# ---- xff_rr_sched_flat ----
==> xff_rr_sched_flat/port_trees.png <==
Scale bar: 20 um.
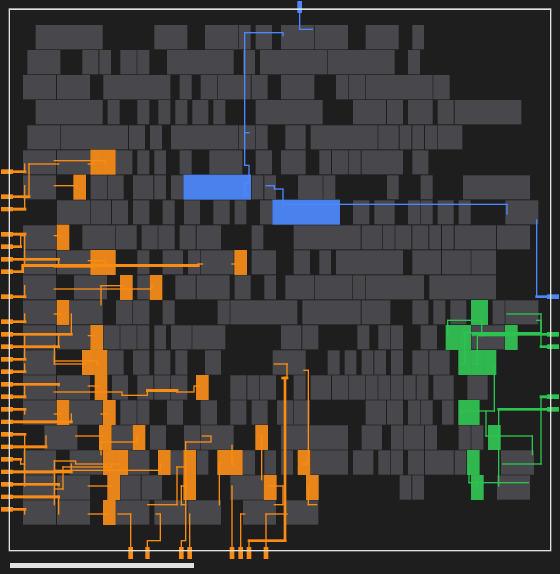
==> xff_rr_sched_flat/layers.png <==
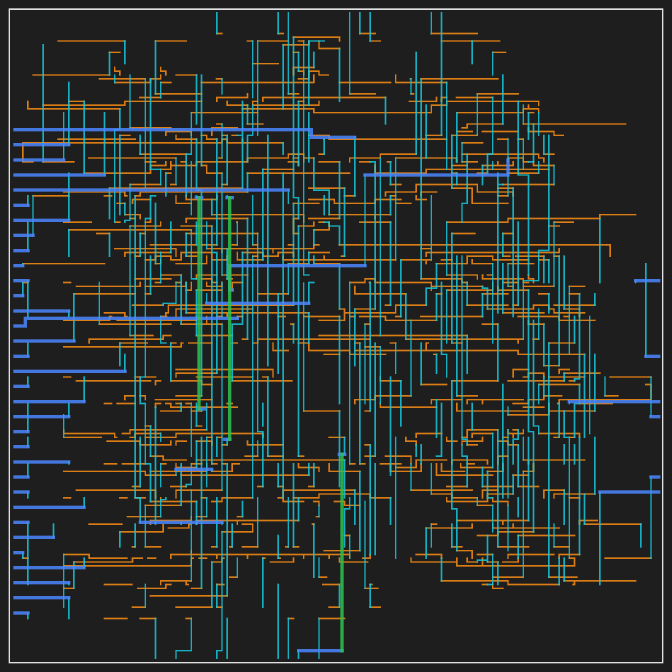
==> xff_rr_sched_flat/sizing.png <==
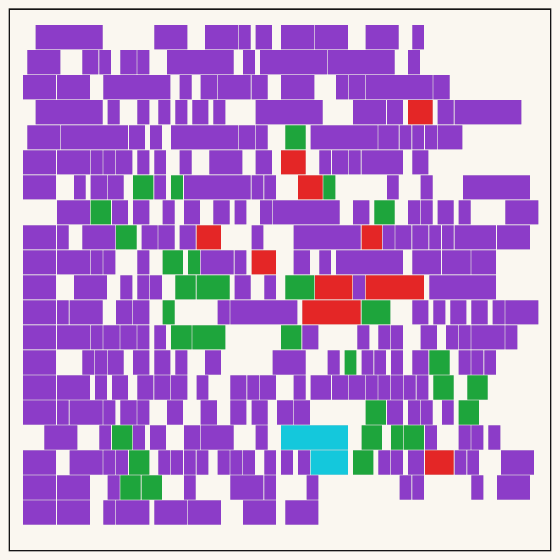
### src/rtl/xff_rr_sched_if.sv
// Handshake bundle between the source FIFOs, the round-robin scheduler and the downstream sink.
// src_en exists only when XFF_SCHED_MASK_EN is defined.
interface xff_rr_sched_if #(
    parameter int NUM_SRC = 4,
    parameter int DW      = 8
);
    localparam int SW = $clog2(NUM_SRC);

    logic [NUM_SRC-1:0]    src_empty_n;
    logic [NUM_SRC*DW-1:0] src_q;
    logic [NUM_SRC-1:0]    src_re;
`ifdef XFF_SCHED_MASK_EN
    logic [NUM_SRC-1:0]    src_en;
`endif
    logic                  o_vld;
    logic [DW-1:0]         o_data;
    logic [SW-1:0]         o_src;
    logic                  o_rdy;
    logic                  busy;

    modport master (
        input  src_empty_n, src_q, o_rdy,
`ifdef XFF_SCHED_MASK_EN
        input  src_en,
`endif
        output src_re, o_vld, o_data, o_src, busy
    );

    modport slave (
        output src_empty_n, src_q, o_rdy,
`ifdef XFF_SCHED_MASK_EN
        output src_en,
`endif
        input  src_re, o_vld, o_data, o_src, busy
    );
endinterface

### src/rtl/xff_rr_sched.sv
// Round-robin burst drain scheduler: pops NUM_SRC show-ahead FIFOs onto one registered valid/ready stream.
// Optional per-source enable mask is compiled in with XFF_SCHED_MASK_EN.
module xff_rr_sched #(
    parameter int NUM_SRC   = 4,
    parameter int DW        = 8,
    parameter int MAX_BURST = 4
) (
    input  logic              clk,
    input  logic              rst,
    xff_rr_sched_if.master    bus
);
    localparam int SW = $clog2(NUM_SRC);
    localparam int CW = $clog2(MAX_BURST + 1);

    typedef enum logic {IDLE, BURST} state_t;

    state_t           state_reg, state_next;
    logic [SW-1:0]    rr_ptr_reg, rr_ptr_next;
    logic [SW-1:0]    grant_reg, grant_next;
    logic [CW-1:0]    burst_cnt_reg, burst_cnt_next;
    logic             o_vld_reg;
    logic [DW-1:0]    o_data_reg;
    logic [SW-1:0]    o_src_reg;

    logic [NUM_SRC-1:0] eligible;
    logic               can_load;
    logic               pop;
    logic [SW-1:0]      sel;
    logic               rr_found;
    logic [SW-1:0]      rr_pick;

    function automatic logic [SW-1:0] wrap_inc(input logic [SW-1:0] v);
        if (int'(v) == NUM_SRC - 1)
            return '0;
        else
            return v + 1'b1;
    endfunction

    generate
        for (genvar gi = 0; gi < NUM_SRC; gi++) begin : g_elig
`ifdef XFF_SCHED_MASK_EN
            assign eligible[gi] = bus.src_en[gi] & bus.src_empty_n[gi];
`else
            assign eligible[gi] = bus.src_empty_n[gi];
`endif
            assign bus.src_re[gi] = pop && (sel == SW'(gi));
        end
    endgenerate

    assign can_load = !o_vld_reg || bus.o_rdy;

    // Scan downward so the last hit, i.e. the nearest one at or above rr_ptr, wins.
    always_comb begin
        rr_found = 1'b0;
        rr_pick  = rr_ptr_reg;
        for (int k = NUM_SRC - 1; k >= 0; k--) begin
            int idx;
            idx = int'(rr_ptr_reg) + k;
            if (idx >= NUM_SRC)
                idx = idx - NUM_SRC;
            if (eligible[idx]) begin
                rr_found = 1'b1;
                rr_pick  = SW'(idx);
            end
        end
    end

    always_comb begin
        state_next     = state_reg;
        rr_ptr_next    = rr_ptr_reg;
        grant_next     = grant_reg;
        burst_cnt_next = burst_cnt_reg;
        pop            = 1'b0;
        sel            = grant_reg;
        if (!rst) begin
            case (state_reg)
                IDLE: begin
                    if (rr_found && can_load) begin
                        pop            = 1'b1;
                        sel            = rr_pick;
                        burst_cnt_next = CW'(1);
                        if (MAX_BURST == 1) begin
                            rr_ptr_next = wrap_inc(rr_pick);
                        end else begin
                            state_next = BURST;
                            grant_next = rr_pick;
                        end
                    end
                end
                BURST: begin
                    // A drained or masked-off source releases the grant without popping anyone.
                    if (!eligible[grant_reg]) begin
                        state_next  = IDLE;
                        rr_ptr_next = wrap_inc(grant_reg);
                    end else if (can_load) begin
                        pop            = 1'b1;
                        burst_cnt_next = burst_cnt_reg + 1'b1;
                        if (int'(burst_cnt_reg) + 1 >= MAX_BURST) begin
                            state_next  = IDLE;
                            rr_ptr_next = wrap_inc(grant_reg);
                        end
                    end
                end
                default: state_next = IDLE;
            endcase
        end
    end

    always_ff @(posedge clk) begin
        if (rst) begin
            state_reg     <= IDLE;
            rr_ptr_reg    <= '0;
            grant_reg     <= '0;
            burst_cnt_reg <= '0;
            o_vld_reg     <= 1'b0;
            o_data_reg    <= '0;
            o_src_reg     <= '0;
        end else begin
            state_reg     <= state_next;
            rr_ptr_reg    <= rr_ptr_next;
            grant_reg     <= grant_next;
            burst_cnt_reg <= burst_cnt_next;
            if (pop) begin
                o_vld_reg  <= 1'b1;
                o_data_reg <= bus.src_q[sel*DW +: DW];
                o_src_reg  <= sel;
            end else if (o_vld_reg && bus.o_rdy) begin
                o_vld_reg <= 1'b0;
            end
        end
    end

    assign bus.o_vld  = o_vld_reg;
    assign bus.o_data = o_data_reg;
    assign bus.o_src  = o_src_reg;
    assign bus.busy   = (state_reg == BURST);
endmodule

### src/flat_wrapper.sv
// flat-port wrapper written by rule: the top's interface ports become plain ports
module xff_rr_sched_flat 
#(
    parameter int NUM_SRC   = 4,
    parameter int DW        = 8,
    parameter int MAX_BURST = 4
)
  (clk, rst, bus_src_empty_n, bus_src_q, bus_o_rdy, bus_src_re, bus_o_vld, bus_o_data, bus_o_src, bus_busy);
  xff_rr_sched_if #(.NUM_SRC(NUM_SRC), .DW(DW)) bus_i ();
  input  logic clk;
  input  logic rst;
  input wire logic [$bits(bus_i.src_empty_n)-1:0] bus_src_empty_n;
  input wire logic [$bits(bus_i.src_q)-1:0] bus_src_q;
  input wire logic [$bits(bus_i.o_rdy)-1:0] bus_o_rdy;
  output wire logic [$bits(bus_i.src_re)-1:0] bus_src_re;
  output wire logic [$bits(bus_i.o_vld)-1:0] bus_o_vld;
  output wire logic [$bits(bus_i.o_data)-1:0] bus_o_data;
  output wire logic [$bits(bus_i.o_src)-1:0] bus_o_src;
  output wire logic [$bits(bus_i.busy)-1:0] bus_busy;
  assign bus_i.src_empty_n = bus_src_empty_n;
  assign bus_i.src_q = bus_src_q;
  assign bus_i.o_rdy = bus_o_rdy;
  assign bus_src_re = bus_i.src_re;
  assign bus_o_vld = bus_i.o_vld;
  assign bus_o_data = bus_i.o_data;
  assign bus_o_src = bus_i.o_src;
  assign bus_busy = bus_i.busy;
  xff_rr_sched #(.NUM_SRC(NUM_SRC), .DW(DW), .MAX_BURST(MAX_BURST)) u_core (.clk(clk), .rst(rst), .bus(bus_i));
endmodule
### config.mk
export PLATFORM = sky130hd
export DESIGN_NAME = xff_rr_sched_flat
export DESIGN_NICKNAME = d
export VERILOG_FILES = /design/src/rtl/xff_rr_sched_if.sv /design/src/rtl/xff_rr_sched.sv /design/src/flat_wrapper.sv
export SDC_FILE = /design/constraint.sdc
export NUM_CORES = 1
export LEC_CHECK = 0
export ABC_AREA = 1
export CORE_UTILIZATION = 49
export DETAILED_ROUTE_END_ITERATION = 10
export GPL_ROUTABILITY_DRIVEN = 0
export HOLD_SLACK_MARGIN = 0.1
export PLACE_DENSITY = 0.83
export SYNTH_ARGS = -nofsm -noshare
export SYNTH_HDL_FRONTEND = slang
export SYNTH_SLANG_ARGS = --single-unit
export TNS_END_PERCENT = 30
### constraint.sdc
create_clock -name clk -period 5.6 [get_ports clk]
set_input_delay 1.12 -clock clk [delete_from_list [all_inputs] [get_ports clk]]
set_output_delay 1.12 -clock clk [all_outputs]
set_load 0.05 [all_outputs]
==> summary.txt <==
Figures from the implementation reports.

- The post-synthesis cell count reads 258.
- In this run the power density over the cells is 515 nW/um2.
- Tap insertion was completed with 44 tapcells.
- CTS built an H-tree with a depth of 1.
- The number of global-route vias before repair reads 1545.
- The main area contributors are sky130_fd_sc_hd__dfxtp_1, sky130_fd_sc_hd__nand2_1, sky130_fd_sc_hd__nand3_1.
- The core region is 3050 um2.
- The run finished with clean final reports.
- The cell taking the most area after synthesis is sky130_fd_sc_hd__dfxtp_1.
- The post-cts sizing count reads 0.
- The reported leakage power reads 1.09 nW.
- Measured against its own limit, the worst slew margin works out to 65.1%.
- The cell class contributing the biggest share of worst-path delay reads buffers and inverters.
- The simple logic cell fraction of the synthesized area is 48.7%.
- The critical path is of the input port to output pin type.
- The area of the multi-input gates is 916 um2.
- The layout summary lists the proportion of cells stronger than drive strength 1 as 13.9%.
- Global route summary, busiest routing layer listed as met2.
- The sequential cell count is 19.
- The fmax reads 195 MHz.
- The startpoint of the worst hold path reads u_core.bus.o_data[7].
- The area reported by Yosys stat reads 1580 um2.
- The area fraction of the dominant cell type after synthesis is 24.1%.
- The endpoint class of the critical path is an output pin.
- The xor/xnor cell area share of the yosys netlist is 0%.
- The routed design shows a via density per instance of 4.89.
- The detailed router reports a met3 wire length of 248 um.
- In this run the cell area of the synthesized design comes to 1580 um2.
- The met1 layer usage reported by global route reads 28.7%.
- The number of nets handed over by synthesis was 299.
- The layout report lists the non-clock buffer share of cell area as 25.9%.
- Per the TritonCTS log, the buffer count is 3.
- The total count of max-transition violations in the final report is 0.
- The number of max-capacitance violations reported is 0.
- The area taken by flip-flops and latches is 380 um2.
- The clock network burns 6.5% of the power.
## Picture notes: xff_rr_sched_flat/port_trees.png
[orange] bus_src_q | bits: 32 | direction: input | end cells: 32 | buffers: 32 | wire: 347 um
[green] bus_src_empty_n | bits: 4 | direction: input | end cells: 11 | buffers: 4 | wire: 97.9 um
[blue] bus_o_src | bits: 2 | direction: output | end cells: 2 | buffers: 2 | wire: 66.0 um
Port-buffer cells: 54
num ports: 55

## Picture notes: xff_rr_sched_flat/layers.png
[green] M4 | wire length: 58.5 um
[cyan] M2 | wire length: 1850 um
[blue] M3 | wire length: 248 um
[orange] M1 | wire length: 1720 um
Total Routing Usage GR: 23.8%
detailed-route wire length: 3.88 mm

## Picture notes: xff_rr_sched_flat/sizing.png
[red] x3 and x4 | cells: 10 | share: 3.2%
[purple] x1 and smaller | cells: 266 | share: 86%
[green] x2 | cells: 31 | share: 10%
[cyan] x6 and larger | cells: 2 | share: 0.65%
area delta synth->final: 35.9%
least setup slack across all paths after layout: 475 ps
final instance area: 2140 um2
Buffers, non-clock: 56


# ---- mux_pulse_seq ----
==> mux_pulse_seq/sizing.png <==
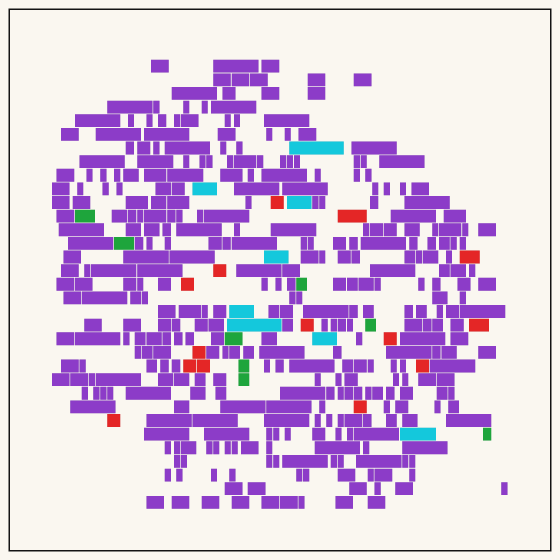
==> mux_pulse_seq/layers.png <==
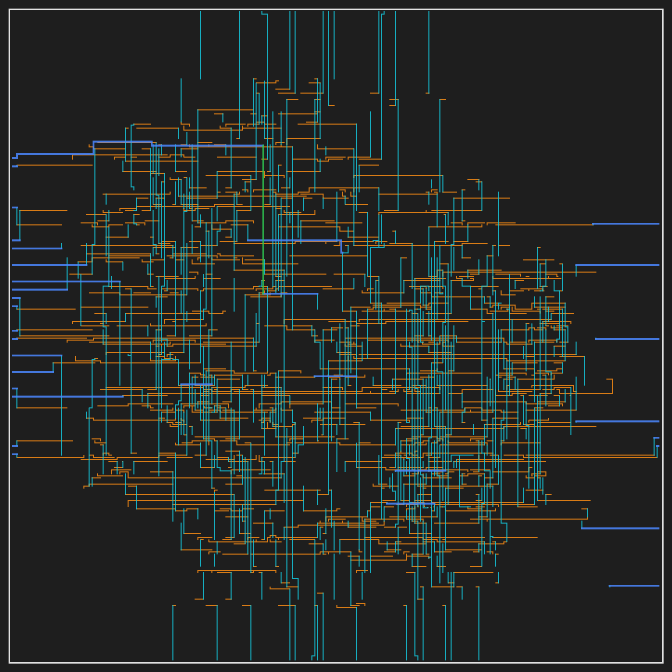
--- config.mk ---
export PLATFORM = sky130hd
export DESIGN_NAME = mux_pulse_seq
export DESIGN_NICKNAME = d
export VERILOG_FILES = /design/src/rtl/mux_pulse_seq_pkg.sv /design/src/rtl/mux_seq_timer.sv /design/src/rtl/mux_pulse_seq.sv
export SDC_FILE = /design/constraint.sdc
export NUM_CORES = 1
export LEC_CHECK = 0
export CAP_MARGIN = 25
export CORE_MARGIN = 8
export CORE_UTILIZATION = 35
export DETAILED_ROUTE_END_ITERATION = 8
export REMOVE_ABC_BUFFERS = 1
export SETUP_SLACK_MARGIN = 0.3
export SYNTH_ARGS = -nofsm -noshare
export SYNTH_HDL_FRONTEND = slang
export SYNTH_SLANG_ARGS = --single-unit
--- constraint.sdc ---
create_clock -name clock -period 4.1 [get_ports clock]
set_input_delay 0.82 -clock clock [delete_from_list [all_inputs] [get_ports clock]]
set_output_delay 0.82 -clock clock [all_outputs]
set_load 0.01 [all_outputs]
--- src/rtl/mux_pulse_seq_pkg.sv ---
// -----------------------------------------------------------------------------
// mux_pulse_seq_pkg
// Shared definitions for the mux pulse sequencer: sequencer state encoding,
// mux address width and the modulo-16 address adder.
// -----------------------------------------------------------------------------
package mux_pulse_seq_pkg;

   localparam int ADR_W = 4;

   typedef enum logic [2:0] {
      ST_IDLE   = 3'd0,
      ST_SETTLE = 3'd1,
      ST_PULSE  = 3'd2,
      ST_GAP    = 3'd3,
      ST_DONE   = 3'd4
   } state_e;

   // Address arithmetic wraps naturally at the address width (mod 16).
   function automatic logic [ADR_W-1:0] adr_add(input logic [ADR_W-1:0] base,
                                                input logic [ADR_W-1:0] ofs);
      return base + ofs;
   endfunction

endpackage

--- src/rtl/mux_seq_timer.sv ---
// -----------------------------------------------------------------------------
// mux_seq_timer
// Phase down-counter for the SETTLE and PULSE phases. A load of 0 is treated
// as 1 so every phase lasts at least one cycle.
//
// Ports:
//   clk_i       clock
//   rst_ni      asynchronous active-low reset
//   load_i      load load_val_i (takes effect on the next cycle)
//   load_val_i  requested phase length in cycles
//   count_i     decrement while a timed phase is active
//   expire_o    high in the last cycle of the loaded phase
// -----------------------------------------------------------------------------
module mux_seq_timer #(
   parameter int CNT_W = 8
) (
   input  logic             clk_i,
   input  logic             rst_ni,
   input  logic             load_i,
   input  logic [CNT_W-1:0] load_val_i,
   input  logic             count_i,
   output logic             expire_o
);

   logic [CNT_W-1:0] cnt_q, cnt_d;

   always_comb begin
      cnt_d = cnt_q;
      if (load_i) begin
         cnt_d = (load_val_i == '0) ? CNT_W'(1) : load_val_i;
      end else if (count_i && (cnt_q > CNT_W'(1))) begin
         cnt_d = cnt_q - CNT_W'(1);
      end
   end

   always_ff @(posedge clk_i or negedge rst_ni) begin
      if (!rst_ni) cnt_q <= '0;
      else         cnt_q <= cnt_d;
   end

   // Counter holds the remaining cycles including the current one.
   assign expire_o = (cnt_q <= CNT_W'(1));

endmodule

--- src/rtl/mux_pulse_seq.sv ---
// -----------------------------------------------------------------------------
// mux_pulse_seq
// Drives a low/med/high mux address triple through SETTLE -> PULSE -> GAP
// phases, either for a single channel index k or scanning k from first_ch to
// last_ch (with wrap-around at 16). mux_en is high only during PULSE, and the
// addresses change only on entry to SETTLE, so they are stable while enabled.
//
// Optional feature: define MUX_PULSE_SEQ_CONFLICT_CHECK_EN to compare the
// three addresses in SETTLE; a collision aborts the sequence and sets err
// (sticky until the next accepted start). Otherwise err is tied to 0.
//
// Ports:
//   clock, reset_n          clock, asynchronous active-low reset
//   start, abort            begin a sequence / terminate an active one
//   scan_mode               0 = single triple, 1 = scan first_ch..last_ch
//   first_ch, last_ch       scan start / end index
//   med_ofs, high_ofs       offsets added to k for med/high addresses
//   settle_cnt, pulse_cnt   phase lengths in cycles (0 treated as 1)
//   low_adr/med_adr/high_adr mux addresses
//   mux_en                  pulse window
//   busy, done, err         status
// -----------------------------------------------------------------------------
module mux_pulse_seq
   import mux_pulse_seq_pkg::*;
#(
   parameter int CNT_W = 8
) (
   input  logic             clock,
   input  logic             reset_n,
   input  logic             start,
   input  logic             abort,
   input  logic             scan_mode,
   input  logic [3:0]       first_ch,
   input  logic [3:0]       last_ch,
   input  logic [3:0]       med_ofs,
   input  logic [3:0]       high_ofs,
   input  logic [CNT_W-1:0] settle_cnt,
   input  logic [CNT_W-1:0] pulse_cnt,
   output logic [3:0]       low_adr,
   output logic [3:0]       med_adr,
   output logic [3:0]       high_adr,
   output logic             mux_en,
   output logic             busy,
   output logic             done,
   output logic             err
);

   state_e           state_q, state_d;
   logic [ADR_W-1:0] k_q, k_d;
   logic [ADR_W-1:0] low_q, med_q, high_q;
   logic [ADR_W-1:0] low_d, med_d, high_d;

   // Configuration captured when start is accepted.
   logic             scan_q;
   logic [ADR_W-1:0] last_q, med_ofs_q, high_ofs_q;
   logic [CNT_W-1:0] settle_q, pulse_q;

   logic             start_acc;
   logic             adr_load;
   logic             tmr_load, tmr_expire, tmr_count;
   logic [CNT_W-1:0] tmr_val;
   logic             conflict;
   logic [ADR_W-1:0] mofs_sel, hofs_sel;

`ifdef MUX_PULSE_SEQ_CONFLICT_CHECK_EN
   assign conflict = (low_q == med_q) || (low_q == high_q) || (med_q == high_q);
`else
   assign conflict = 1'b0;
`endif

   always_comb begin
      state_d   = state_q;
      k_d       = k_q;
      start_acc = 1'b0;
      tmr_load  = 1'b0;
      tmr_val   = settle_q;
      case (state_q)
         ST_IDLE: begin
            // abort has priority over start
            if (start && !abort) begin
               start_acc = 1'b1;
               state_d   = ST_SETTLE;
               k_d       = first_ch;
               tmr_load  = 1'b1;
               tmr_val   = settle_cnt;
            end
         end
         ST_SETTLE: begin
            if (abort || conflict) begin
               state_d = ST_IDLE;
            end else if (tmr_expire) begin
               state_d  = ST_PULSE;
               tmr_load = 1'b1;
               tmr_val  = pulse_q;
            end
         end
         ST_PULSE: begin
            if (abort)           state_d = ST_IDLE;
            else if (tmr_expire) state_d = ST_GAP;
         end
         ST_GAP: begin
            if (abort) begin
               state_d = ST_IDLE;
            end else if (!scan_q || (k_q == last_q)) begin
               state_d = ST_DONE;
            end else begin
               state_d  = ST_SETTLE;
               k_d      = adr_add(k_q, ADR_W'(1));
               tmr_load = 1'b1;
               tmr_val  = settle_q;
            end
         end
         ST_DONE: begin
            state_d = ST_IDLE;
         end
         default: begin
            state_d = ST_IDLE;
         end
      endcase
   end

   // Addresses only move on entry to SETTLE; at start the offsets come
   // straight from the inputs because the capture registers are not yet loaded.
   assign adr_load = (state_d == ST_SETTLE) && (state_q != ST_SETTLE);
   assign mofs_sel = start_acc ? med_ofs  : med_ofs_q;
   assign hofs_sel = start_acc ? high_ofs : high_ofs_q;

   always_comb begin
      low_d  = low_q;
      med_d  = med_q;
      high_d = high_q;
      if (adr_load) begin
         low_d  = k_d;
         med_d  = adr_add(k_d, mofs_sel);
         high_d = adr_add(k_d, hofs_sel);
      end
   end

   always_ff @(posedge clock or negedge reset_n) begin
      if (!reset_n) begin
         state_q <= ST_IDLE;
         k_q     <= '0;
         low_q   <= '0;
         med_q   <= '0;
         high_q  <= '0;
      end else begin
         state_q <= state_d;
         k_q     <= k_d;
         low_q   <= low_d;
         med_q   <= med_d;
         high_q  <= high_d;
      end
   end

   always_ff @(posedge clock or negedge reset_n) begin
      if (!reset_n) begin
         scan_q     <= 1'b0;
         last_q     <= '0;
         med_ofs_q  <= '0;
         high_ofs_q <= '0;
         settle_q   <= '0;
         pulse_q    <= '0;
      end else if (start_acc) begin
         scan_q     <= scan_mode;
         last_q     <= last_ch;
         med_ofs_q  <= med_ofs;
         high_ofs_q <= high_ofs;
         settle_q   <= settle_cnt;
         pulse_q    <= pulse_cnt;
      end
   end

`ifdef MUX_PULSE_SEQ_CONFLICT_CHECK_EN
   logic err_q;

   always_ff @(posedge clock or negedge reset_n) begin
      if (!reset_n) begin
         err_q <= 1'b0;
      end else if (start_acc) begin
         err_q <= 1'b0;
      end else if ((state_q == ST_SETTLE) && !abort && conflict) begin
         err_q <= 1'b1;
      end
   end

   assign err = err_q;
`else
   assign err = 1'b0;
`endif

   assign tmr_count = (state_q == ST_SETTLE) || (state_q == ST_PULSE);

   mux_seq_timer #(
      .CNT_W (CNT_W)
   ) u_timer (
      .clk_i      (clock),
      .rst_ni     (reset_n),
      .load_i     (tmr_load),
      .load_val_i (tmr_val),
      .count_i    (tmr_count),
      .expire_o   (tmr_expire)
   );

   // Status decoded from the state register so reset clears them at once.
   assign mux_en   = (state_q == ST_PULSE);
   assign busy     = (state_q != ST_IDLE);
   assign done     = (state_q == ST_DONE);
   assign low_adr  = low_q;
   assign med_adr  = med_q;
   assign high_adr = high_q;

endmodule

==> summary.txt <==
Figures from the implementation reports.

- The number of antenna violations at the first check in global routing is 0.
- The number of unique standard cell types used by synthesis reads 51.
- The number of max-capacitance violations reported is 0.
- Per the post-synthesis stats, the area per cell is 8.96 um2.
- The number of logic stages on the critical path including buffering reads 11.
- The final timing report lists a max-slew violation count of 0.
- In the synthesized netlist, the cells that appear most often are sky130_fd_sc_hd__nand2_1, sky130_fd_sc_hd__dfrtp_1, sky130_fd_sc_hd__nor2_1.
- Per the layout report, the design carries 7 non-clock inverters.
- STA classifies the critical path endpoint as a flip-flop.
- The group with the largest share of power is sequential cells.
- The flow ran to the end, and the final reports show no timing, DRC or antenna violations.
- The sequential logic power reads 0.000872 W.
- The met2 global-route usage is 21.8%.
- Summing all flip-flop and latch instances after layout gives 1400 um2.
- The type of the worst setup path is input port to flip-flop.
- Hold timing on the final database bottoms out at a slack of 291 ps.
- Sequential elements use 47.5% of the synthesized area.
- The highest-count logic cell in the final layout reads sky130_fd_sc_hd__nand2_1.
- The end-of-flow core utilization reads 45.9%.
- Across the routed clock network, the largest skew measured is 15.1 ps.
- The share of total power in the clock network is 20.4%.
- The post-synthesis mux area share is 1.78%.
- The share of cells above drive strength 1 reads 7.79%.
- The path category of the worst min-delay check reads input port to async pin.
- The detailed-route vias per instance is 4.97.
- The final antenna diode count reads 0.
- The ratio of final minimum period to clock period reads 81.9%.
- The detailed-router iteration count before antenna repair reads 4.
- Combinational cells account for 37.1% of the total power.
- The count of multi-input combinational gates reads 252.
- The clock tree from TritonCTS reads done.
- Yosys attributes the largest share of cell area to sky130_fd_sc_hd__dfrtp_1, sky130_fd_sc_hd__nand2_1, sky130_fd_sc_hd__xnor2_1.
- The core region area reads 8180 um2.
- The reported net switching power reads 0.000690 W.
- The largest registers in the layout are pulse_q (8), settle_q (8), u_timer.cnt_q (8).
- The max-slew headroom at the worst pin reads 50.7%.
- Static timing analysis puts the maximum clock frequency at 298 MHz.
About mux_pulse_seq/sizing.png:
[green] x2 | cells: 8 | share: 2.1%
[red] x3 and x4 | cells: 14 | share: 3.6%
[purple] x1 and smaller | cells: 355 | share: 92%
[cyan] x6 and larger | cells: 8 | share: 2.1%
least setup slack across all paths after layout: 743 ps
Buffers, non-clock: 63
final instance area: 3750 um2
area delta synth->final: 27.3%

About mux_pulse_seq/layers.png:
[orange] M1 | wire length: 3490 um
[green] M4 | wire length: 24.5 um
[blue] M3 | wire length: 257 um
[cyan] M2 | wire length: 3620 um
number of vias after detailed routing: 2437
Total Routing Usage GR: 13.4%
detailed-route wire length per cell: 15.1 um
detailed-route wire length: 7.39 mm


# ---- arbiter_rr_hold ----
==> arbiter_rr_hold/placed.png <==
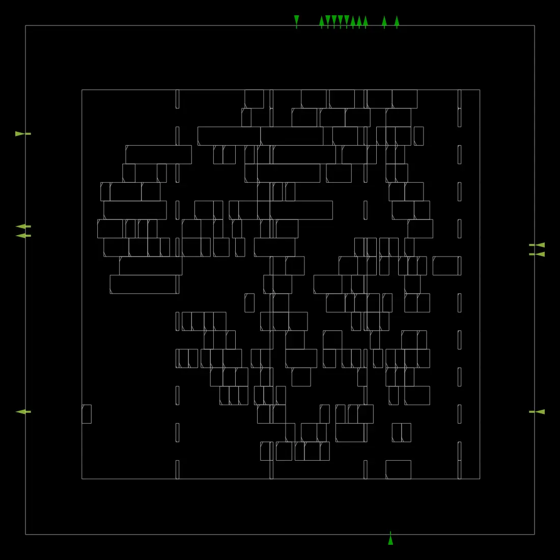
==> arbiter_rr_hold/port_trees.png <==
Scale bar: 20 um.
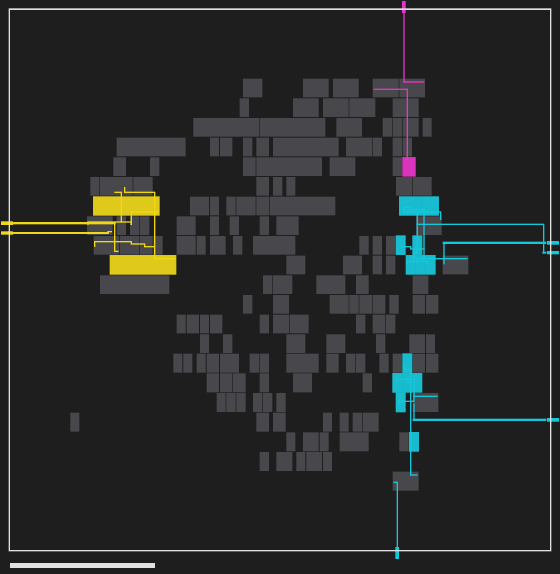
File: src/rtl/arbiter_rr_hold.sv
// Round-robin arbiter with grant hold until the owner releases the resource.
// Optional forced release after MAX_HOLD cycles is enabled by defining ARB_TIMEOUT_EN.
//   state | meaning
//   IDLE  | no owner, arbitrate among pending requests
//   HOLD  | owner gnt_id keeps the resource until done/req drop (or forced release)
module arbiter_rr_hold #(
    parameter int N_REQ    = 4,
    parameter int ID_W     = $clog2(N_REQ),
    parameter int MAX_HOLD = 8
) (
    input  logic             clk,
    input  logic             rst_n,
    input  logic [N_REQ-1:0] req,
    input  logic [N_REQ-1:0] done,
    output logic [N_REQ-1:0] gnt,
    output logic             gnt_valid,
    output logic [ID_W-1:0]  gnt_id,
    output logic             busy,
    output logic             timeout
);

    localparam int SW = ID_W + 1;

    typedef enum logic {
        IDLE = 1'b0,
        HOLD = 1'b1
    } state_t;

    state_t           state, state_nxt;
    logic [ID_W-1:0]  ptr, ptr_nxt, gnt_id_nxt, win_id, ptr_after;
    logic [N_REQ-1:0] gnt_nxt, win_onehot;
    logic             win_found, release_now, others_pending, force_release;

    if (N_REQ < 2 || N_REQ > 16 || MAX_HOLD < 2 || MAX_HOLD > 255) begin : g_param_check
        $error("arbiter_rr_hold: N_REQ or MAX_HOLD out of range");
    end

    // First set request bit scanning upward from ptr, wrapping at N_REQ.
    always_comb begin
        logic [SW-1:0]   sum;
        logic [ID_W-1:0] cand;
        sum       = '0;
        cand      = '0;
        win_id    = ptr;
        win_found = 1'b0;
        for (int i = 0; i < N_REQ; i++) begin
            sum = {1'b0, ptr} + SW'(i);
            if (sum >= SW'(N_REQ)) begin
                sum = sum - SW'(N_REQ);
            end
            cand = sum[ID_W-1:0];
            if (!win_found && req[cand]) begin
                win_found = 1'b1;
                win_id    = cand;
            end
        end
    end

    always_comb begin
        win_onehot         = '0;
        win_onehot[win_id] = 1'b1;
    end

    assign release_now    = (|(done & gnt)) | ~(|(req & gnt));
    assign others_pending = |(req & ~gnt);
    assign ptr_after      = (gnt_id == ID_W'(N_REQ - 1)) ? '0 : gnt_id + ID_W'(1);

`ifdef ARB_TIMEOUT_EN
    localparam logic [7:0] HOLD_LAST = 8'(MAX_HOLD - 1);

    logic [7:0] hold_cnt, hold_cnt_nxt;
    logic       timeout_q;

    assign force_release = (state == HOLD) && !release_now
                           && (hold_cnt == HOLD_LAST) && others_pending;

    // Counter runs only while the same owner stays; it saturates so a lone owner keeps the grant.
    always_comb begin
        hold_cnt_nxt = '0;
        if (state == HOLD && state_nxt == HOLD) begin
            hold_cnt_nxt = (hold_cnt == HOLD_LAST) ? hold_cnt : hold_cnt + 8'd1;
        end
    end

    always_ff @(posedge clk or negedge rst_n) begin
        if (!rst_n) begin
            hold_cnt  <= '0;
            timeout_q <= 1'b0;
        end else begin
            hold_cnt  <= hold_cnt_nxt;
            timeout_q <= force_release;
        end
    end

    assign timeout = timeout_q;
`else
    assign force_release = 1'b0;
    assign timeout       = 1'b0;
`endif

    always_comb begin
        state_nxt  = state;
        ptr_nxt    = ptr;
        gnt_nxt    = gnt;
        gnt_id_nxt = gnt_id;
        case (state)
            IDLE: begin
                if (win_found) begin
                    gnt_nxt    = win_onehot;
                    gnt_id_nxt = win_id;
                    state_nxt  = HOLD;
                end
            end
            HOLD: begin
                if (release_now || force_release) begin
                    gnt_nxt   = '0;
                    ptr_nxt   = ptr_after;
                    state_nxt = IDLE;
                end
            end
            default: begin
                gnt_nxt   = '0;
                state_nxt = IDLE;
            end
        endcase
    end

    always_ff @(posedge clk or negedge rst_n) begin
        if (!rst_n) begin
            state  <= IDLE;
            ptr    <= '0;
            gnt    <= '0;
            gnt_id <= '0;
        end else begin
            state  <= state_nxt;
            ptr    <= ptr_nxt;
            gnt    <= gnt_nxt;
            gnt_id <= gnt_id_nxt;
        end
    end

    assign gnt_valid = |gnt;
    assign busy      = gnt_valid;

endmodule

File: config.mk
export PLATFORM = sky130hd
export DESIGN_NAME = arbiter_rr_hold
export DESIGN_NICKNAME = d
export VERILOG_FILES = /design/src/rtl/arbiter_rr_hold.sv
export SDC_FILE = /design/constraint.sdc
export NUM_CORES = 1
export LEC_CHECK = 0
export ABC_AREA = 1
export CAP_MARGIN = 20
export CELL_PAD_IN_SITES_DETAIL_PLACEMENT = 0
export CELL_PAD_IN_SITES_GLOBAL_PLACEMENT = 2
export CORE_MARGIN = 8
export CORE_UTILIZATION = 25
export CTS_CLUSTER_SIZE = 40
export DETAILED_ROUTE_END_ITERATION = 8
export PLACE_DENSITY = 0.75
export SETUP_SLACK_MARGIN = 0.02
export SLEW_MARGIN = 20
export SYNTH_ARGS = -nofsm -noshare
export SYNTH_HDL_FRONTEND = slang
export SYNTH_SLANG_ARGS = --single-unit
File: constraint.sdc
create_clock -name clk -period 1.89 [get_ports clk]
set_input_delay 0.2835 -clock clk [delete_from_list [all_inputs] [get_ports clk]]
set_output_delay 0.2835 -clock clk [all_outputs]
set_load 0.01 [all_outputs]
==> summary.txt <==
Figures from the implementation reports.

- The OpenROAD warning count reads 26.
- The largest net degree at the start of global routing is 14.
- The floorplan die width reads 74.7 um.
- The endpoint of the most critical register-to-register path reads gnt[1].
- The layout has 28 buffers outside the clock class.
- The share of cells above drive strength 1 is 17.3%.
- The flow ran to the end, and the final reports show no timing, DRC or antenna violations.
- The setup total negative slack is 0 ps.
- Per the CTS log, the maximum H-tree level is 1.
- The combinational group power is 0.00170 W.
- The group with the largest share of power reads combinational cells.
- The biggest area contributor in the post-synthesis netlist is sky130_fd_sc_hd__nand2_1.
- The dominant cell by count in the synthesized netlist reads sky130_fd_sc_hd__nand2_1.
- The largest registers in the layout are gnt (4), gnt_id (2), ptr (2).
- Per Yosys stat, the portion of area used by sequential elements is 26.1%.
- Walking the worst path, the cells encountered are buf_4 -> nand2_1 -> nand2_2 -> nand2_1 -> nand2_4 -> nor2_4 -> nand2_1 -> o21ai_4 -> buf_4 -> nand3_1 -> nand2_1.
- The endpoint class of the critical path is a flip-flop.
- The simple logic cell fraction of the synthesized area is 54.6%.
- The number of unique standard cell types used by synthesis is 25.
- The die is 74.7 um tall.
- The overall overflow remaining after global route reads 0.
- The layout clock buffer count is 4.
- The average wire per cell in the routed design reads 11.5 um.
- In this run, the synthesized area fraction spent on AND-OR/OR-AND gates is recorded as 6.24%.
- In this run the layout overhead on the synthesized area is reported as 35.6%.
- In this run the worst path has a maximum fanout of 6.
- The detailed-route DRC error count is 0.
- The share of total power in the clock network is 6.5%.
- The cell-mix breakdown from Yosys lists the XOR/XNOR area share as 0%.
- The proportion of power drawn by combinational gates is 75.9%.
- In the final layout, the multi-input gates occupy 556 um2.
- The post-CTS setup-driven buffer insertion count reads 0.
- The synthesis report lists the most area-consuming cells as sky130_fd_sc_hd__nand2_1, sky130_fd_sc_hd__dfrtp_1, sky130_fd_sc_hd__nand3_1.
- The clock net in this run drives a total of 9 sinks.
- The first global-routing pass estimated 4.32 mm of wire.
- The required time reported for the critical path endpoint is 2090 ps.
About arbiter_rr_hold/placed.png:
sequential cell count: 9
sequential share of cell area: 19.5%
Tapcell Cnt: 46
Final Instance Count excl. Fillers: 214
final standard cell utilization of the core: 35.0%

About arbiter_rr_hold/port_trees.png:
[cyan] req | bits: 4 | direction: input | end cells: 13 | buffers: 4 | wire: 137 um
[yellow] gnt_id | bits: 2 | direction: output | end cells: 2 | buffers: 2 | wire: 75.6 um
[magenta] gnt_valid | bits: 1 | direction: output | end cells: 1 | buffers: 1 | wire: 26.9 um
num ports: 19
Port-buffer cells: 17


# ---- updn_ctr_dcnto_ext ----
### src/rtl/ctr_pkg.sv
// Shared constants for the dynamic count-to counter family: terminal modes
// and the one-bit run/done state encoding.
package ctr_pkg;

   localparam logic [1:0] MODE_FREE    = 2'b00;
   localparam logic [1:0] MODE_RELOAD  = 2'b01;
   localparam logic [1:0] MODE_ONESHOT = 2'b10;

   typedef enum logic {
      ST_RUN  = 1'b0,
      ST_DONE = 1'b1
   } ctr_state_t;

   // Mode 2'b11 is reserved and behaves as free-run.
   function automatic logic [1:0] eff_mode(input logic [1:0] m);
      return (m == 2'b11) ? MODE_FREE : m;
   endfunction

endpackage

### src/rtl/ctr_prescaler.sv
// Clock-enable prescaler: emits one tick every prescale+1 enabled cycles.
// No valid/ready handshake here; tick is a single-cycle qualifier.
module ctr_prescaler #(
   parameter int PRE_W = 4
) (
   input  logic             clk,
   input  logic             reset,
   input  logic             clr,
   input  logic             cen,
   input  logic [PRE_W-1:0] prescale,
   output logic             tick
);

   logic [PRE_W-1:0] pre_cnt;

   // Using >= keeps the prescaler from running away if prescale is lowered
   // below the current phase.
   assign tick = cen && (pre_cnt >= prescale);

   // Phase counter: cleared by load, wraps on tick, frozen while disabled.
   always_ff @(posedge clk or posedge reset) begin
      if (reset) begin
         pre_cnt <= '0;
      end else if (clr) begin
         pre_cnt <= '0;
      end else if (tick) begin
         pre_cnt <= '0;
      end else if (cen) begin
         pre_cnt <= pre_cnt + 1'b1;
      end
   end

endmodule

### src/rtl/updn_ctr_dcnto_ext.sv
// Up/down counter with a dynamic terminal value, prescaled advance, three
// terminal modes and registered terminal pulse / sticky flag outputs.
// The one-bit FSM state is visible directly on `done`.
module updn_ctr_dcnto_ext
   import ctr_pkg::*;
#(
   parameter int WIDTH = 8,
   parameter int PRE_W = 4
) (
   input  logic             clk,
   input  logic             reset,
   input  logic             load,
   input  logic             cen,
   input  logic             up_dn,
   input  logic [1:0]       mode,
   input  logic [PRE_W-1:0] prescale,
   input  logic [WIDTH-1:0] data,
   input  logic [WIDTH-1:0] count_to,
   input  logic             tc_clr,
   output logic [WIDTH-1:0] count,
   output logic             tercnt,
   output logic             tc_pulse,
   output logic             tc_flag,
   output logic             done
);

   localparam logic [WIDTH-1:0] ONE = {{(WIDTH-1){1'b0}}, 1'b1};

   ctr_state_t       state, state_nx;
   logic [WIDTH-1:0] count_nx;
   logic             tick;
   logic             do_load;
   logic             advance;
   logic             hit;
   logic [1:0]       m;

   assign do_load = ~load;
   assign m       = eff_mode(mode);
   assign tercnt  = (count == count_to);
   assign advance = tick && !do_load && (state == ST_RUN);
   assign done    = (state == ST_DONE);

   ctr_prescaler #(.PRE_W(PRE_W)) u_pre (
      .clk      (clk),
      .reset    (reset),
      .clr      (do_load),
      .cen      (cen),
      .prescale (prescale),
      .tick     (tick)
   );

   // Next count / next state: load first, then advance by terminal mode.
   always_comb begin
      count_nx = count;
      state_nx = state;
      if (do_load) begin
         count_nx = data;
         state_nx = ST_RUN;
      end else if (advance) begin
         if (tercnt && (m == MODE_RELOAD)) begin
            count_nx = data;
         end else if (tercnt && (m == MODE_ONESHOT)) begin
            count_nx = count;
            state_nx = ST_DONE;
         end else if (up_dn) begin
            count_nx = count + ONE;
         end else begin
            count_nx = count - ONE;
         end
      end
   end

   // A terminal hit is an advance whose resulting count equals count_to;
   // loads never count as hits.
   assign hit = advance && (count_nx == count_to);

   // Count register and FSM state.
   always_ff @(posedge clk or posedge reset) begin
      if (reset) begin
         count <= '0;
         state <= ST_RUN;
      end else begin
         count <= count_nx;
         state <= state_nx;
      end
   end

   // Terminal pulse and sticky flag; a set beats a simultaneous clear.
   always_ff @(posedge clk or posedge reset) begin
      if (reset) begin
         tc_pulse <= 1'b0;
         tc_flag  <= 1'b0;
      end else begin
         tc_pulse <= hit;
         if (hit) begin
            tc_flag <= 1'b1;
         end else if (tc_clr) begin
            tc_flag <= 1'b0;
         end
      end
   end

endmodule

### config.mk
export PLATFORM = sky130hd
export DESIGN_NAME = updn_ctr_dcnto_ext
export DESIGN_NICKNAME = d
export VERILOG_FILES = /design/src/rtl/ctr_pkg.sv /design/src/rtl/ctr_prescaler.sv /design/src/rtl/updn_ctr_dcnto_ext.sv
export SDC_FILE = /design/constraint.sdc
export NUM_CORES = 1
export LEC_CHECK = 0
export ABC_AREA = 1
export CORE_MARGIN = 5
export CORE_UTILIZATION = 65
export CTS_CLUSTER_DIAMETER = 120
export DETAILED_ROUTE_END_ITERATION = 10
export DONT_BUFFER_PORTS = 1
export PLACE_DENSITY = 0.86
export SLEW_MARGIN = 20
export SYNTH_ARGS = -nofsm -noshare
export SYNTH_HDL_FRONTEND = slang
export SYNTH_SLANG_ARGS = --single-unit
### constraint.sdc
create_clock -name clk -period 5.3 [get_ports clk]
set_input_delay 1.06 -clock clk [delete_from_list [all_inputs] [get_ports clk]]
set_output_delay 1.06 -clock clk [all_outputs]
set_load 0.01 [all_outputs]
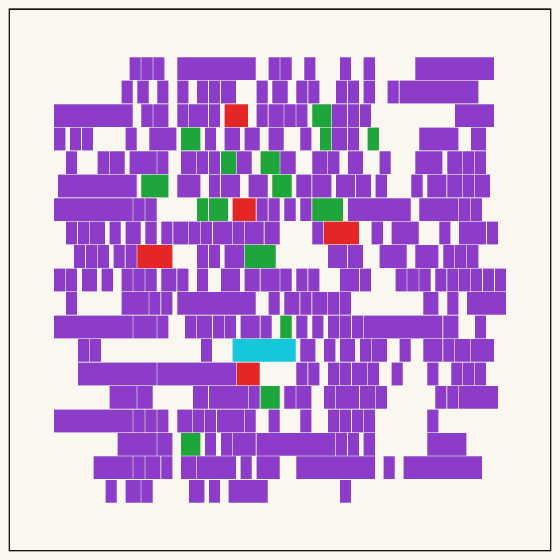
(updn_ctr_dcnto_ext/sizing.png)
[green] x2 | cells: 15 | share: 5.1%
[cyan] x6 and larger | cells: 1 | share: 0.34%
[red] x3 and x4 | cells: 5 | share: 1.7%
[purple] x1 and smaller | cells: 275 | share: 93%
Buffers, non-clock: 0
final instance area: 1830 um2
area delta synth->final: 1.95%
least setup slack across all paths after layout: 2360 ps

==> summary.txt <==
Figures from the implementation reports.

- For this design, the CTS-stage hold fixing added 0 buffers.
- After layout, the worst path uses 55.4% of the clock period.
- The most common logic cell in the final layout is sky130_fd_sc_hd__nand2_1.
- The met2 global-route usage is 35.9%.
- The end-of-flow core utilization reads 67.5%.
- The fmax reads 341 MHz.
- The length of routed met2 wiring is 1.96 mm.
- Per the power-grid run, VDD falls by no more than 0.170 mV.
- Looking at the cell usage after synthesis, the top flip-flop cell is sky130_fd_sc_hd__dfrtp_1.
- The post-CTS setup-driven buffer insertion count is 0.
- The synthesis report lists the Yosys warning total as 0.
- The run finished with clean final reports.
- 221 cells are multi-input combinational gates.
- The main area contributors are sky130_fd_sc_hd__dfrtp_1, sky130_fd_sc_hd__nand2_1, sky130_fd_sc_hd__inv_1.
- The share of the core filled by cells before placement reads 66.3%.
- After the last flow step, the layout net total stands at 337.
- The routed length on met1 reads 1.86 mm.
- The number of flip-flops in the largest register reads 8.
- The sum of routed wire length over all layers is 4.15 mm.
- The number of nets with antenna violations after routing is 0.
- The latest clock arrival within the worst-skew pair is 300 ps.
- The area taken by flip-flops and latches is 375 um2.
- The post-cts sizing count is 0.
- The power report lists the combinational group at 0.000161 W.
- The highest layer used for signal routing is met4.
- The sequential cell count reads 15.
- The CTS report gives the tree buffer count as 3.
- The overall overflow remaining after global route is 0.
- In the synthesized netlist, the cells that appear most often are sky130_fd_sc_hd__nand2_1, sky130_fd_sc_hd__inv_1, sky130_fd_sc_hd__nand3_1.
- The dominant cell by count in the synthesized netlist reads sky130_fd_sc_hd__nand2_1.
- Yosys mapped a number of flops with a built-in enable equal to 0.
- Per STA, the worst path is made up of inv_1 -> nand2_1 -> nand2_1 -> nand2_2 -> nor2_4 -> nand2_1 -> inv_1.
- The group with the largest share of power reads combinational cells.
- The number of fill cells reads 273.
- The endpoint of the most critical register-to-register path is tc_flag.
- The max-slew headroom at the worst pin reads 58.8%.

# ---- dual_bus_arbiter_flat ----
==> dual_bus_arbiter_flat/sizing.png <==
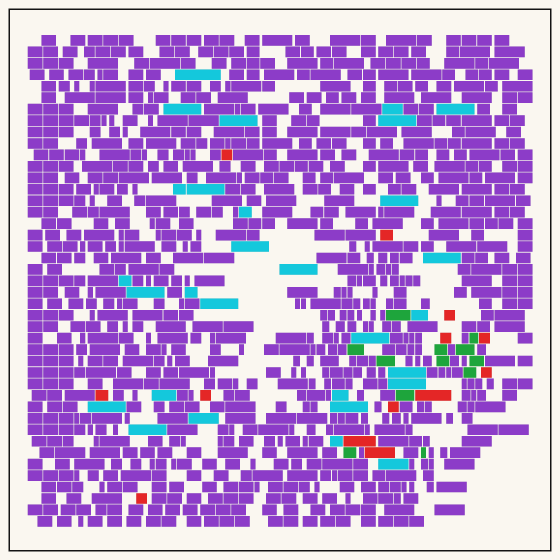
==> dual_bus_arbiter_flat/placed.png <==
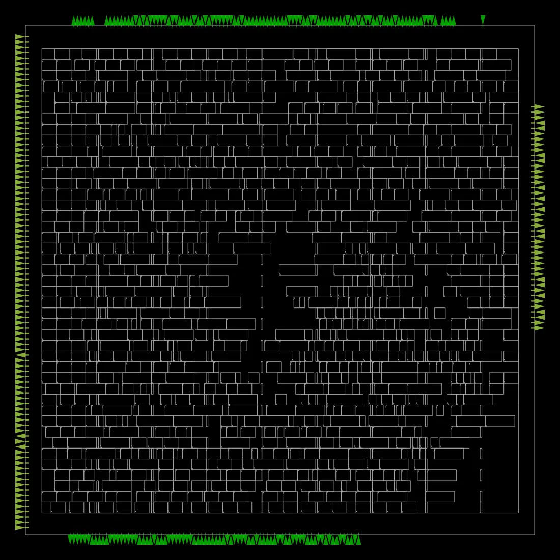
`src/rtl/dual_bus_arbiter_if.sv`:
```
// Bundled signals of the two requesting masters and the shared memory port.
// The arbiter connects through the slave modport; stimulus drives the master modport.
interface dual_bus_arbiter_if #(
    parameter int unsigned ADDR_WIDTH = 32,
    parameter int unsigned DATA_WIDTH = 32
);
    logic                  instr_cyc;
    logic                  instr_stb;
    logic                  instr_we;
    logic [3:0]            instr_wstrb;
    logic [ADDR_WIDTH-1:0] instr_addr;
    logic [DATA_WIDTH-1:0] instr_data_out;
    logic [DATA_WIDTH-1:0] instr_data_in;
    logic                  instr_ack;

    logic                  data_cyc;
    logic                  data_stb;
    logic                  data_we;
    logic [3:0]            data_wstrb;
    logic [ADDR_WIDTH-1:0] data_addr;
    logic [DATA_WIDTH-1:0] data_data_out;
    logic [DATA_WIDTH-1:0] data_data_in;
    logic                  data_ack;

    logic                  mem_cyc;
    logic                  mem_stb;
    logic                  mem_we;
    logic [3:0]            mem_wstrb;
    logic [ADDR_WIDTH-1:0] mem_addr;
    logic [DATA_WIDTH-1:0] mem_data_out;
    logic [DATA_WIDTH-1:0] mem_data_in;
    logic                  mem_ack;

    modport slave (
        input  instr_cyc, instr_stb, instr_we, instr_wstrb, instr_addr, instr_data_out,
        output instr_data_in, instr_ack,
        input  data_cyc, data_stb, data_we, data_wstrb, data_addr, data_data_out,
        output data_data_in, data_ack,
        output mem_cyc, mem_stb, mem_we, mem_wstrb, mem_addr, mem_data_out,
        input  mem_data_in, mem_ack
    );

    modport master (
        output instr_cyc, instr_stb, instr_we, instr_wstrb, instr_addr, instr_data_out,
        input  instr_data_in, instr_ack,
        output data_cyc, data_stb, data_we, data_wstrb, data_addr, data_data_out,
        input  data_data_in, data_ack,
        input  mem_cyc, mem_stb, mem_we, mem_wstrb, mem_addr, mem_data_out,
        output mem_data_in, mem_ack
    );
endinterface

```
`src/rtl/dual_bus_arbiter.sv`:
```
// Round-robin arbiter sharing one memory port between an instruction and a data master,
// with a stall timeout that completes the owner's request with zero data and flags bus_err.
module dual_bus_arbiter #(
    parameter int unsigned ADDR_WIDTH     = 32,
    parameter int unsigned DATA_WIDTH     = 32,
    parameter int unsigned TIMEOUT_CYCLES = 1024
) (
    input  logic                  clk,
    input  logic                  rst_n,
    dual_bus_arbiter_if.slave     bus,
    output logic                  bus_err,
    output logic                  err_src
);
    typedef enum logic [1:0] {IDLE, BUSY, RESP} state_t;

    localparam logic [15:0] TO_LIMIT = TIMEOUT_CYCLES[15:0];

    state_t                state;
    logic                  owner;       // 0 = instr, 1 = data
    logic                  last_grant;
    logic [15:0]           stall_cnt;
    logic [ADDR_WIDTH-1:0] addr_q;
    logic [DATA_WIDTH-1:0] wdata_q;
    logic                  we_q;
    logic [3:0]            wstrb_q;
    logic                  mem_act_q;
    logic                  instr_ack_q;
    logic                  data_ack_q;
    logic [DATA_WIDTH-1:0] instr_rd_q;
    logic [DATA_WIDTH-1:0] data_rd_q;

    logic instr_req;
    logic data_req;
    logic pick_data;
    logic timeout_hit;

    always_comb begin
        instr_req   = bus.instr_cyc & bus.instr_stb;
        data_req    = bus.data_cyc & bus.data_stb;
        // data wins when alone, or on a tie when instr was granted last
        pick_data   = data_req & (~instr_req | ~last_grant);
        timeout_hit = (TIMEOUT_CYCLES != 0) && ((stall_cnt + 16'd1) == TO_LIMIT);
    end

    always_ff @(posedge clk) begin
        if (!rst_n) begin
            state       <= IDLE;
            owner       <= 1'b0;
            last_grant  <= 1'b0;
            stall_cnt   <= '0;
            addr_q      <= '0;
            wdata_q     <= '0;
            we_q        <= 1'b0;
            wstrb_q     <= '0;
            mem_act_q   <= 1'b0;
            instr_ack_q <= 1'b0;
            data_ack_q  <= 1'b0;
            instr_rd_q  <= '0;
            data_rd_q   <= '0;
            bus_err     <= 1'b0;
            err_src     <= 1'b0;
        end else begin
            instr_ack_q <= 1'b0;
            data_ack_q  <= 1'b0;
            bus_err     <= 1'b0;
            case (state)
                IDLE: begin
                    if (instr_req || data_req) begin
                        owner      <= pick_data;
                        last_grant <= pick_data;
                        addr_q     <= pick_data ? bus.data_addr     : bus.instr_addr;
                        wdata_q    <= pick_data ? bus.data_data_out : bus.instr_data_out;
                        we_q       <= pick_data ? bus.data_we       : bus.instr_we;
                        wstrb_q    <= pick_data ? bus.data_wstrb    : bus.instr_wstrb;
                        stall_cnt  <= '0;
                        mem_act_q  <= 1'b1;
                        state      <= BUSY;
                    end
                end
                BUSY: begin
                    // a coincident mem_ack takes priority over timeout expiry
                    if (bus.mem_ack || timeout_hit) begin
                        if (owner) begin
                            data_rd_q  <= bus.mem_ack ? bus.mem_data_in : '0;
                            data_ack_q <= 1'b1;
                        end else begin
                            instr_rd_q  <= bus.mem_ack ? bus.mem_data_in : '0;
                            instr_ack_q <= 1'b1;
                        end
                        if (!bus.mem_ack) begin
                            bus_err <= 1'b1;
                            err_src <= owner;
                        end
                        mem_act_q <= 1'b0;
                        state     <= RESP;
                    end
                    if (!bus.mem_ack) stall_cnt <= stall_cnt + 16'd1;
                end
                RESP: state <= IDLE;
                default: begin
                    mem_act_q <= 1'b0;
                    state     <= IDLE;
                end
            endcase
        end
    end

    assign bus.mem_cyc       = mem_act_q;
    assign bus.mem_stb       = mem_act_q;
    assign bus.mem_we        = we_q;
    assign bus.mem_wstrb     = wstrb_q;
    assign bus.mem_addr      = addr_q;
    assign bus.mem_data_out  = wdata_q;
    assign bus.instr_ack     = instr_ack_q;
    assign bus.data_ack      = data_ack_q;
    assign bus.instr_data_in = instr_rd_q;
    assign bus.data_data_in  = data_rd_q;
endmodule

```
`src/flat_wrapper.sv`:
```
// flat-port wrapper written by rule: the top's interface ports become plain ports
module dual_bus_arbiter_flat 
#(
    parameter int unsigned ADDR_WIDTH     = 32,
    parameter int unsigned DATA_WIDTH     = 32,
    parameter int unsigned TIMEOUT_CYCLES = 1024
)
  (clk, rst_n, bus_err, err_src, bus_instr_cyc, bus_instr_stb, bus_instr_we, bus_instr_wstrb, bus_instr_addr, bus_instr_data_out, bus_instr_data_in, bus_instr_ack, bus_data_cyc, bus_data_stb, bus_data_we, bus_data_wstrb, bus_data_addr, bus_data_data_out, bus_data_data_in, bus_data_ack, bus_mem_cyc, bus_mem_stb, bus_mem_we, bus_mem_wstrb, bus_mem_addr, bus_mem_data_out, bus_mem_data_in, bus_mem_ack);
  dual_bus_arbiter_if #(.ADDR_WIDTH(ADDR_WIDTH), .DATA_WIDTH(DATA_WIDTH)) bus_i ();
  input  logic clk;
  input  logic rst_n;
  output logic bus_err;
  output logic err_src;
  input wire logic [$bits(bus_i.instr_cyc)-1:0] bus_instr_cyc;
  input wire logic [$bits(bus_i.instr_stb)-1:0] bus_instr_stb;
  input wire logic [$bits(bus_i.instr_we)-1:0] bus_instr_we;
  input wire logic [$bits(bus_i.instr_wstrb)-1:0] bus_instr_wstrb;
  input wire logic [$bits(bus_i.instr_addr)-1:0] bus_instr_addr;
  input wire logic [$bits(bus_i.instr_data_out)-1:0] bus_instr_data_out;
  output wire logic [$bits(bus_i.instr_data_in)-1:0] bus_instr_data_in;
  output wire logic [$bits(bus_i.instr_ack)-1:0] bus_instr_ack;
  input wire logic [$bits(bus_i.data_cyc)-1:0] bus_data_cyc;
  input wire logic [$bits(bus_i.data_stb)-1:0] bus_data_stb;
  input wire logic [$bits(bus_i.data_we)-1:0] bus_data_we;
  input wire logic [$bits(bus_i.data_wstrb)-1:0] bus_data_wstrb;
  input wire logic [$bits(bus_i.data_addr)-1:0] bus_data_addr;
  input wire logic [$bits(bus_i.data_data_out)-1:0] bus_data_data_out;
  output wire logic [$bits(bus_i.data_data_in)-1:0] bus_data_data_in;
  output wire logic [$bits(bus_i.data_ack)-1:0] bus_data_ack;
  output wire logic [$bits(bus_i.mem_cyc)-1:0] bus_mem_cyc;
  output wire logic [$bits(bus_i.mem_stb)-1:0] bus_mem_stb;
  output wire logic [$bits(bus_i.mem_we)-1:0] bus_mem_we;
  output wire logic [$bits(bus_i.mem_wstrb)-1:0] bus_mem_wstrb;
  output wire logic [$bits(bus_i.mem_addr)-1:0] bus_mem_addr;
  output wire logic [$bits(bus_i.mem_data_out)-1:0] bus_mem_data_out;
  input wire logic [$bits(bus_i.mem_data_in)-1:0] bus_mem_data_in;
  input wire logic [$bits(bus_i.mem_ack)-1:0] bus_mem_ack;
  assign bus_i.instr_cyc = bus_instr_cyc;
  assign bus_i.instr_stb = bus_instr_stb;
  assign bus_i.instr_we = bus_instr_we;
  assign bus_i.instr_wstrb = bus_instr_wstrb;
  assign bus_i.instr_addr = bus_instr_addr;
  assign bus_i.instr_data_out = bus_instr_data_out;
  assign bus_instr_data_in = bus_i.instr_data_in;
  assign bus_instr_ack = bus_i.instr_ack;
  assign bus_i.data_cyc = bus_data_cyc;
  assign bus_i.data_stb = bus_data_stb;
  assign bus_i.data_we = bus_data_we;
  assign bus_i.data_wstrb = bus_data_wstrb;
  assign bus_i.data_addr = bus_data_addr;
  assign bus_i.data_data_out = bus_data_data_out;
  assign bus_data_data_in = bus_i.data_data_in;
  assign bus_data_ack = bus_i.data_ack;
  assign bus_mem_cyc = bus_i.mem_cyc;
  assign bus_mem_stb = bus_i.mem_stb;
  assign bus_mem_we = bus_i.mem_we;
  assign bus_mem_wstrb = bus_i.mem_wstrb;
  assign bus_mem_addr = bus_i.mem_addr;
  assign bus_mem_data_out = bus_i.mem_data_out;
  assign bus_i.mem_data_in = bus_mem_data_in;
  assign bus_i.mem_ack = bus_mem_ack;
  dual_bus_arbiter #(.ADDR_WIDTH(ADDR_WIDTH), .DATA_WIDTH(DATA_WIDTH), .TIMEOUT_CYCLES(TIMEOUT_CYCLES)) u_core (.clk(clk), .rst_n(rst_n), .bus(bus_i), .bus_err(bus_err), .err_src(err_src));
endmodule
```
`config.mk`:
```
export PLATFORM = sky130hd
export DESIGN_NAME = dual_bus_arbiter_flat
export DESIGN_NICKNAME = d
export VERILOG_FILES = /design/src/rtl/dual_bus_arbiter_if.sv /design/src/rtl/dual_bus_arbiter.sv /design/src/flat_wrapper.sv
export SDC_FILE = /design/constraint.sdc
export NUM_CORES = 1
export LEC_CHECK = 0
export CORE_MARGIN = 4
export CORE_UTILIZATION = 44
export DETAILED_ROUTE_END_ITERATION = 8
export PLACE_DENSITY_LB_ADDON = 0.2
export SETUP_SLACK_MARGIN = 0.02
export SKIP_CTS_REPAIR_TIMING = 1
export SLEW_MARGIN = 5
export SYNTH_ARGS = -nofsm -noshare
export SYNTH_HDL_FRONTEND = slang
export SYNTH_SLANG_ARGS = --single-unit
```
`constraint.sdc`:
```
create_clock -name clk -period 5.3 [get_ports clk]
set_input_delay 0.53 -clock clk [delete_from_list [all_inputs] [get_ports clk]]
set_output_delay 0.53 -clock clk [all_outputs]
set_load 0.05 [all_outputs]
```
==> summary.txt <==
Figures from the implementation reports.

- The flow ran to the end, and the final reports show no timing, DRC or antenna violations.
- The largest fanout on the critical path reads 32.
- The power per cell area reads 317 nW/um2.
- In the final layout, the multi-input gates occupy 2990 um2.
- The setup slack of the worst register-to-register path is 2310 ps.
- The number of antenna violations at the first check in global routing reads 0.
- The tap cell count is 180.
- The clock network power reads 0.00120 W.
- The number of max-capacitance violations reported is 0.
- The simple logic cell fraction of the synthesized area reads 11.0%.
- In the final design database the tool counted 1106 nets.
- The reg-to-reg critical path startpoint reads u_core.stall_cnt[0].
- The met2 global-route usage reads 44.7%.
- The OpenROAD warning count is 29.
- The cell-internal power is 0.00223 W.
- Ranked by total cell area, the synthesized netlist is headed by sky130_fd_sc_hd__dfxtp_1, sky130_fd_sc_hd__mux2i_1, sky130_fd_sc_hd__a22o_1.
- The OpenROAD report gives the critical path a data arrival time of 3300 ps.
- The ratio of final minimum period to clock period is 56.4%.
- Per the hold report, the tightest min-delay path originates at u_core.err_src.
- The area taken by flip-flops and latches reads 3140 um2.
- The critical path goes through ha_1 -> nand3_1 -> o21a_1 -> a2111oi_0 -> nor4b_4 -> a21oi_2 -> buf_4 -> a22o_1.
- The layout buffering overhead excluding clock cells is 31.7%.
## Picture notes: dual_bus_arbiter_flat/sizing.png
[cyan] x6 and larger | cells: 29 | share: 3.1%
[green] x2 | cells: 12 | share: 1.3%
[purple] x1 and smaller | cells: 886 | share: 94%
[red] x3 and x4 | cells: 13 | share: 1.4%
Buffers, non-clock: 323
least setup slack across all paths after layout: 2310 ps
area delta synth->final: 60.4%
final instance area: 10200 um2

## Picture notes: dual_bus_arbiter_flat/placed.png
Rows: 43
final standard cell utilization of the core: 72.7%
core area: 14000 um2


# ---- img_reader_scaled ----
File: src/rtl/img_pkg.sv
// Shared types and helpers for the scaled frame-buffer reader.
package img_pkg;

  typedef enum logic {
    SCALE_1X = 1'b0,
    SCALE_2X = 1'b1
  } scale_e;

  localparam int H_ACT_DEF = 640;
  localparam int V_ACT_DEF = 480;

  // Bit replication keeps full-scale codes at 0xFF and zero at 0x00.
  function automatic logic [23:0] rgb565_to_888(input logic [15:0] d);
    return {d[15:11], d[15:13], d[10:5], d[10:9], d[4:0], d[4:2]};
  endfunction

endpackage

File: src/rtl/img_addr_gen.sv
// Window decode plus incremental column/line counters producing a registered
// frame-buffer read address; settings are captured once per frame.
module img_addr_gen
  import img_pkg::*;
#(
  parameter int IMG_W  = 320,
  parameter int IMG_H  = 240,
  parameter int ADDR_W = 17,
  parameter int H_ACT  = H_ACT_DEF,
  parameter int V_ACT  = V_ACT_DEF
) (
  input  logic              clk,
  input  logic              reset,
  input  logic              i_de,
  input  logic [9:0]        i_x_pixel,
  input  logic [9:0]        i_y_pixel,
  input  logic              i_scale,
  input  logic              i_mirror,
  input  logic [9:0]        i_x_off,
  input  logic [9:0]        i_y_off,
  output logic [ADDR_W-1:0] o_addr,
  output logic              o_rd_en
);

  localparam int                COL_W     = (IMG_W > 1) ? $clog2(IMG_W) : 1;
  localparam logic [10:0]       IMG_W11   = 11'(IMG_W);
  localparam logic [10:0]       IMG_H11   = 11'(IMG_H);
  localparam logic [10:0]       H_ACT11   = 11'(H_ACT);
  localparam logic [10:0]       V_ACT11   = 11'(V_ACT);
  localparam logic [COL_W-1:0]  COL_LAST  = COL_W'(IMG_W - 1);
  localparam logic [COL_W-1:0]  COL_ONE   = COL_W'(1);
  localparam logic [ADDR_W-1:0] LINE_STEP = ADDR_W'(IMG_W);

  scale_e              r_scale;
  logic                r_mirror;
  logic [9:0]          r_x_off;
  logic [9:0]          r_y_off;
  logic [COL_W-1:0]    r_col;
  logic                r_xsub;
  logic                r_ysub;
  logic                r_line_active;
  logic                r_de_q;
  logic [ADDR_W-1:0]   r_line_base;

  logic                w_frame_start;
  scale_e              w_scale;
  logic                w_mirror;
  logic [9:0]          w_x_off;
  logic [9:0]          w_y_off;
  logic [10:0]         w_x;
  logic [10:0]         w_y;
  logic [10:0]         w_w_eff;
  logic [10:0]         w_h_eff;
  logic [10:0]         w_x_end;
  logic [10:0]         w_y_end;
  logic                w_in_win;
  logic                w_first;
  logic                w_line_end;
  logic                w_ysub_nxt;
  logic                w_xsub;
  logic [COL_W-1:0]    w_col;
  logic [ADDR_W-1:0]   w_line_base;
  logic [ADDR_W-1:0]   w_addr_nxt;

  // The frame-start pixel already belongs to the new frame, so it sees the
  // incoming settings rather than the previously latched ones.
  assign w_frame_start = i_de && (i_x_pixel == 10'd0) && (i_y_pixel == 10'd0);
  assign w_scale       = w_frame_start ? scale_e'(i_scale) : r_scale;
  assign w_mirror      = w_frame_start ? i_mirror : r_mirror;
  assign w_x_off       = w_frame_start ? i_x_off : r_x_off;
  assign w_y_off       = w_frame_start ? i_y_off : r_y_off;
  assign w_line_base   = w_frame_start ? '0 : r_line_base;

  assign w_x     = {1'b0, i_x_pixel};
  assign w_y     = {1'b0, i_y_pixel};
  assign w_w_eff = (w_scale == SCALE_2X) ? (IMG_W11 << 1) : IMG_W11;
  assign w_h_eff = (w_scale == SCALE_2X) ? (IMG_H11 << 1) : IMG_H11;
  assign w_x_end = {1'b0, w_x_off} + w_w_eff;
  assign w_y_end = {1'b0, w_y_off} + w_h_eff;

  assign w_in_win = i_de
                 && (w_x >= {1'b0, w_x_off}) && (w_x < w_x_end)
                 && (w_y >= {1'b0, w_y_off}) && (w_y < w_y_end)
                 && (w_x < H_ACT11) && (w_y < V_ACT11);
  assign w_first  = w_in_win && (w_frame_start || !r_line_active);

  assign w_line_end = r_de_q && !i_de && r_line_active;
  assign w_ysub_nxt = (r_scale == SCALE_2X) ? ~r_ysub : 1'b0;

  always_comb begin
    w_xsub = 1'b0;
    w_col  = r_col;
    if (w_first) begin
      w_col = w_mirror ? COL_LAST : '0;
    end else if (w_in_win) begin
      w_xsub = (w_scale == SCALE_2X) ? ~r_xsub : 1'b0;
      if (!w_xsub) begin
        w_col = w_mirror ? (r_col - COL_ONE) : (r_col + COL_ONE);
      end
    end
  end

  assign w_addr_nxt = w_line_base + ADDR_W'(w_col);

  always_ff @(posedge clk or posedge reset) begin
    if (reset) begin
      r_scale       <= SCALE_1X;
      r_mirror      <= 1'b0;
      r_x_off       <= '0;
      r_y_off       <= '0;
      r_col         <= '0;
      r_xsub        <= 1'b0;
      r_ysub        <= 1'b0;
      r_line_active <= 1'b0;
      r_de_q        <= 1'b0;
      r_line_base   <= '0;
      o_addr        <= '0;
      o_rd_en       <= 1'b0;
    end else begin
      r_de_q  <= i_de;
      o_rd_en <= w_in_win;
      o_addr  <= w_in_win ? w_addr_nxt : '0;
      if (w_frame_start) begin
        r_scale     <= w_scale;
        r_mirror    <= w_mirror;
        r_x_off     <= w_x_off;
        r_y_off     <= w_y_off;
        r_line_base <= '0;
        r_ysub      <= 1'b0;
        r_xsub      <= 1'b0;
      end
      if (w_in_win) begin
        r_col         <= w_col;
        r_xsub        <= w_xsub;
        r_line_active <= 1'b1;
      end
      // Line advance happens in blanking, well before the next line's first pixel.
      if (w_line_end) begin
        r_line_active <= 1'b0;
        r_ysub        <= w_ysub_nxt;
        if (!w_ysub_nxt) begin
          r_line_base <= r_line_base + LINE_STEP;
        end
      end
    end
  end

endmodule

File: src/rtl/img_reader_scaled.sv
// Frame-buffer reader: address generation, memory-latency alignment,
// colour-key transparency and RGB565 to RGB888 expansion.
module img_reader_scaled
  import img_pkg::*;
#(
  parameter int IMG_W   = 320,
  parameter int IMG_H   = 240,
  parameter int ADDR_W  = 17,
  parameter int MEM_LAT = 1,
  parameter int H_ACT   = H_ACT_DEF,
  parameter int V_ACT   = V_ACT_DEF
) (
  input  logic              clk,
  input  logic              reset,
  input  logic              DE,
  input  logic [9:0]        x_pixel,
  input  logic [9:0]        y_pixel,
  input  logic              scale,
  input  logic              mirror,
  input  logic [9:0]        x_off,
  input  logic [9:0]        y_off,
  input  logic              key_en,
  input  logic [15:0]       key_color,
  output logic [ADDR_W-1:0] addr,
  output logic              rd_en,
  input  logic [15:0]       data,
  output logic [7:0]        r_out,
  output logic [7:0]        g_out,
  output logic [7:0]        b_out,
  output logic              de_out,
  output logic              hit
);

  localparam int L = 2 + MEM_LAT;

  logic [MEM_LAT-1:0] r_win_sr;
  logic [L-2:0]       r_de_sr;

  logic               w_win_d;
  logic               w_de_d;
  logic               w_keyed;
  logic [23:0]        w_rgb;

  img_addr_gen #(
    .IMG_W  (IMG_W),
    .IMG_H  (IMG_H),
    .ADDR_W (ADDR_W),
    .H_ACT  (H_ACT),
    .V_ACT  (V_ACT)
  ) u_addr_gen (
    .clk       (clk),
    .reset     (reset),
    .i_de      (DE),
    .i_x_pixel (x_pixel),
    .i_y_pixel (y_pixel),
    .i_scale   (scale),
    .i_mirror  (mirror),
    .i_x_off   (x_off),
    .i_y_off   (y_off),
    .o_addr    (addr),
    .o_rd_en   (rd_en)
  );

  // Both taps line up with the cycle in which the RAM presents data.
  assign w_win_d = r_win_sr[MEM_LAT-1];
  assign w_de_d  = r_de_sr[L-2];
  assign w_keyed = key_en && (data == key_color);
  assign w_rgb   = rgb565_to_888(data);

  always_ff @(posedge clk or posedge reset) begin
    if (reset) begin
      r_win_sr <= '0;
      r_de_sr  <= '0;
      r_out    <= '0;
      g_out    <= '0;
      b_out    <= '0;
      de_out   <= 1'b0;
      hit      <= 1'b0;
    end else begin
      r_win_sr[0] <= rd_en;
      for (int i = 1; i < MEM_LAT; i++) begin
        r_win_sr[i] <= r_win_sr[i-1];
      end
      r_de_sr[0] <= DE;
      for (int i = 1; i < L - 1; i++) begin
        r_de_sr[i] <= r_de_sr[i-1];
      end
      de_out <= w_de_d;
      if (w_win_d && !w_keyed) begin
        {r_out, g_out, b_out} <= w_rgb;
        hit                   <= 1'b1;
      end else begin
        {r_out, g_out, b_out} <= '0;
        hit                   <= 1'b0;
      end
    end
  end

endmodule
File: config.mk
export PLATFORM = sky130hd
export DESIGN_NAME = img_reader_scaled
export DESIGN_NICKNAME = d
export VERILOG_FILES = /design/src/rtl/img_pkg.sv /design/src/rtl/img_addr_gen.sv /design/src/rtl/img_reader_scaled.sv
export SDC_FILE = /design/constraint.sdc
export NUM_CORES = 1
export LEC_CHECK = 0
export ABC_AREA = 1
export CORE_ASPECT_RATIO = 0.9
export CORE_UTILIZATION = 45
export DETAILED_ROUTE_END_ITERATION = 12
export GPL_TIMING_DRIVEN = 0
export PLACE_DENSITY = 0.69
export SYNTH_ARGS = -nofsm -noshare
export SYNTH_HDL_FRONTEND = slang
export SYNTH_HIERARCHICAL = 1
export SYNTH_SLANG_ARGS = --single-unit
File: constraint.sdc
create_clock -name clk -period 5 [get_ports clk]
set_clock_uncertainty 0.2 [all_clocks]
set_input_delay 0.5 -clock clk [delete_from_list [all_inputs] [get_ports clk]]
set_output_delay 0.5 -clock clk [all_outputs]
set_load 0.1 [all_outputs]
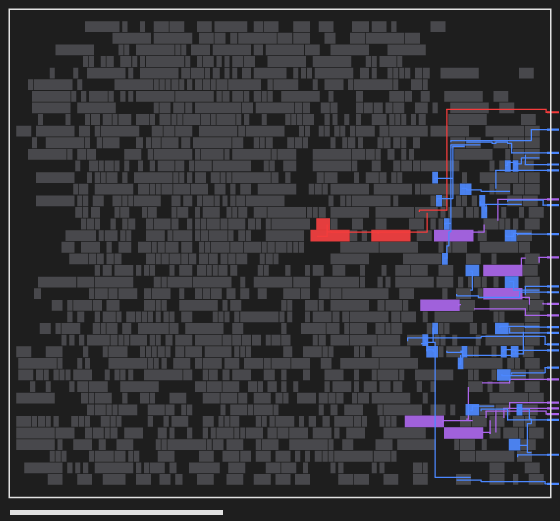
(img_reader_scaled/port_trees.png)
Scale bar: 50 um.
[red] DE | bits: 1 | direction: input | end cells: 3 | buffers: 1 | wire: 88.1 um
[purple] g_out | bits: 8 | direction: output | end cells: 6 | buffers: 10 | wire: 134 um
[blue] key_color | bits: 16 | direction: input | end cells: 27 | buffers: 16 | wire: 481 um
Port-buffer cells: 121
num ports: 122

==> summary.txt <==
Figures from the implementation reports.

- In the final report, the number of hold violations comes to 0.
- The flow ran to the end, but the final reports show violations.
- The number of global-route vias before repair is 5611.
- The critical path's slowest cell reads sky130_fd_sc_hd__ha_1.
- The non-clock buffer total of the final layout is 191.
- Per the timing report, the biggest fanout along the worst path comes to 6.
- The sum of routed wire length over all layers reads 16.7 mm.
- The net count of the finished layout reads 1162.
- Per the layout area report, the sequential fraction of cell area is 25.4%.
- The number of setup violations in the final report reads 9.
- The core region area reads 13500 um2.
- The number of nets with antenna violations after routing is 0.
- The count of buffer and inverter cells on the critical path is 9.
- Once placement completed, the tool counted placed cells totaling 1142.
- By instance count after routing, the leading logic cell types are sky130_fd_sc_hd__nand2_1, sky130_fd_sc_hd__inv_1, sky130_fd_sc_hd__clkdlybuf4s50_1, sky130_fd_sc_hd__dfrtp_1, sky130_fd_sc_hd__nor2_1.
- The critical path in the final layout is reported with a setup slack of -244 ps.
- The clock-pin slew of the registers on the worst-case setup and hold paths reads 70 ps.
- The minimum hold slack reads 75.8 ps.
- The post-route netlist has 21.6% of its cells at a drive strength greater than 1.
- The checks that failed: negative setup slack.

# ---- axis_frame_tx ----
===== config.mk =====
export PLATFORM = sky130hd
export DESIGN_NAME = axis_frame_tx
export DESIGN_NICKNAME = d
export VERILOG_FILES = /design/src/rtl/axis_frame_tx_pkg.sv /design/src/rtl/axis_tx_regfile.sv /design/src/rtl/axis_frame_tx.sv
export SDC_FILE = /design/constraint.sdc
export NUM_CORES = 1
export LEC_CHECK = 0
export CORE_MARGIN = 2
export CORE_UTILIZATION = 60
export CTS_BUF_LIST = sky130_fd_sc_hd__clkbuf_8 sky130_fd_sc_hd__clkbuf_16
export DETAILED_ROUTE_END_ITERATION = 8
export PLACE_DENSITY_LB_ADDON = 0.12
export RECOVER_POWER = 100
export SYNTH_ARGS = -nofsm -noshare
export SYNTH_HDL_FRONTEND = slang
export SYNTH_SLANG_ARGS = --single-unit

===== constraint.sdc =====
create_clock -name axi_clk -period 4.2 [get_ports axi_clk]
set_input_delay 0.63 -clock axi_clk [delete_from_list [all_inputs] [get_ports axi_clk]]
set_output_delay 0.63 -clock axi_clk [all_outputs]
set_load 0.01 [all_outputs]

===== src/rtl/axis_frame_tx_pkg.sv =====
// Shared types and defaults for the frame transmitter.
// The loop feature is enabled by defining AXIS_FRAME_TX_LOOP_EN.
package axis_frame_tx_pkg;

   localparam int DEF_DATA_WIDTH = 16;
   localparam int DEF_DEPTH      = 16;
   localparam int DEF_ADDR_W     = $clog2(DEF_DEPTH);

   typedef enum logic [1:0] {
      IDLE = 2'd0,
      SEND = 2'd1,
      DONE = 2'd2
   } state_t;

   function automatic int unsigned clamp_len(input int unsigned len, input int unsigned depth);
      return (len > depth) ? depth : len;
   endfunction

endpackage


===== src/rtl/axis_tx_regfile.sv =====
// Sample buffer: synchronous write, combinational read, contents never reset.
// A read on the same edge as a write to that address returns the old value.
module axis_tx_regfile #(
   parameter int DATA_WIDTH = 16,
   parameter int DEPTH      = 16,
   parameter int ADDR_W     = 4
) (
   input  logic                         i_clk,
   input  logic                         i_wr_en,
   input  logic [ADDR_W-1:0]            i_wr_addr,
   input  logic signed [DATA_WIDTH-1:0] i_wr_data,
   input  logic [ADDR_W-1:0]            i_rd_addr,
   output logic signed [DATA_WIDTH-1:0] o_rd_data
);

   logic signed [DATA_WIDTH-1:0] r_mem [DEPTH];

   always_ff @(posedge i_clk) begin
      if (i_wr_en) r_mem[i_wr_addr] <= i_wr_data;
   end

   assign o_rd_data = r_mem[i_rd_addr];

endmodule


===== src/rtl/axis_frame_tx.sv =====
// AXI4-Stream master that replays a buffered frame of samples on start.
// Defining AXIS_FRAME_TX_LOOP_EN adds loop_mode for gapless repeated frames.
module axis_frame_tx
   import axis_frame_tx_pkg::*;
#(
   parameter int DATA_WIDTH = DEF_DATA_WIDTH,
   parameter int DEPTH      = DEF_DEPTH,
   parameter int ADDR_W     = DEF_ADDR_W
) (
`ifdef AXIS_FRAME_TX_LOOP_EN
   input  logic                         loop_mode,
`endif
   input  logic                         axi_clk,
   input  logic                         axi_reset_n,
   input  logic                         wr_en,
   input  logic [ADDR_W-1:0]            wr_addr,
   input  logic signed [DATA_WIDTH-1:0] wr_data,
   input  logic                         start,
   input  logic [ADDR_W:0]              frame_len,
   output logic                         busy,
   output logic                         done,
   output logic                         m_axis_valid,
   output logic signed [DATA_WIDTH-1:0] m_axis_data,
   output logic                         m_axis_last,
   input  logic                         m_axis_ready
);

   localparam logic [ADDR_W:0] LP_ONE = (ADDR_W+1)'(1);

   state_t                       r_state, w_state_nxt;
   logic [ADDR_W:0]              r_len, w_len_nxt;
   logic [ADDR_W:0]              r_ptr, w_ptr_nxt;
   logic                         r_valid, w_valid_nxt;
   logic                         r_last, w_last_nxt;
   logic                         r_done, w_done_nxt;
   logic signed [DATA_WIDTH-1:0] r_data, w_data_nxt;
   logic signed [DATA_WIDTH-1:0] w_rd_data;
   logic [ADDR_W-1:0]            w_rd_addr;
   logic [ADDR_W:0]              w_len_clamped;
   logic                         w_hs;
   logic                         w_loop;

`ifdef AXIS_FRAME_TX_LOOP_EN
   assign w_loop = loop_mode;
`else
   assign w_loop = 1'b0;
`endif

   assign w_len_clamped = (ADDR_W+1)'(clamp_len(32'(frame_len), DEPTH));
   assign w_hs          = r_valid & m_axis_ready;

   // The next load is mem[ptr] mid-frame; the first beat (and a loop wrap) reads mem[0].
   assign w_rd_addr = (r_state == SEND && !r_last) ? r_ptr[ADDR_W-1:0] : '0;

   axis_tx_regfile #(
      .DATA_WIDTH (DATA_WIDTH),
      .DEPTH      (DEPTH),
      .ADDR_W     (ADDR_W)
   ) u_regfile (
      .i_clk     (axi_clk),
      .i_wr_en   (wr_en),
      .i_wr_addr (wr_addr),
      .i_wr_data (wr_data),
      .i_rd_addr (w_rd_addr),
      .o_rd_data (w_rd_data)
   );

   always_comb begin
      w_state_nxt = r_state;
      w_len_nxt   = r_len;
      w_ptr_nxt   = r_ptr;
      w_valid_nxt = r_valid;
      w_last_nxt  = r_last;
      w_data_nxt  = r_data;
      w_done_nxt  = 1'b0;
      case (r_state)
         IDLE: begin
            if (start) begin
               w_len_nxt = w_len_clamped;
               if (w_len_clamped == '0) begin
                  w_state_nxt = DONE;
                  w_done_nxt  = 1'b1;
               end else begin
                  w_data_nxt  = w_rd_data;
                  w_last_nxt  = (w_len_clamped == LP_ONE);
                  w_valid_nxt = 1'b1;
                  w_ptr_nxt   = LP_ONE;
                  w_state_nxt = SEND;
               end
            end
         end
         SEND: begin
            if (w_hs) begin
               if (r_last) begin
                  w_done_nxt = 1'b1;
                  if (w_loop) begin
                     w_data_nxt = w_rd_data;
                     w_ptr_nxt  = LP_ONE;
                     w_last_nxt = (r_len == LP_ONE);
                  end else begin
                     w_valid_nxt = 1'b0;
                     w_last_nxt  = 1'b0;
                     w_state_nxt = DONE;
                  end
               end else begin
                  w_data_nxt = w_rd_data;
                  w_ptr_nxt  = r_ptr + LP_ONE;
                  w_last_nxt = (r_ptr == r_len - LP_ONE);
               end
            end
         end
         DONE:    w_state_nxt = IDLE;
         default: w_state_nxt = IDLE;
      endcase
   end

   always_ff @(posedge axi_clk) begin
      if (!axi_reset_n) begin
         r_state <= IDLE;
         r_len   <= '0;
         r_ptr   <= '0;
         r_valid <= 1'b0;
         r_last  <= 1'b0;
         r_done  <= 1'b0;
         r_data  <= '0;
      end else begin
         r_state <= w_state_nxt;
         r_len   <= w_len_nxt;
         r_ptr   <= w_ptr_nxt;
         r_valid <= w_valid_nxt;
         r_last  <= w_last_nxt;
         r_done  <= w_done_nxt;
         r_data  <= w_data_nxt;
      end
   end

   assign busy         = (r_state != IDLE);
   assign done         = r_done;
   assign m_axis_valid = r_valid;
   assign m_axis_data  = r_data;
   assign m_axis_last  = r_last;

endmodule


==> summary.txt <==
Figures from the implementation reports.

- The run finished, with violations left.
- The main flop type reads sky130_fd_sc_hd__edfxtp_1.
- The number of cells in the yosys synthesis report is 783.
- The tool flagged a number of max-cap violations equal to 4.
- The number of nets with antenna violations after routing is 0.
- The timing report gives the biggest stage delay along the critical path as 1350 ps.
- The final reports fail on max-capacitance violations, max-slew violations.
- The detailed-route DRC error count reads 0.
- The clock sink count reads 287.
- The cell taking the most area after synthesis reads sky130_fd_sc_hd__edfxtp_1.
- The total count of max-transition violations in the final report reads 61.
- Measured along the x axis, the die boundary spans 143 um.
- The sequential cell count is 287.
- CTS built an H-tree with a depth of 1.
- The sequential cell fraction of total power is 53.4%.
- The layout has 6 inverters outside the clock class.
- In this run the critical register-to-register path is launched from r_state[1].
- Yosys instantiated no cell more often than sky130_fd_sc_hd__edfxtp_1.
- Hold repair after CTS inserted 0 buffers.
- The critical path's slowest cell reads sky130_fd_sc_hd__nor3_1.
- The post-cts sizing count is 0.
- Setup repair after global routing left no endpoint under its margin.
- Timing analysis after detailed placement gives a worst setup slack of 1220 ps.
- The area fraction of the dominant cell type after synthesis reads 66.0%.
- The worst-case setup margin in the final layout is 1030 ps.
- The number of fill cells reads 1245.
- The kind of cell with the highest combined delay along the critical path is simple AND/OR/NAND/NOR gates.
- The slew of the pin with the lowest slew margin is 1760 ps.
- The post-synthesis mux area share reads 6.12%.
- The number of flip-flops in the largest register is 256.
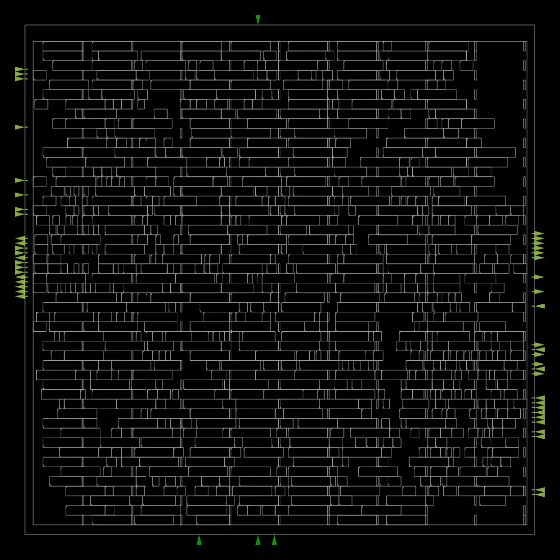
(axis_frame_tx/placed.png)
core area: 18900 um2
final standard cell utilization of the core: 70.6%

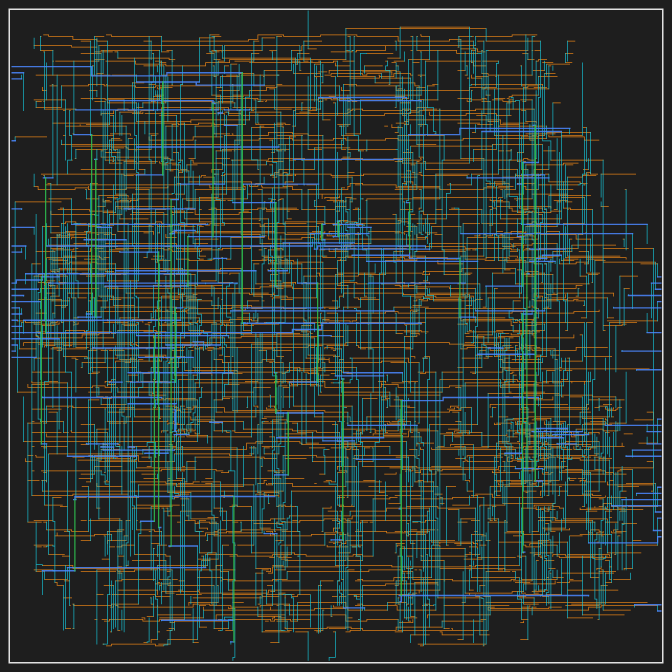
(axis_frame_tx/layers.png)
[orange] M1 | wire length: 11300 um
[blue] M3 | wire length: 1880 um
[cyan] M2 | wire length: 12400 um
[green] M4 | wire length: 874 um
Total Routing Usage GR: 26.3%
detailed-route wire length: 26.5 mm
number of vias after detailed routing: 7054
detailed-route wire length per cell: 23.7 um


# ---- instr_fetch_unit ----
==> instr_fetch_unit/port_trees.png <==
Scale bar: 20 um.
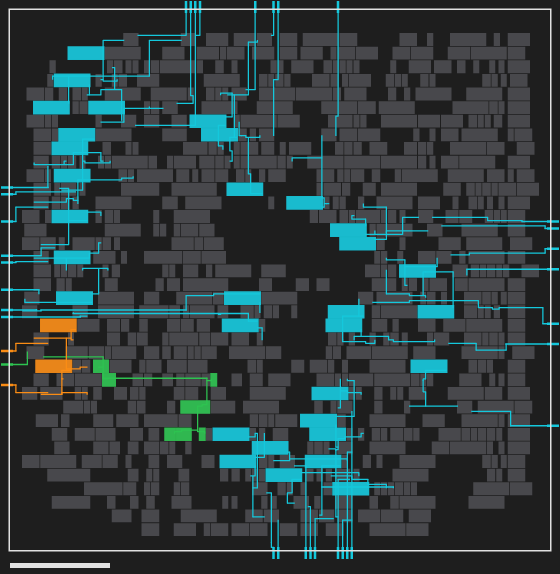
==> instr_fetch_unit/class_map.png <==
Fill, decap, tap and diode cells in grey.
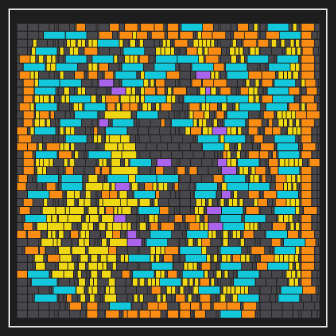
<file path="src/rtl/instr_fetch_unit_pkg.sv">
// Shared fetch-stage types: instruction/register words, fetch FSM states and fault codes.
package instr_fetch_unit_pkg;

  typedef logic [31:0] instruction_t;
  typedef logic [31:0] register_t;

  typedef enum logic [2:0] {
    FS_IDLE,
    FS_REQ,
    FS_WAIT,
    FS_HOLD,
    FS_FAULT
  } fetch_state_t;

  typedef logic [1:0] fetch_fault_t;

  localparam fetch_fault_t FF_NONE     = 2'b00;
  localparam fetch_fault_t FF_MISALIGN = 2'b01;
  localparam fetch_fault_t FF_TIMEOUT  = 2'b10;

endpackage

</file>
<file path="src/rtl/instr_fetch_unit.sv">
// Single-outstanding instruction fetch: PC in, req/gnt/rvalid imem read, valid/ready instr out.
// Handshakes: imem request accepted when mem_req && mem_gnt; instruction consumed when instr_valid && instr_ready.
module instr_fetch_unit
  import instr_fetch_unit_pkg::*;
#(
  parameter int XLEN    = 32,
  parameter int TIMEOUT = 16
) (
  input  logic            clk,
  input  logic            rst,
  input  logic            pc_load,
  input  logic [XLEN-1:0] pc_in,
  output logic            mem_req,
  output logic [XLEN-1:0] mem_addr,
  input  logic            mem_gnt,
  input  logic            mem_rvalid,
  input  logic [31:0]     mem_rdata,
  output logic            instr_valid,
  input  logic            instr_ready,
  output instruction_t    instr,
  output logic [XLEN-1:0] instr_pc,
  output logic            fault,
  output fetch_fault_t    fault_code
);

  localparam int TW = $clog2(TIMEOUT + 1);

  fetch_state_t   state;
  logic [TW-1:0]  timer;
  logic           kill;
  logic           misaligned;
  logic           timer_expired;

  assign misaligned    = (pc_in[1:0] != 2'b00);
  assign timer_expired = (timer == TW'(TIMEOUT - 1));

  always_ff @(posedge clk) begin
    if (!rst) begin
      state       <= FS_IDLE;
      mem_req     <= 1'b0;
      mem_addr    <= '0;
      instr_valid <= 1'b0;
      instr       <= '0;
      instr_pc    <= '0;
      fault       <= 1'b0;
      fault_code  <= FF_NONE;
      timer       <= '0;
      kill        <= 1'b0;
    end else begin
      if (timer != TW'(TIMEOUT)) timer <= timer + 1'b1;

      case (state)
        // A new PC from IDLE, FAULT or HOLD always starts a fresh fetch and drops any held word.
        FS_IDLE, FS_FAULT, FS_HOLD: begin
          if (pc_load) begin
            instr_valid <= 1'b0;
            timer       <= '0;
            kill        <= 1'b0;
            if (misaligned) begin
              state      <= FS_FAULT;
              mem_req    <= 1'b0;
              fault      <= 1'b1;
              fault_code <= FF_MISALIGN;
            end else begin
              state      <= FS_REQ;
              mem_req    <= 1'b1;
              mem_addr   <= pc_in;
              fault      <= 1'b0;
              fault_code <= FF_NONE;
            end
          end else if (state == FS_HOLD && instr_ready) begin
            state       <= FS_IDLE;
            instr_valid <= 1'b0;
            timer       <= '0;
          end
        end

        FS_REQ: begin
          if (mem_gnt) begin
            state   <= FS_WAIT;
            mem_req <= 1'b0;
            timer   <= '0;
            // Granted in the same cycle as a redirect: the old response is still owed, so kill it.
            if (pc_load) begin
              if (misaligned) begin
                state      <= FS_FAULT;
                fault      <= 1'b1;
                fault_code <= FF_MISALIGN;
              end else begin
                kill     <= 1'b1;
                mem_addr <= pc_in;
              end
            end
          end else if (pc_load) begin
            timer <= '0;
            if (misaligned) begin
              state      <= FS_FAULT;
              mem_req    <= 1'b0;
              fault      <= 1'b1;
              fault_code <= FF_MISALIGN;
            end else begin
              mem_addr <= pc_in;
            end
          end else if (timer_expired) begin
            state      <= FS_FAULT;
            mem_req    <= 1'b0;
            fault      <= 1'b1;
            fault_code <= FF_TIMEOUT;
            timer      <= '0;
          end
        end

        FS_WAIT: begin
          if (pc_load) begin
            if (misaligned) begin
              state      <= FS_FAULT;
              kill       <= 1'b0;
              fault      <= 1'b1;
              fault_code <= FF_MISALIGN;
              timer      <= '0;
            end else if (mem_rvalid) begin
              state    <= FS_REQ;
              mem_req  <= 1'b1;
              mem_addr <= pc_in;
              kill     <= 1'b0;
              timer    <= '0;
            end else begin
              kill     <= 1'b1;
              mem_addr <= pc_in;
            end
          end else if (mem_rvalid) begin
            timer <= '0;
            if (kill) begin
              state   <= FS_REQ;
              mem_req <= 1'b1;
              kill    <= 1'b0;
            end else begin
              state       <= FS_HOLD;
              instr       <= mem_rdata;
              instr_pc    <= mem_addr;
              instr_valid <= 1'b1;
            end
          end else if (timer_expired) begin
            state      <= FS_FAULT;
            kill       <= 1'b0;
            fault      <= 1'b1;
            fault_code <= FF_TIMEOUT;
            timer      <= '0;
          end
        end

        default: begin
          state   <= FS_IDLE;
          mem_req <= 1'b0;
          timer   <= '0;
        end
      endcase
    end
  end

endmodule

</file>
<file path="config.mk">
export PLATFORM = sky130hd
export DESIGN_NAME = instr_fetch_unit
export DESIGN_NICKNAME = d
export VERILOG_FILES = /design/src/rtl/instr_fetch_unit_pkg.sv /design/src/rtl/instr_fetch_unit.sv
export SDC_FILE = /design/constraint.sdc
export NUM_CORES = 1
export LEC_CHECK = 0
export ABC_CLOCK_PERIOD_IN_PS = 1700
export CORE_MARGIN = 2
export CORE_UTILIZATION = 39
export CTS_CLUSTER_DIAMETER = 30
export DETAILED_ROUTE_END_ITERATION = 10
export GPL_TIMING_DRIVEN = 0
export PLACE_DENSITY = 0.73
export SYNTH_ARGS = -nofsm -noshare
export SYNTH_HDL_FRONTEND = slang
export SYNTH_SLANG_ARGS = --single-unit
</file>
<file path="constraint.sdc">
create_clock -name clk -period 1.7 [get_ports clk]
set_input_delay 0.34 -clock clk [delete_from_list [all_inputs] [get_ports clk]]
set_output_delay 0.34 -clock clk [all_outputs]
set_load 0.02 [all_outputs]
</file>
==> summary.txt <==
Figures from the implementation reports.

- Once the clock tree was built, the resizer swapped 71 gates to a different size.
- The violation count after the first detailed-route iteration reads 294.
- Routed signal wires occupy layers up through met4.
- The number of buffers created by CTS is 9.
- The clock network power reads 0.00151 W.
- The wire length of the first global-routing pass reads 19.4 mm.
- The flow ran to the end, but the final reports show violations.
- The count of H-tree levels built during CTS is 3.
- The final timing report counts setup violations totalling 1.
- The detailed-router iteration count before antenna repair reads 6.
- The area of the multi-input gates reads 1990 um2.
- The hold buffer count at CTS reads 0.
- The simple logic cell fraction of the synthesized area is 24.6%.
- The worst-case setup margin in the final layout is -14.1 ps.
- After synthesis, flip-flops and latches occupy 52.3% of the total area.
- The biggest cell category by area in the final layout is sequential cells.
- In this run the critical path is formed by buf_6 -> and2b_2 -> a21boi_1 -> o32ai_2 -> buf_4 -> o221a_2.
- Clock tree synthesis selected as its root buffer the cell sky130_fd_sc_hd__clkbuf_8.
- In this run the horizontal extent of the chip is 108 um.
- The tally of yosys warning messages reads 0.
- The average instance area after synthesis is 7.80 um2.
- The combinational group power reads 0.000539 W.
- The number of register bits inferred by synthesis is 110.
- The final cell count without fillers reads 869.
- In this design, the stage delay of the slowest critical-path cell is 380 ps.
- The net count of the finished layout is 801.
- The setup slack of the worst register-to-register path reads -10 ps.
- The post-synthesis mux area share is 0%.
- The final reports fail on negative setup slack.
- The commonest cells after synthesis are sky130_fd_sc_hd__nand2_1, sky130_fd_sc_hd__dfxtp_1, sky130_fd_sc_hd__a21oi_1.
- The biggest combinational cell group after synthesis is simple AND/OR/NAND/NOR gates.
- The worst setup path is of the flip-flop to flip-flop kind.
- The post-route report lists met1 wire length as 5.30 mm.
- The worst reg-to-reg path cell count is 6.
- The area fraction of the dominant cell type after synthesis is 52.3%.
- For the sequential group, total power comes out at 0.00265 W.
- The detailed-route via count reads 4309.
- The number of non-clock inverters reads 7.
Notes on instr_fetch_unit/port_trees.png above:
[cyan] mem_addr | bits: 32 | direction: output | end cells: 32 | buffers: 32 | wire: 1260 um
[green] mem_gnt | bits: 1 | direction: input | end cells: 7 | buffers: 1 | wire: 65.3 um
[orange] fault_code | bits: 2 | direction: output | end cells: 2 | buffers: 2 | wire: 55.2 um
Port-buffer cells: 169
num ports: 171

Notes on instr_fetch_unit/class_map.png above:
[orange] remaining buffers and delay cells | cells: 212
[cyan] registers | cells: 110
[yellow] remaining logic cells | cells: 395
[purple] clock drivers and dummy loads | cells: 16
core area: 10400 um2
final standard cell utilization of the core: 63.8%


# ---- ifetch_line_ctrl_flat ----
**src/rtl/ifetch_line_ctrl_pkg.sv**
```systemverilog
// fetch_pkg: shared state encoding, NOP constant and address-split width helpers
// for the single-line instruction-fetch controller.
package fetch_pkg;

  typedef enum logic {
    CHECK  = 1'b0,
    REFILL = 1'b1
  } fetch_state_e;

  localparam logic [31:0] NOP = 32'h0000_0013;

  function automatic int unsigned idx_width(input int unsigned line_words);
    return $clog2(line_words);
  endfunction

  // Tag covers everything above the word index and the byte offset.
  function automatic int unsigned tag_width(input int unsigned data_w,
                                            input int unsigned line_words);
    return data_w - idx_width(line_words) - 2;
  endfunction

endpackage

```
**src/rtl/ifetch_line_ctrl_if.sv**
```systemverilog
// ifetch_mem_if: word-read request/ack bus between the fetch controller (master)
// and instruction memory (slave).
interface ifetch_mem_if #(
  parameter int dataW = 32
);
  logic             MemReq;
  logic [dataW-1:0] MemAddr;
  logic             MemAck;
  logic [31:0]      MemData;

  modport master (output MemReq, MemAddr, input  MemAck, MemData);
  modport slave  (input  MemReq, MemAddr, output MemAck, MemData);
endinterface

```
**src/rtl/ifetch_line_ctrl_store.sv**
```systemverilog
// ifetch_line_store: LINE_WORDS x 32 line buffer, one synchronous write port and
// one asynchronous read port, zeroed by reset.
module ifetch_line_store #(
  parameter int LINE_WORDS = 4,
  parameter int IDX_W      = 2
) (
  input  logic             clock,
  input  logic             reset,
  input  logic             wr_en_i,
  input  logic [IDX_W-1:0] wr_idx_i,
  input  logic [31:0]      wr_data_i,
  input  logic [IDX_W-1:0] rd_idx_i,
  output logic [31:0]      rd_data_o
);

  logic [31:0] mem_q [LINE_WORDS];

  // NOTE: resetting the array makes every word a reset flop, never a RAM macro;
  // acceptable for a handful of words and it keeps cold reads deterministic.
  always_ff @(posedge clock or posedge reset) begin
    if (reset) begin
      for (int i = 0; i < LINE_WORDS; i++) mem_q[i] <= '0;
    end else if (wr_en_i) begin
      mem_q[wr_idx_i] <= wr_data_i;
    end
  end

  assign rd_data_o = mem_q[rd_idx_i];

endmodule

```
**src/rtl/ifetch_line_ctrl.sv**
```systemverilog
// ifetch_line_ctrl: one-line instruction fetch buffer with word-by-word refill.
// Optional hit/miss performance counters are enabled by defining FETCH_PERF_CNT_EN.
module ifetch_line_ctrl
  import fetch_pkg::*;
#(
  parameter int dataW      = 32,
  parameter int LINE_WORDS = 4
) (
  input  logic             clock,
  input  logic             reset,
  input  logic [dataW-1:0] ProgAddr,
  input  logic             Flush,
  output logic [31:0]      Instr,
  output logic             InstrValid,
  output logic             InsCacheStall,
  ifetch_mem_if.master     mem
`ifdef FETCH_PERF_CNT_EN
  ,
  output logic [31:0]      HitCount,
  output logic [31:0]      MissCount
`endif
);

  localparam int unsigned IDX   = idx_width(LINE_WORDS);
  localparam int unsigned TAG_W = tag_width(dataW, LINE_WORDS);

  fetch_state_e     state_q, state_d;
  logic [TAG_W-1:0] line_tag_q, line_tag_d;
  logic [TAG_W-1:0] fill_base_q, fill_base_d;
  logic             line_valid_q, line_valid_d;
  logic             flush_pend_q, flush_pend_d;
  logic [IDX-1:0]   fill_cnt_q, fill_cnt_d;

  logic [IDX-1:0]   rd_idx;
  logic [TAG_W-1:0] fetch_tag;
  logic [31:0]      rd_data;
  logic             wr_en;
  logic             hit;
  logic             unused_byte_ofs;

  assign rd_idx          = ProgAddr[IDX+1:2];
  assign fetch_tag       = ProgAddr[dataW-1:IDX+2];
  assign unused_byte_ofs = ^ProgAddr[1:0];

  // Flush forces a miss so the refill starts in the very cycle it is seen.
  assign hit = (state_q == CHECK) && line_valid_q && (fetch_tag == line_tag_q) && !Flush;

  ifetch_line_store #(
    .LINE_WORDS(LINE_WORDS),
    .IDX_W     (IDX)
  ) u_store (
    .clock    (clock),
    .reset    (reset),
    .wr_en_i  (wr_en),
    .wr_idx_i (fill_cnt_q),
    .wr_data_i(mem.MemData),
    .rd_idx_i (rd_idx),
    .rd_data_o(rd_data)
  );

  // NOTE: every signal gets its default before the case so no path leaves one
  // unassigned, which is what would otherwise infer a latch.
  always_comb begin
    state_d       = state_q;
    line_tag_d    = line_tag_q;
    line_valid_d  = line_valid_q;
    fill_base_d   = fill_base_q;
    fill_cnt_d    = fill_cnt_q;
    flush_pend_d  = flush_pend_q;
    wr_en         = 1'b0;
    Instr         = NOP;
    InstrValid    = 1'b0;
    InsCacheStall = 1'b1;
    mem.MemReq    = 1'b0;
    mem.MemAddr   = '0;

    unique case (state_q)
      CHECK: begin
        if (hit) begin
          Instr         = rd_data;
          InstrValid    = 1'b1;
          InsCacheStall = 1'b0;
        end else begin
          fill_base_d = fetch_tag;
          fill_cnt_d  = '0;
          state_d     = REFILL;
        end
        if (Flush) line_valid_d = 1'b0;
      end

      REFILL: begin
        mem.MemReq  = 1'b1;
        mem.MemAddr = {fill_base_q, fill_cnt_q, 2'b00};
        if (Flush) flush_pend_d = 1'b1;
        if (mem.MemAck) begin
          wr_en      = 1'b1;
          fill_cnt_d = fill_cnt_q + IDX'(1);
          if (fill_cnt_q == IDX'(LINE_WORDS - 1)) begin
            // A flush seen anywhere in the burst, including on the last ack,
            // leaves the freshly filled line unusable.
            line_tag_d   = fill_base_q;
            line_valid_d = !(flush_pend_q || Flush);
            flush_pend_d = 1'b0;
            state_d      = CHECK;
          end
        end
      end

      default: state_d = CHECK;
    endcase
  end

  // NOTE: state registers use non-blocking assignment so all flops update from
  // the same pre-edge values regardless of evaluation order.
  always_ff @(posedge clock or posedge reset) begin
    if (reset) begin
      state_q      <= CHECK;
      line_tag_q   <= '0;
      line_valid_q <= 1'b0;
      fill_base_q  <= '0;
      fill_cnt_q   <= '0;
      flush_pend_q <= 1'b0;
    end else begin
      state_q      <= state_d;
      line_tag_q   <= line_tag_d;
      line_valid_q <= line_valid_d;
      fill_base_q  <= fill_base_d;
      fill_cnt_q   <= fill_cnt_d;
      flush_pend_q <= flush_pend_d;
    end
  end

`ifdef FETCH_PERF_CNT_EN
  logic [31:0] hit_cnt_q, miss_cnt_q;

  always_ff @(posedge clock or posedge reset) begin
    if (reset) begin
      hit_cnt_q  <= '0;
      miss_cnt_q <= '0;
    end else begin
      if (hit) hit_cnt_q <= hit_cnt_q + 32'd1;
      if ((state_q == CHECK) && !hit) miss_cnt_q <= miss_cnt_q + 32'd1;
    end
  end

  assign HitCount  = hit_cnt_q;
  assign MissCount = miss_cnt_q;
`endif

endmodule

```
**src/flat_wrapper.sv**
```systemverilog
// flat-port wrapper written by rule: the top's interface ports become plain ports
module ifetch_line_ctrl_flat import fetch_pkg::*;
#(
  parameter int dataW      = 32,
  parameter int LINE_WORDS = 4
)
  (clock, reset, ProgAddr, Flush, Instr, InstrValid, InsCacheStall, mem_MemReq, mem_MemAddr, mem_MemAck, mem_MemData);
  ifetch_mem_if #(.dataW(dataW)) mem_i ();
  input  logic clock;
  input  logic reset;
  input  logic [dataW-1:0] ProgAddr;
  input  logic Flush;
  output logic [31:0] Instr;
  output logic InstrValid;
  output logic InsCacheStall;
  output wire logic [$bits(mem_i.MemReq)-1:0] mem_MemReq;
  output wire logic [$bits(mem_i.MemAddr)-1:0] mem_MemAddr;
  input wire logic [$bits(mem_i.MemAck)-1:0] mem_MemAck;
  input wire logic [$bits(mem_i.MemData)-1:0] mem_MemData;
  assign mem_MemReq = mem_i.MemReq;
  assign mem_MemAddr = mem_i.MemAddr;
  assign mem_i.MemAck = mem_MemAck;
  assign mem_i.MemData = mem_MemData;
  ifetch_line_ctrl #(.dataW(dataW), .LINE_WORDS(LINE_WORDS)) u_core (.clock(clock), .reset(reset), .ProgAddr(ProgAddr), .Flush(Flush), .Instr(Instr), .InstrValid(InstrValid), .InsCacheStall(InsCacheStall), .mem(mem_i));
endmodule
```
**config.mk**
```make
export PLATFORM = sky130hd
export DESIGN_NAME = ifetch_line_ctrl_flat
export DESIGN_NICKNAME = d
export VERILOG_FILES = /design/src/rtl/ifetch_line_ctrl_pkg.sv /design/src/rtl/ifetch_line_ctrl_if.sv /design/src/rtl/ifetch_line_ctrl_store.sv /design/src/rtl/ifetch_line_ctrl.sv /design/src/flat_wrapper.sv
export SDC_FILE = /design/constraint.sdc
export NUM_CORES = 1
export LEC_CHECK = 0
export CORE_MARGIN = 2
export CORE_UTILIZATION = 50
export CTS_BUF_LIST = sky130_fd_sc_hd__clkbuf_4 sky130_fd_sc_hd__clkbuf_8 sky130_fd_sc_hd__clkbuf_16
export DETAILED_ROUTE_END_ITERATION = 12
export GPL_ROUTABILITY_DRIVEN = 1
export MAX_ROUTING_LAYER = met4
export PLACE_DENSITY_LB_ADDON = 0.12
export RECOVER_POWER = 25
export SETUP_SLACK_MARGIN = 0.05
export SYNTH_ARGS = -nofsm -noshare
export SYNTH_HDL_FRONTEND = slang
export SYNTH_SLANG_ARGS = --single-unit
export TNS_END_PERCENT = 1
```
**constraint.sdc**
```tcl
create_clock -name clock -period 14.9 [get_ports clock]
set_input_delay 2.235 -clock clock [delete_from_list [all_inputs] [get_ports clock]]
set_output_delay 2.235 -clock clock [all_outputs]
set_load 0.03 [all_outputs]
```
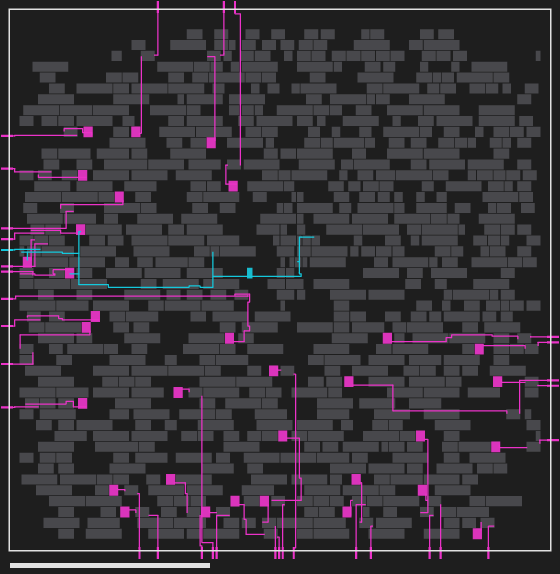
(ifetch_line_ctrl_flat/port_trees.png)
Scale bar: 50 um.
[magenta] Instr | bits: 32 | direction: output | end cells: 32 | buffers: 32 | wire: 873 um
[cyan] InsCacheStall | bits: 1 | direction: output | end cells: 1 | buffers: 1 | wire: 120 um
num ports: 135
Port-buffer cells: 130

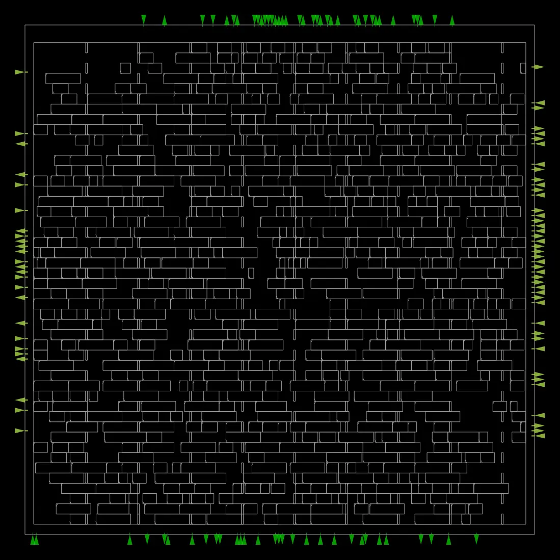
(ifetch_line_ctrl_flat/placed.png)
sequential cell count: 189
core area: 16700 um2
Tapcell Cnt: 220

==> summary.txt <==
Figures from the implementation reports.

- The flow ran to the end, but the final reports show violations.
- The final reports fail on max-capacitance violations, max-slew violations.
- For reference, the top cells by count after synthesis are sky130_fd_sc_hd__dfrtp_1, sky130_fd_sc_hd__mux2_2, sky130_fd_sc_hd__and2_1, sky130_fd_sc_hd__mux4_2, sky130_fd_sc_hd__and3_1.
- STA puts the critical path data required time at 12660 ps.
- The dominant cell by count in the synthesized netlist is sky130_fd_sc_hd__dfrtp_1.
- The main flop type reads sky130_fd_sc_hd__dfrtp_1.
- Per the timing report, the most critical flop-to-flop path finishes at u_core.fill_base_q[4].
- The worst hold path terminates at u_core.line_valid_q.
- The cell-mix breakdown from Yosys lists the compound-gate area share as 0.494%.
- The async set-or-reset flop fraction in the synthesized netlist reads 100%.
- After layout, the inverter instance count without clock inverters stands at 4.
- The number of logic stages on the critical path including buffering is 8.
- The logic gate fraction of the total cell area reads 34.8%.
- The number of max-capacitance violations reported reads 1.
- The aggregate global-route resource usage is 22.3%.
- The overall overflow remaining after global route reads 0.
- The number of core rows is 47.
- The number of flip-flops in the largest register reads 128.
- In this run the cell area of the synthesized design comes to 8610 um2.
- Counting flops with a built-in enable in the synthesized netlist gives 0.
- The die is 135 um wide.
- Clock-pin slew was measured on the worst setup and hold paths at 60 ps.
- Warnings raised by the tools during the run amount to 33.
- The total count of max-transition violations in the final report reads 136.
- Between clock sinks in the finished design, the worst skew comes to 12.9 ps.
- Of the total power, combinational logic draws 36.1%.
- For this run, design rule violations remaining after detail routing come to 0.
- The number of antenna violations at the first check in global routing was 0.
- The proportion of total power due to net switching is 30.7%.
- The final antenna diode tally reported by the flow is 0.
- The worst hold path depth is 1.

# ---- load_store_unit ----
==> src/rtl/load_store_unit.sv <==
// Load/store front end for data_memory: sizes and extends loads, merges sub-word
// stores with a read-modify-write, and rejects misaligned or illegal requests.
module load_store_unit #(
  parameter bit CHECK_ALIGN = 1'b1
) (
  input  logic        clk,
  input  logic        reset,
  input  logic        req_valid,
  output logic        req_ready,
  input  logic        req_load,
  input  logic [2:0]  req_funct3,
  input  logic [31:0] req_addr,
  input  logic [31:0] req_wdata,
  output logic        resp_valid,
  output logic [31:0] resp_rdata,
  output logic        resp_err,
  output logic        Mem_read,
  output logic        Mem_write,
  output logic [31:0] mem_addr,
  output logic [31:0] mem_wdata,
  input  logic [31:0] Read_data
);

  typedef enum logic [2:0] {
    IDLE,
    LD_RD,
    LD_WAIT,
    RMW_RD,
    RMW_WAIT,
    ST_WR,
    RESP
  } state_t;

  state_t      state;
  logic [2:0]  funct3_q;
  logic [1:0]  lane_q;
  logic [15:0] wdata_q;
  logic        mem_read_q;
  logic        mem_write_q;

  logic        req_illegal;
  logic        req_misaligned;
  logic [7:0]  rd_byte;
  logic [15:0] rd_half;
  logic [31:0] load_result;
  logic [31:0] merged_word;

  always_comb begin
    req_illegal = 1'b1;
    if (req_load) begin
      case (req_funct3)
        3'b000, 3'b001, 3'b010, 3'b100, 3'b101: req_illegal = 1'b0;
        default:                                req_illegal = 1'b1;
      endcase
    end else begin
      case (req_funct3)
        3'b000, 3'b001, 3'b010: req_illegal = 1'b0;
        default:                req_illegal = 1'b1;
      endcase
    end
  end

  // funct3[1:0] encodes the access size for every legal load and store
  assign req_misaligned = CHECK_ALIGN &&
                          (((req_funct3[1:0] == 2'b01) && req_addr[0]) ||
                           ((req_funct3[1:0] == 2'b10) && (req_addr[1:0] != 2'b00)));

  always_comb begin
    rd_byte = Read_data[7:0];
    case (lane_q)
      2'd0: rd_byte = Read_data[7:0];
      2'd1: rd_byte = Read_data[15:8];
      2'd2: rd_byte = Read_data[23:16];
      2'd3: rd_byte = Read_data[31:24];
      default: rd_byte = Read_data[7:0];
    endcase
    rd_half = lane_q[1] ? Read_data[31:16] : Read_data[15:0];

    case (funct3_q)
      3'b000:  load_result = {{24{rd_byte[7]}}, rd_byte};
      3'b001:  load_result = {{16{rd_half[15]}}, rd_half};
      3'b100:  load_result = {24'd0, rd_byte};
      3'b101:  load_result = {16'd0, rd_half};
      default: load_result = Read_data;
    endcase

    merged_word = Read_data;
    if (funct3_q[0]) begin
      if (lane_q[1]) merged_word[31:16] = wdata_q;
      else           merged_word[15:0]  = wdata_q;
    end else begin
      case (lane_q)
        2'd0: merged_word[7:0]   = wdata_q[7:0];
        2'd1: merged_word[15:8]  = wdata_q[7:0];
        2'd2: merged_word[23:16] = wdata_q[7:0];
        2'd3: merged_word[31:24] = wdata_q[7:0];
        default: merged_word = Read_data;
      endcase
    end
  end

  // Strobes are gated by reset so an in-flight store can never reach memory
  assign Mem_read  = mem_read_q  & reset;
  assign Mem_write = mem_write_q & reset;

  always_ff @(posedge clk) begin
    if (!reset) begin
      state       <= IDLE;
      req_ready   <= 1'b1;
      resp_valid  <= 1'b0;
      resp_err    <= 1'b0;
      resp_rdata  <= 32'd0;
      mem_read_q  <= 1'b0;
      mem_write_q <= 1'b0;
      mem_addr    <= 32'd0;
      mem_wdata   <= 32'd0;
      funct3_q    <= 3'd0;
      lane_q      <= 2'd0;
      wdata_q     <= 16'd0;
    end else begin
      case (state)
        IDLE: begin
          if (req_valid) begin
            funct3_q   <= req_funct3;
            lane_q     <= req_addr[1:0];
            wdata_q    <= req_wdata[15:0];
            mem_addr   <= {req_addr[31:2], 2'b00};
            resp_rdata <= 32'd0;
            resp_err   <= 1'b0;
            req_ready  <= 1'b0;
            if (req_illegal || req_misaligned) begin
              resp_err   <= 1'b1;
              resp_valid <= 1'b1;
              state      <= RESP;
            end else if (req_load) begin
              mem_read_q <= 1'b1;
              state      <= LD_RD;
            end else if (req_funct3[1:0] == 2'b10) begin
              mem_wdata   <= req_wdata;
              mem_write_q <= 1'b1;
              state       <= ST_WR;
            end else begin
              mem_read_q <= 1'b1;
              state      <= RMW_RD;
            end
          end
        end
        LD_RD: state <= LD_WAIT;
        LD_WAIT: begin
          resp_rdata <= load_result;
          mem_read_q <= 1'b0;
          resp_valid <= 1'b1;
          state      <= RESP;
        end
        RMW_RD: state <= RMW_WAIT;
        RMW_WAIT: begin
          mem_wdata   <= merged_word;
          mem_read_q  <= 1'b0;
          mem_write_q <= 1'b1;
          state       <= ST_WR;
        end
        ST_WR: begin
          mem_write_q <= 1'b0;
          resp_valid  <= 1'b1;
          state       <= RESP;
        end
        RESP: begin
          resp_valid <= 1'b0;
          req_ready  <= 1'b1;
          state      <= IDLE;
        end
        default: begin
          mem_read_q  <= 1'b0;
          mem_write_q <= 1'b0;
          resp_valid  <= 1'b0;
          req_ready   <= 1'b1;
          state       <= IDLE;
        end
      endcase
    end
  end

endmodule

==> config.mk <==
export PLATFORM = sky130hd
export DESIGN_NAME = load_store_unit
export DESIGN_NICKNAME = d
export VERILOG_FILES = /design/src/rtl/load_store_unit.sv
export SDC_FILE = /design/constraint.sdc
export NUM_CORES = 1
export LEC_CHECK = 0
export ABC_AREA = 1
export CAP_MARGIN = 5
export CORE_MARGIN = 2
export CORE_UTILIZATION = 48
export DETAILED_ROUTE_END_ITERATION = 12
export GPL_ROUTABILITY_DRIVEN = 1
export GPL_TIMING_DRIVEN = 0
export PLACE_DENSITY = 0.82
export SLEW_MARGIN = 40
export SYNTH_ARGS = -nofsm -noshare
export SYNTH_HDL_FRONTEND = slang
export SYNTH_SLANG_ARGS = --single-unit
==> constraint.sdc <==
create_clock -name clk -period 2.3 [get_ports clk]
set_clock_uncertainty 0.2 [all_clocks]
set_input_delay 0.23 -clock clk [delete_from_list [all_inputs] [get_ports clk]]
set_output_delay 0.23 -clock clk [all_outputs]
set_load 0.02 [all_outputs]
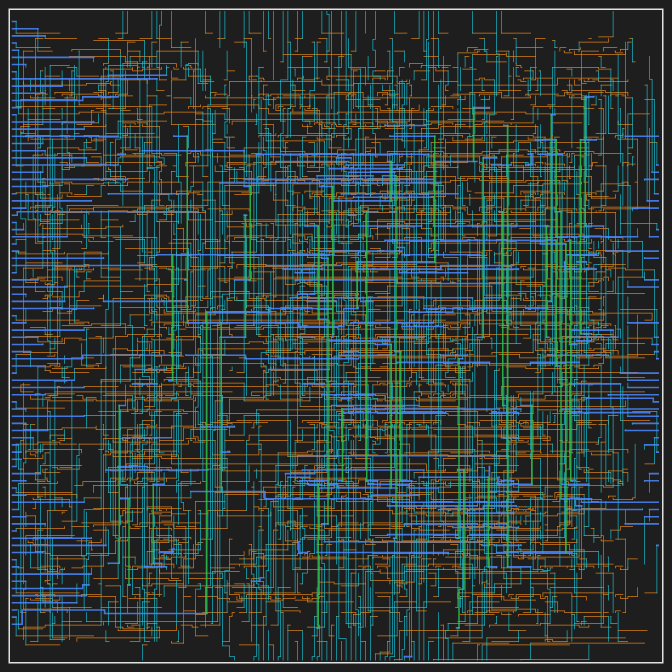
(load_store_unit/layers.png)
[blue] M3 | wire length: 2470 um
[green] M4 | wire length: 1180 um
[orange] M1 | wire length: 10500 um
[cyan] M2 | wire length: 12000 um
number of vias after detailed routing: 8294
Total Routing Usage GR: 34.9%
detailed-route wire length per cell: 16.8 um
detailed-route wire length: 26.2 mm

==> summary.txt <==
Figures from the implementation reports.

- The met2 global-route usage is 56.3%.
- The biggest combinational cell group after synthesis is simple AND/OR/NAND/NOR gates.
- The violation count after the first detailed-route iteration is 724.
- The cell sequence reported for the critical path is clkdlybuf4s50_1 -> clkbuf_4 -> nand2_1 -> inv_1 -> clkdlybuf4s50_1.
- Per the OpenROAD floorplan log, the area of the core is 13900 um2.
- Of the total synthesized cell area, the portion taken by AND, OR, NAND and NOR gates is 37.2%.
- The synthesis run shows the most used standard cells to be sky130_fd_sc_hd__nand2_1, sky130_fd_sc_hd__inv_1, sky130_fd_sc_hd__nor2_1.
- Per the synthesis report, the dominant area consumer among library cells is sky130_fd_sc_hd__dfxtp_1.
- The endpoint of the most critical register-to-register path reads mem_wdata[10].
- For this run, the top clock speed supported by timing is 456 MHz.
- The pre-antenna-repair detailed-routing pass consisted of 7 iterations.
- The clock network contribution to total cell area is 6.03%.
- The flow ran to the end, and the final reports show no timing, DRC or antenna violations.
- The count of buffer and inverter cells on the critical path reads 4.
- The standard cell area after detailed placement reads 9100 um2.
- Total power for the finished layout comes to 0.0127 W.
- The synthesis report names the predominant flop master as sky130_fd_sc_hd__dfxtp_1.
- For reference, full adder, half adder and majority cells occupy 0% of the area reported after synthesis.
- On the worst setup and hold paths after CTS, the clock-pin slew comes to 60 ps.
- The detailed-route DRC error count reads 0.
- For met3 alone, demand over resource in global routing was 9.64%.
- The worst setup path is launched from an input port.
- The sequential cell count reads 123.
- The number of non-clock inverters is 138.
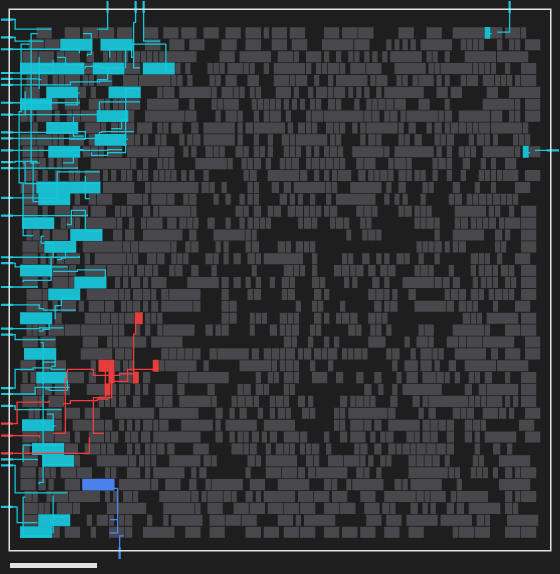
(load_store_unit/port_trees.png)
Scale bar: 20 um.
[blue] resp_valid | bits: 1 | direction: output | end cells: 1 | buffers: 1 | wire: 18.4 um
[red] req_funct3 | bits: 3 | direction: input | end cells: 7 | buffers: 3 | wire: 147 um
[cyan] mem_addr | bits: 32 | direction: output | end cells: 32 | buffers: 32 | wire: 898 um
Port-buffer cells: 201
num ports: 204


# ---- serial_word_rx ----
==> serial_word_rx/placed.png <==
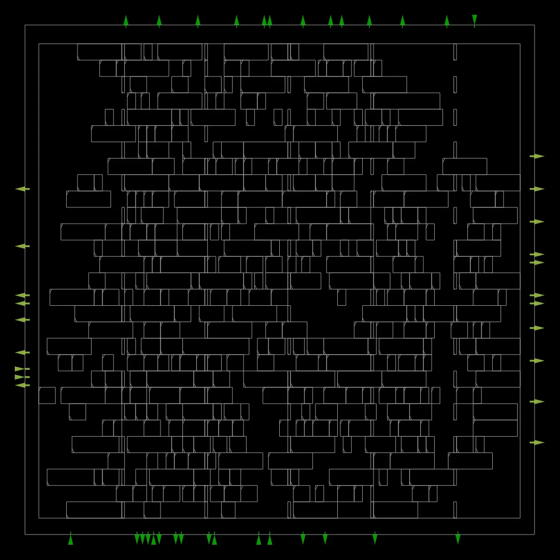
[config.mk]
export PLATFORM = sky130hd
export DESIGN_NAME = serial_word_rx
export DESIGN_NICKNAME = d
export VERILOG_FILES = /design/src/rtl/serial_word_rx.sv
export SDC_FILE = /design/constraint.sdc
export NUM_CORES = 1
export LEC_CHECK = 0
export ABC_AREA = 0
export CAP_MARGIN = 10
export CORE_MARGIN = 2
export CORE_UTILIZATION = 50
export CTS_BUF_LIST = sky130_fd_sc_hd__clkbuf_4 sky130_fd_sc_hd__clkbuf_8 sky130_fd_sc_hd__clkbuf_16
export DETAILED_ROUTE_END_ITERATION = 7
export DONT_BUFFER_PORTS = 1
export PLACE_DENSITY = 0.68
export REMOVE_ABC_BUFFERS = 1
export SLEW_MARGIN = 40
export SYNTH_ARGS = -nofsm -noshare
export SYNTH_HDL_FRONTEND = slang
export SYNTH_SLANG_ARGS = --single-unit
[constraint.sdc]
create_clock -name clk -period 1.7 [get_ports clk]
set_input_delay 0.34 -clock clk [delete_from_list [all_inputs] [get_ports clk]]
set_output_delay 0.34 -clock clk [all_outputs]
set_load 0.03 [all_outputs]
[src/rtl/serial_word_rx.sv]
// serial_word_rx: frames and deserializes a WIDTH-bit word from a serial
// stream and presents it through a one-entry valid/ready buffer. A word that
// completes while the buffer is still full is dropped, and a sticky overrun
// flag records the drop.
module serial_word_rx #(
  parameter int WIDTH = 32,
  parameter int CW    = 6
) (
  input  logic             clk,
  input  logic             reset_L,
  input  logic             enb,
  input  logic             start,
  input  logic             abort,
  input  logic             dir,
  input  logic             s_in,
  input  logic             ready,
  output logic [WIDTH-1:0] word_out,
  output logic             valid,
  output logic             busy,
  output logic [CW-1:0]    bit_cnt,
  output logic             overrun
);

  typedef enum logic {IDLE, RECV} state_t;

  localparam logic [CW-1:0] LAST = CW'(WIDTH - 1);

  state_t           state;
  logic [WIDTH-1:0] shreg;
  logic             dir_l;

  logic             sel_dir;
  logic [WIDTH-1:0] base;
  logic [WIDTH-1:0] shift_in;
  logic             complete;

  // Next shift-register value. At start the frame begins from an empty
  // register and uses the live dir, since dir_l is only latched on that edge.
  always_comb begin
    sel_dir  = (state == IDLE) ? dir : dir_l;
    base     = (state == IDLE) ? '0 : shreg;
    shift_in = sel_dir ? {s_in, base[WIDTH-1:1]} : {base[WIDTH-2:0], s_in};
    complete = (state == RECV) && enb && !abort && (bit_cnt == LAST);
  end

  assign busy = (state == RECV);

  // Framing FSM: start opens a frame, abort drops it, WIDTH bits close it.
  always_ff @(posedge clk) begin
    if (!reset_L) begin
      state   <= IDLE;
      shreg   <= '0;
      bit_cnt <= '0;
      dir_l   <= 1'b0;
    end else if (abort) begin
      state   <= IDLE;
      shreg   <= '0;
      bit_cnt <= '0;
    end else begin
      case (state)
        IDLE: begin
          if (start) begin
            state   <= RECV;
            dir_l   <= dir;
            shreg   <= enb ? shift_in : '0;
            bit_cnt <= enb ? CW'(1) : '0;
          end
        end
        RECV: begin
          if (enb) begin
            shreg <= shift_in;
            if (complete) begin
              bit_cnt <= '0;
              state   <= IDLE;
            end else begin
              bit_cnt <= bit_cnt + 1'b1;
            end
          end
        end
        default: state <= IDLE;
      endcase
    end
  end

  // Output buffer: load on completion if empty or draining this cycle,
  // otherwise drop the word and flag overrun.
  always_ff @(posedge clk) begin
    if (!reset_L) begin
      word_out <= '0;
      valid    <= 1'b0;
      overrun  <= 1'b0;
    end else if (complete) begin
      if (!valid || ready) begin
        word_out <= shift_in;
        valid    <= 1'b1;
      end else begin
        overrun  <= 1'b1;
      end
    end else if (valid && ready) begin
      valid <= 1'b0;
    end
  end

endmodule
==> summary.txt <==
Figures from the implementation reports.

- The flow ran to the end, and the final reports show no timing, DRC or antenna violations.
- The clock-pin slew of the registers on the worst-case setup and hold paths is 80 ps.
- The area of the mapped netlist reads 3260 um2.
- The minimum period implied by the final worst setup slack reads 1630 ps.
- The final cell count without fillers reads 472.
- The xor/xnor cell area share of the yosys netlist reads 0%.
- Summing the areas of all compound-gate instances in the mapped netlist gives 18.2% of the synthesized area.
- The type of the worst setup path reads flip-flop to flip-flop.
- The highest layer used for signal routing reads met4.
- The proportion of power drawn by combinational gates reads 4.4%.
- Measured along the y axis, the die boundary spans 84.7 um.
- Looking at the power breakdown, sequential logic takes 50.4% of the total.
- The end point of the critical path reads word_out[23].
- 0 antenna diodes ended up in the layout.
- The net count of the finished layout is 399.
- The first global-routing pass estimated 12.0 mm of wire.
- The endpoint class of the critical path reads a flip-flop.
- The latest clock arrival within the worst-skew pair reads 350 ps.
- The floorplan die width reads 84.7 um.
- Wires add up to 7.08 mm.
- The core region area reads 6310 um2.
- Detailed placement ended at an HPWL of 4.57 mm.
- In the post-synthesis netlist, the biggest area contributors are sky130_fd_sc_hd__dfxtp_1, sky130_fd_sc_hd__mux2i_1, sky130_fd_sc_hd__nand2_1.
- The post-synthesis mux area share reads 9.87%.
- Per report_power, the Sequential row totals 0.00174 W.
- In this run the static leakage power is 1.21 nW.
- The worst register-to-register path ends at word_out[23].
- The minimum hold slack reads 113 ps.
- The global-route track usage on met3 reads 4.72%.
- The number of cells in the yosys synthesis report reads 382.
- The cell at the root of the clock tree reads sky130_fd_sc_hd__clkbuf_8.
- The count of H-tree levels built during CTS is 3.
- Across every metal layer, demand over resource in global routing totals 20.7%.
- The hold buffer count at CTS reads 0.
- The biggest cell category by area in the final layout reads logic gates.
- The die footprint is 7180 um2.
- The power per cell area is 932 nW/um2.
- The launching element of the worst setup path reads bit_cnt[1].
- The largest registers in the layout are shreg (32), word_out (32), bit_cnt (6).
- The standard cell area after detailed placement reads 3390 um2.
- The global routing report lists met1 layer usage as 26.0%.
Notes on serial_word_rx/placed.png above:
sequential cell count: 74
Tapcell Cnt: 77
Rows: 29



==> layout pictures side by side <==
Cell placement.
panel A
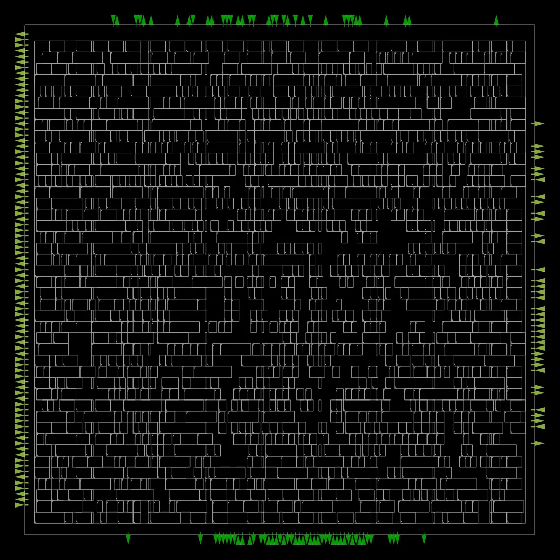
panel B
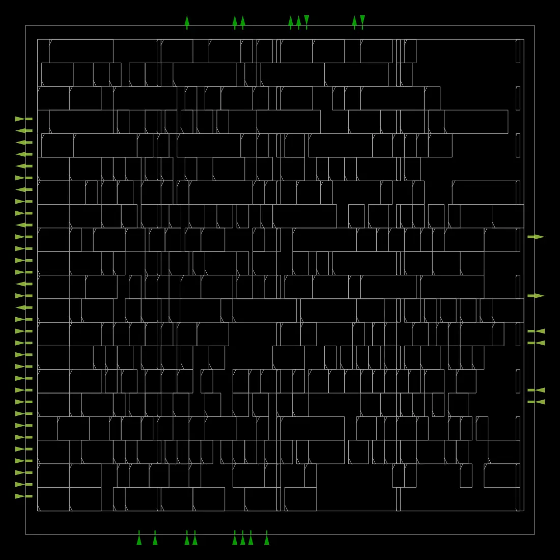
panel C
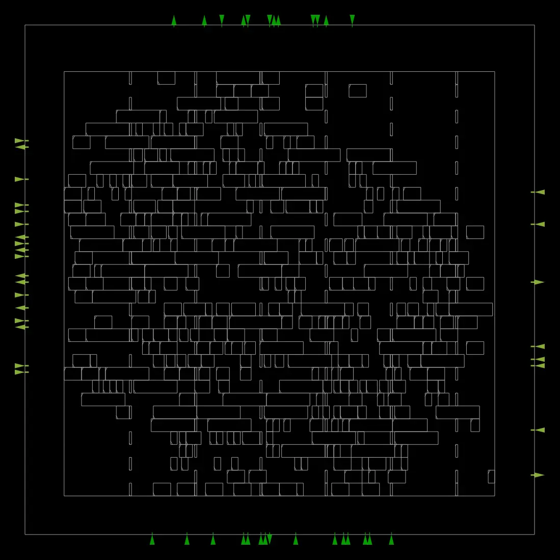
panel D
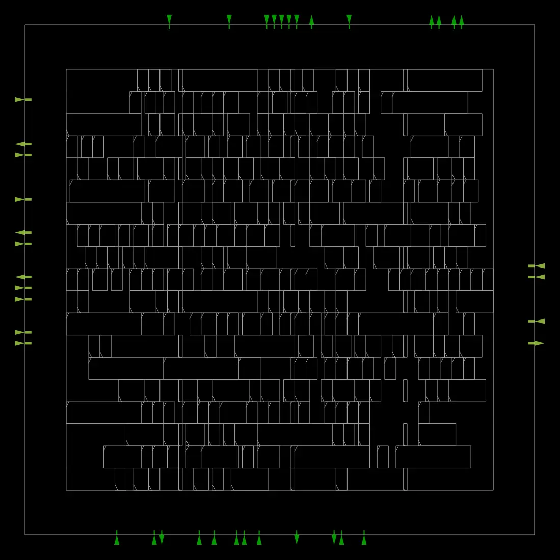
panel E
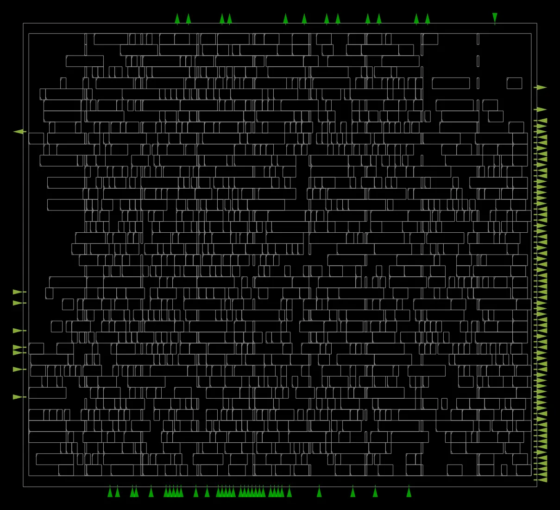
panel F
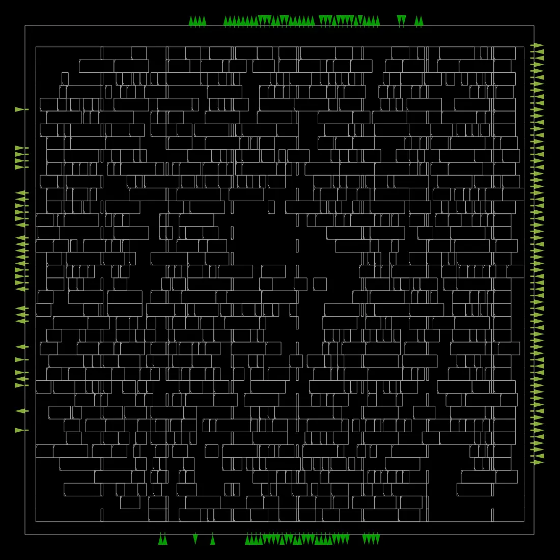
The one with the most cells is panel A.
The one with the lowest utilization is panel C.
panel B -> xff_rr_sched_flat
panel F -> instr_fetch_unit
panel A -> load_store_unit
panel C -> mux_pulse_seq
panel D -> updn_ctr_dcnto_ext
panel E -> img_reader_scaled


==> notes/layouts.md <==
Pictures saved along the way, in no particular order.

Port wiring.
shot_01.png
Scale bar: 50 um.
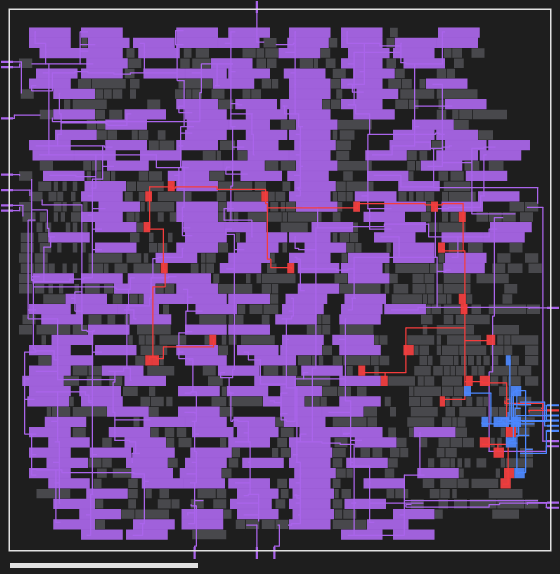
shot_02.png
Scale bar: 20 um.
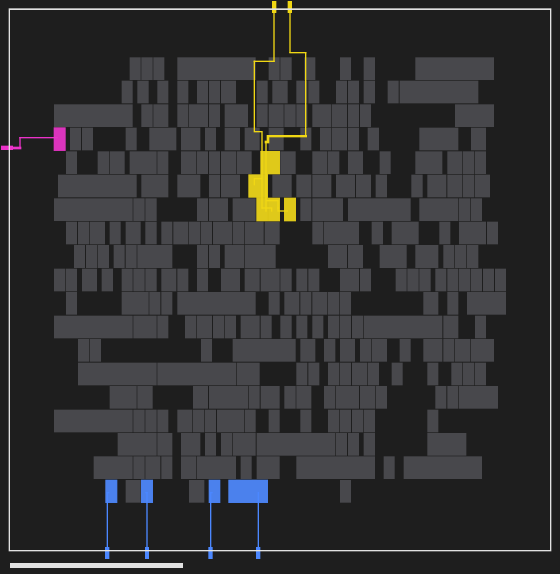
shot_03.png
Scale bar: 20 um.
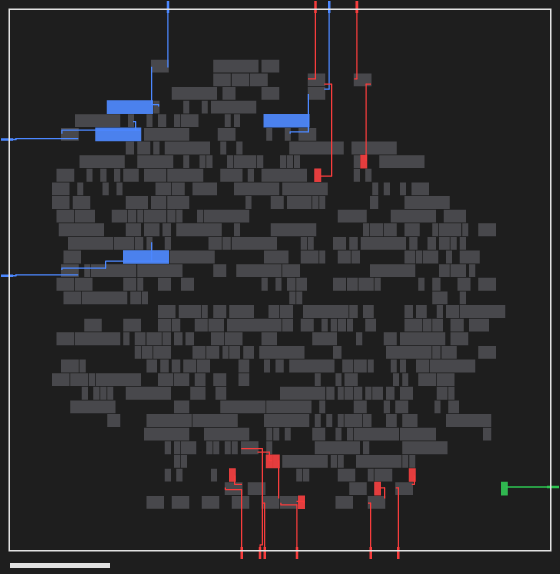
shot_03.png -> mux_pulse_seq
shot_02.png -> updn_ctr_dcnto_ext
shot_01.png -> axis_frame_tx
Of these, smallest die: shot_02.png
Of these, most cells: shot_01.png

Power is estimated from default activity; no workload was simulated.
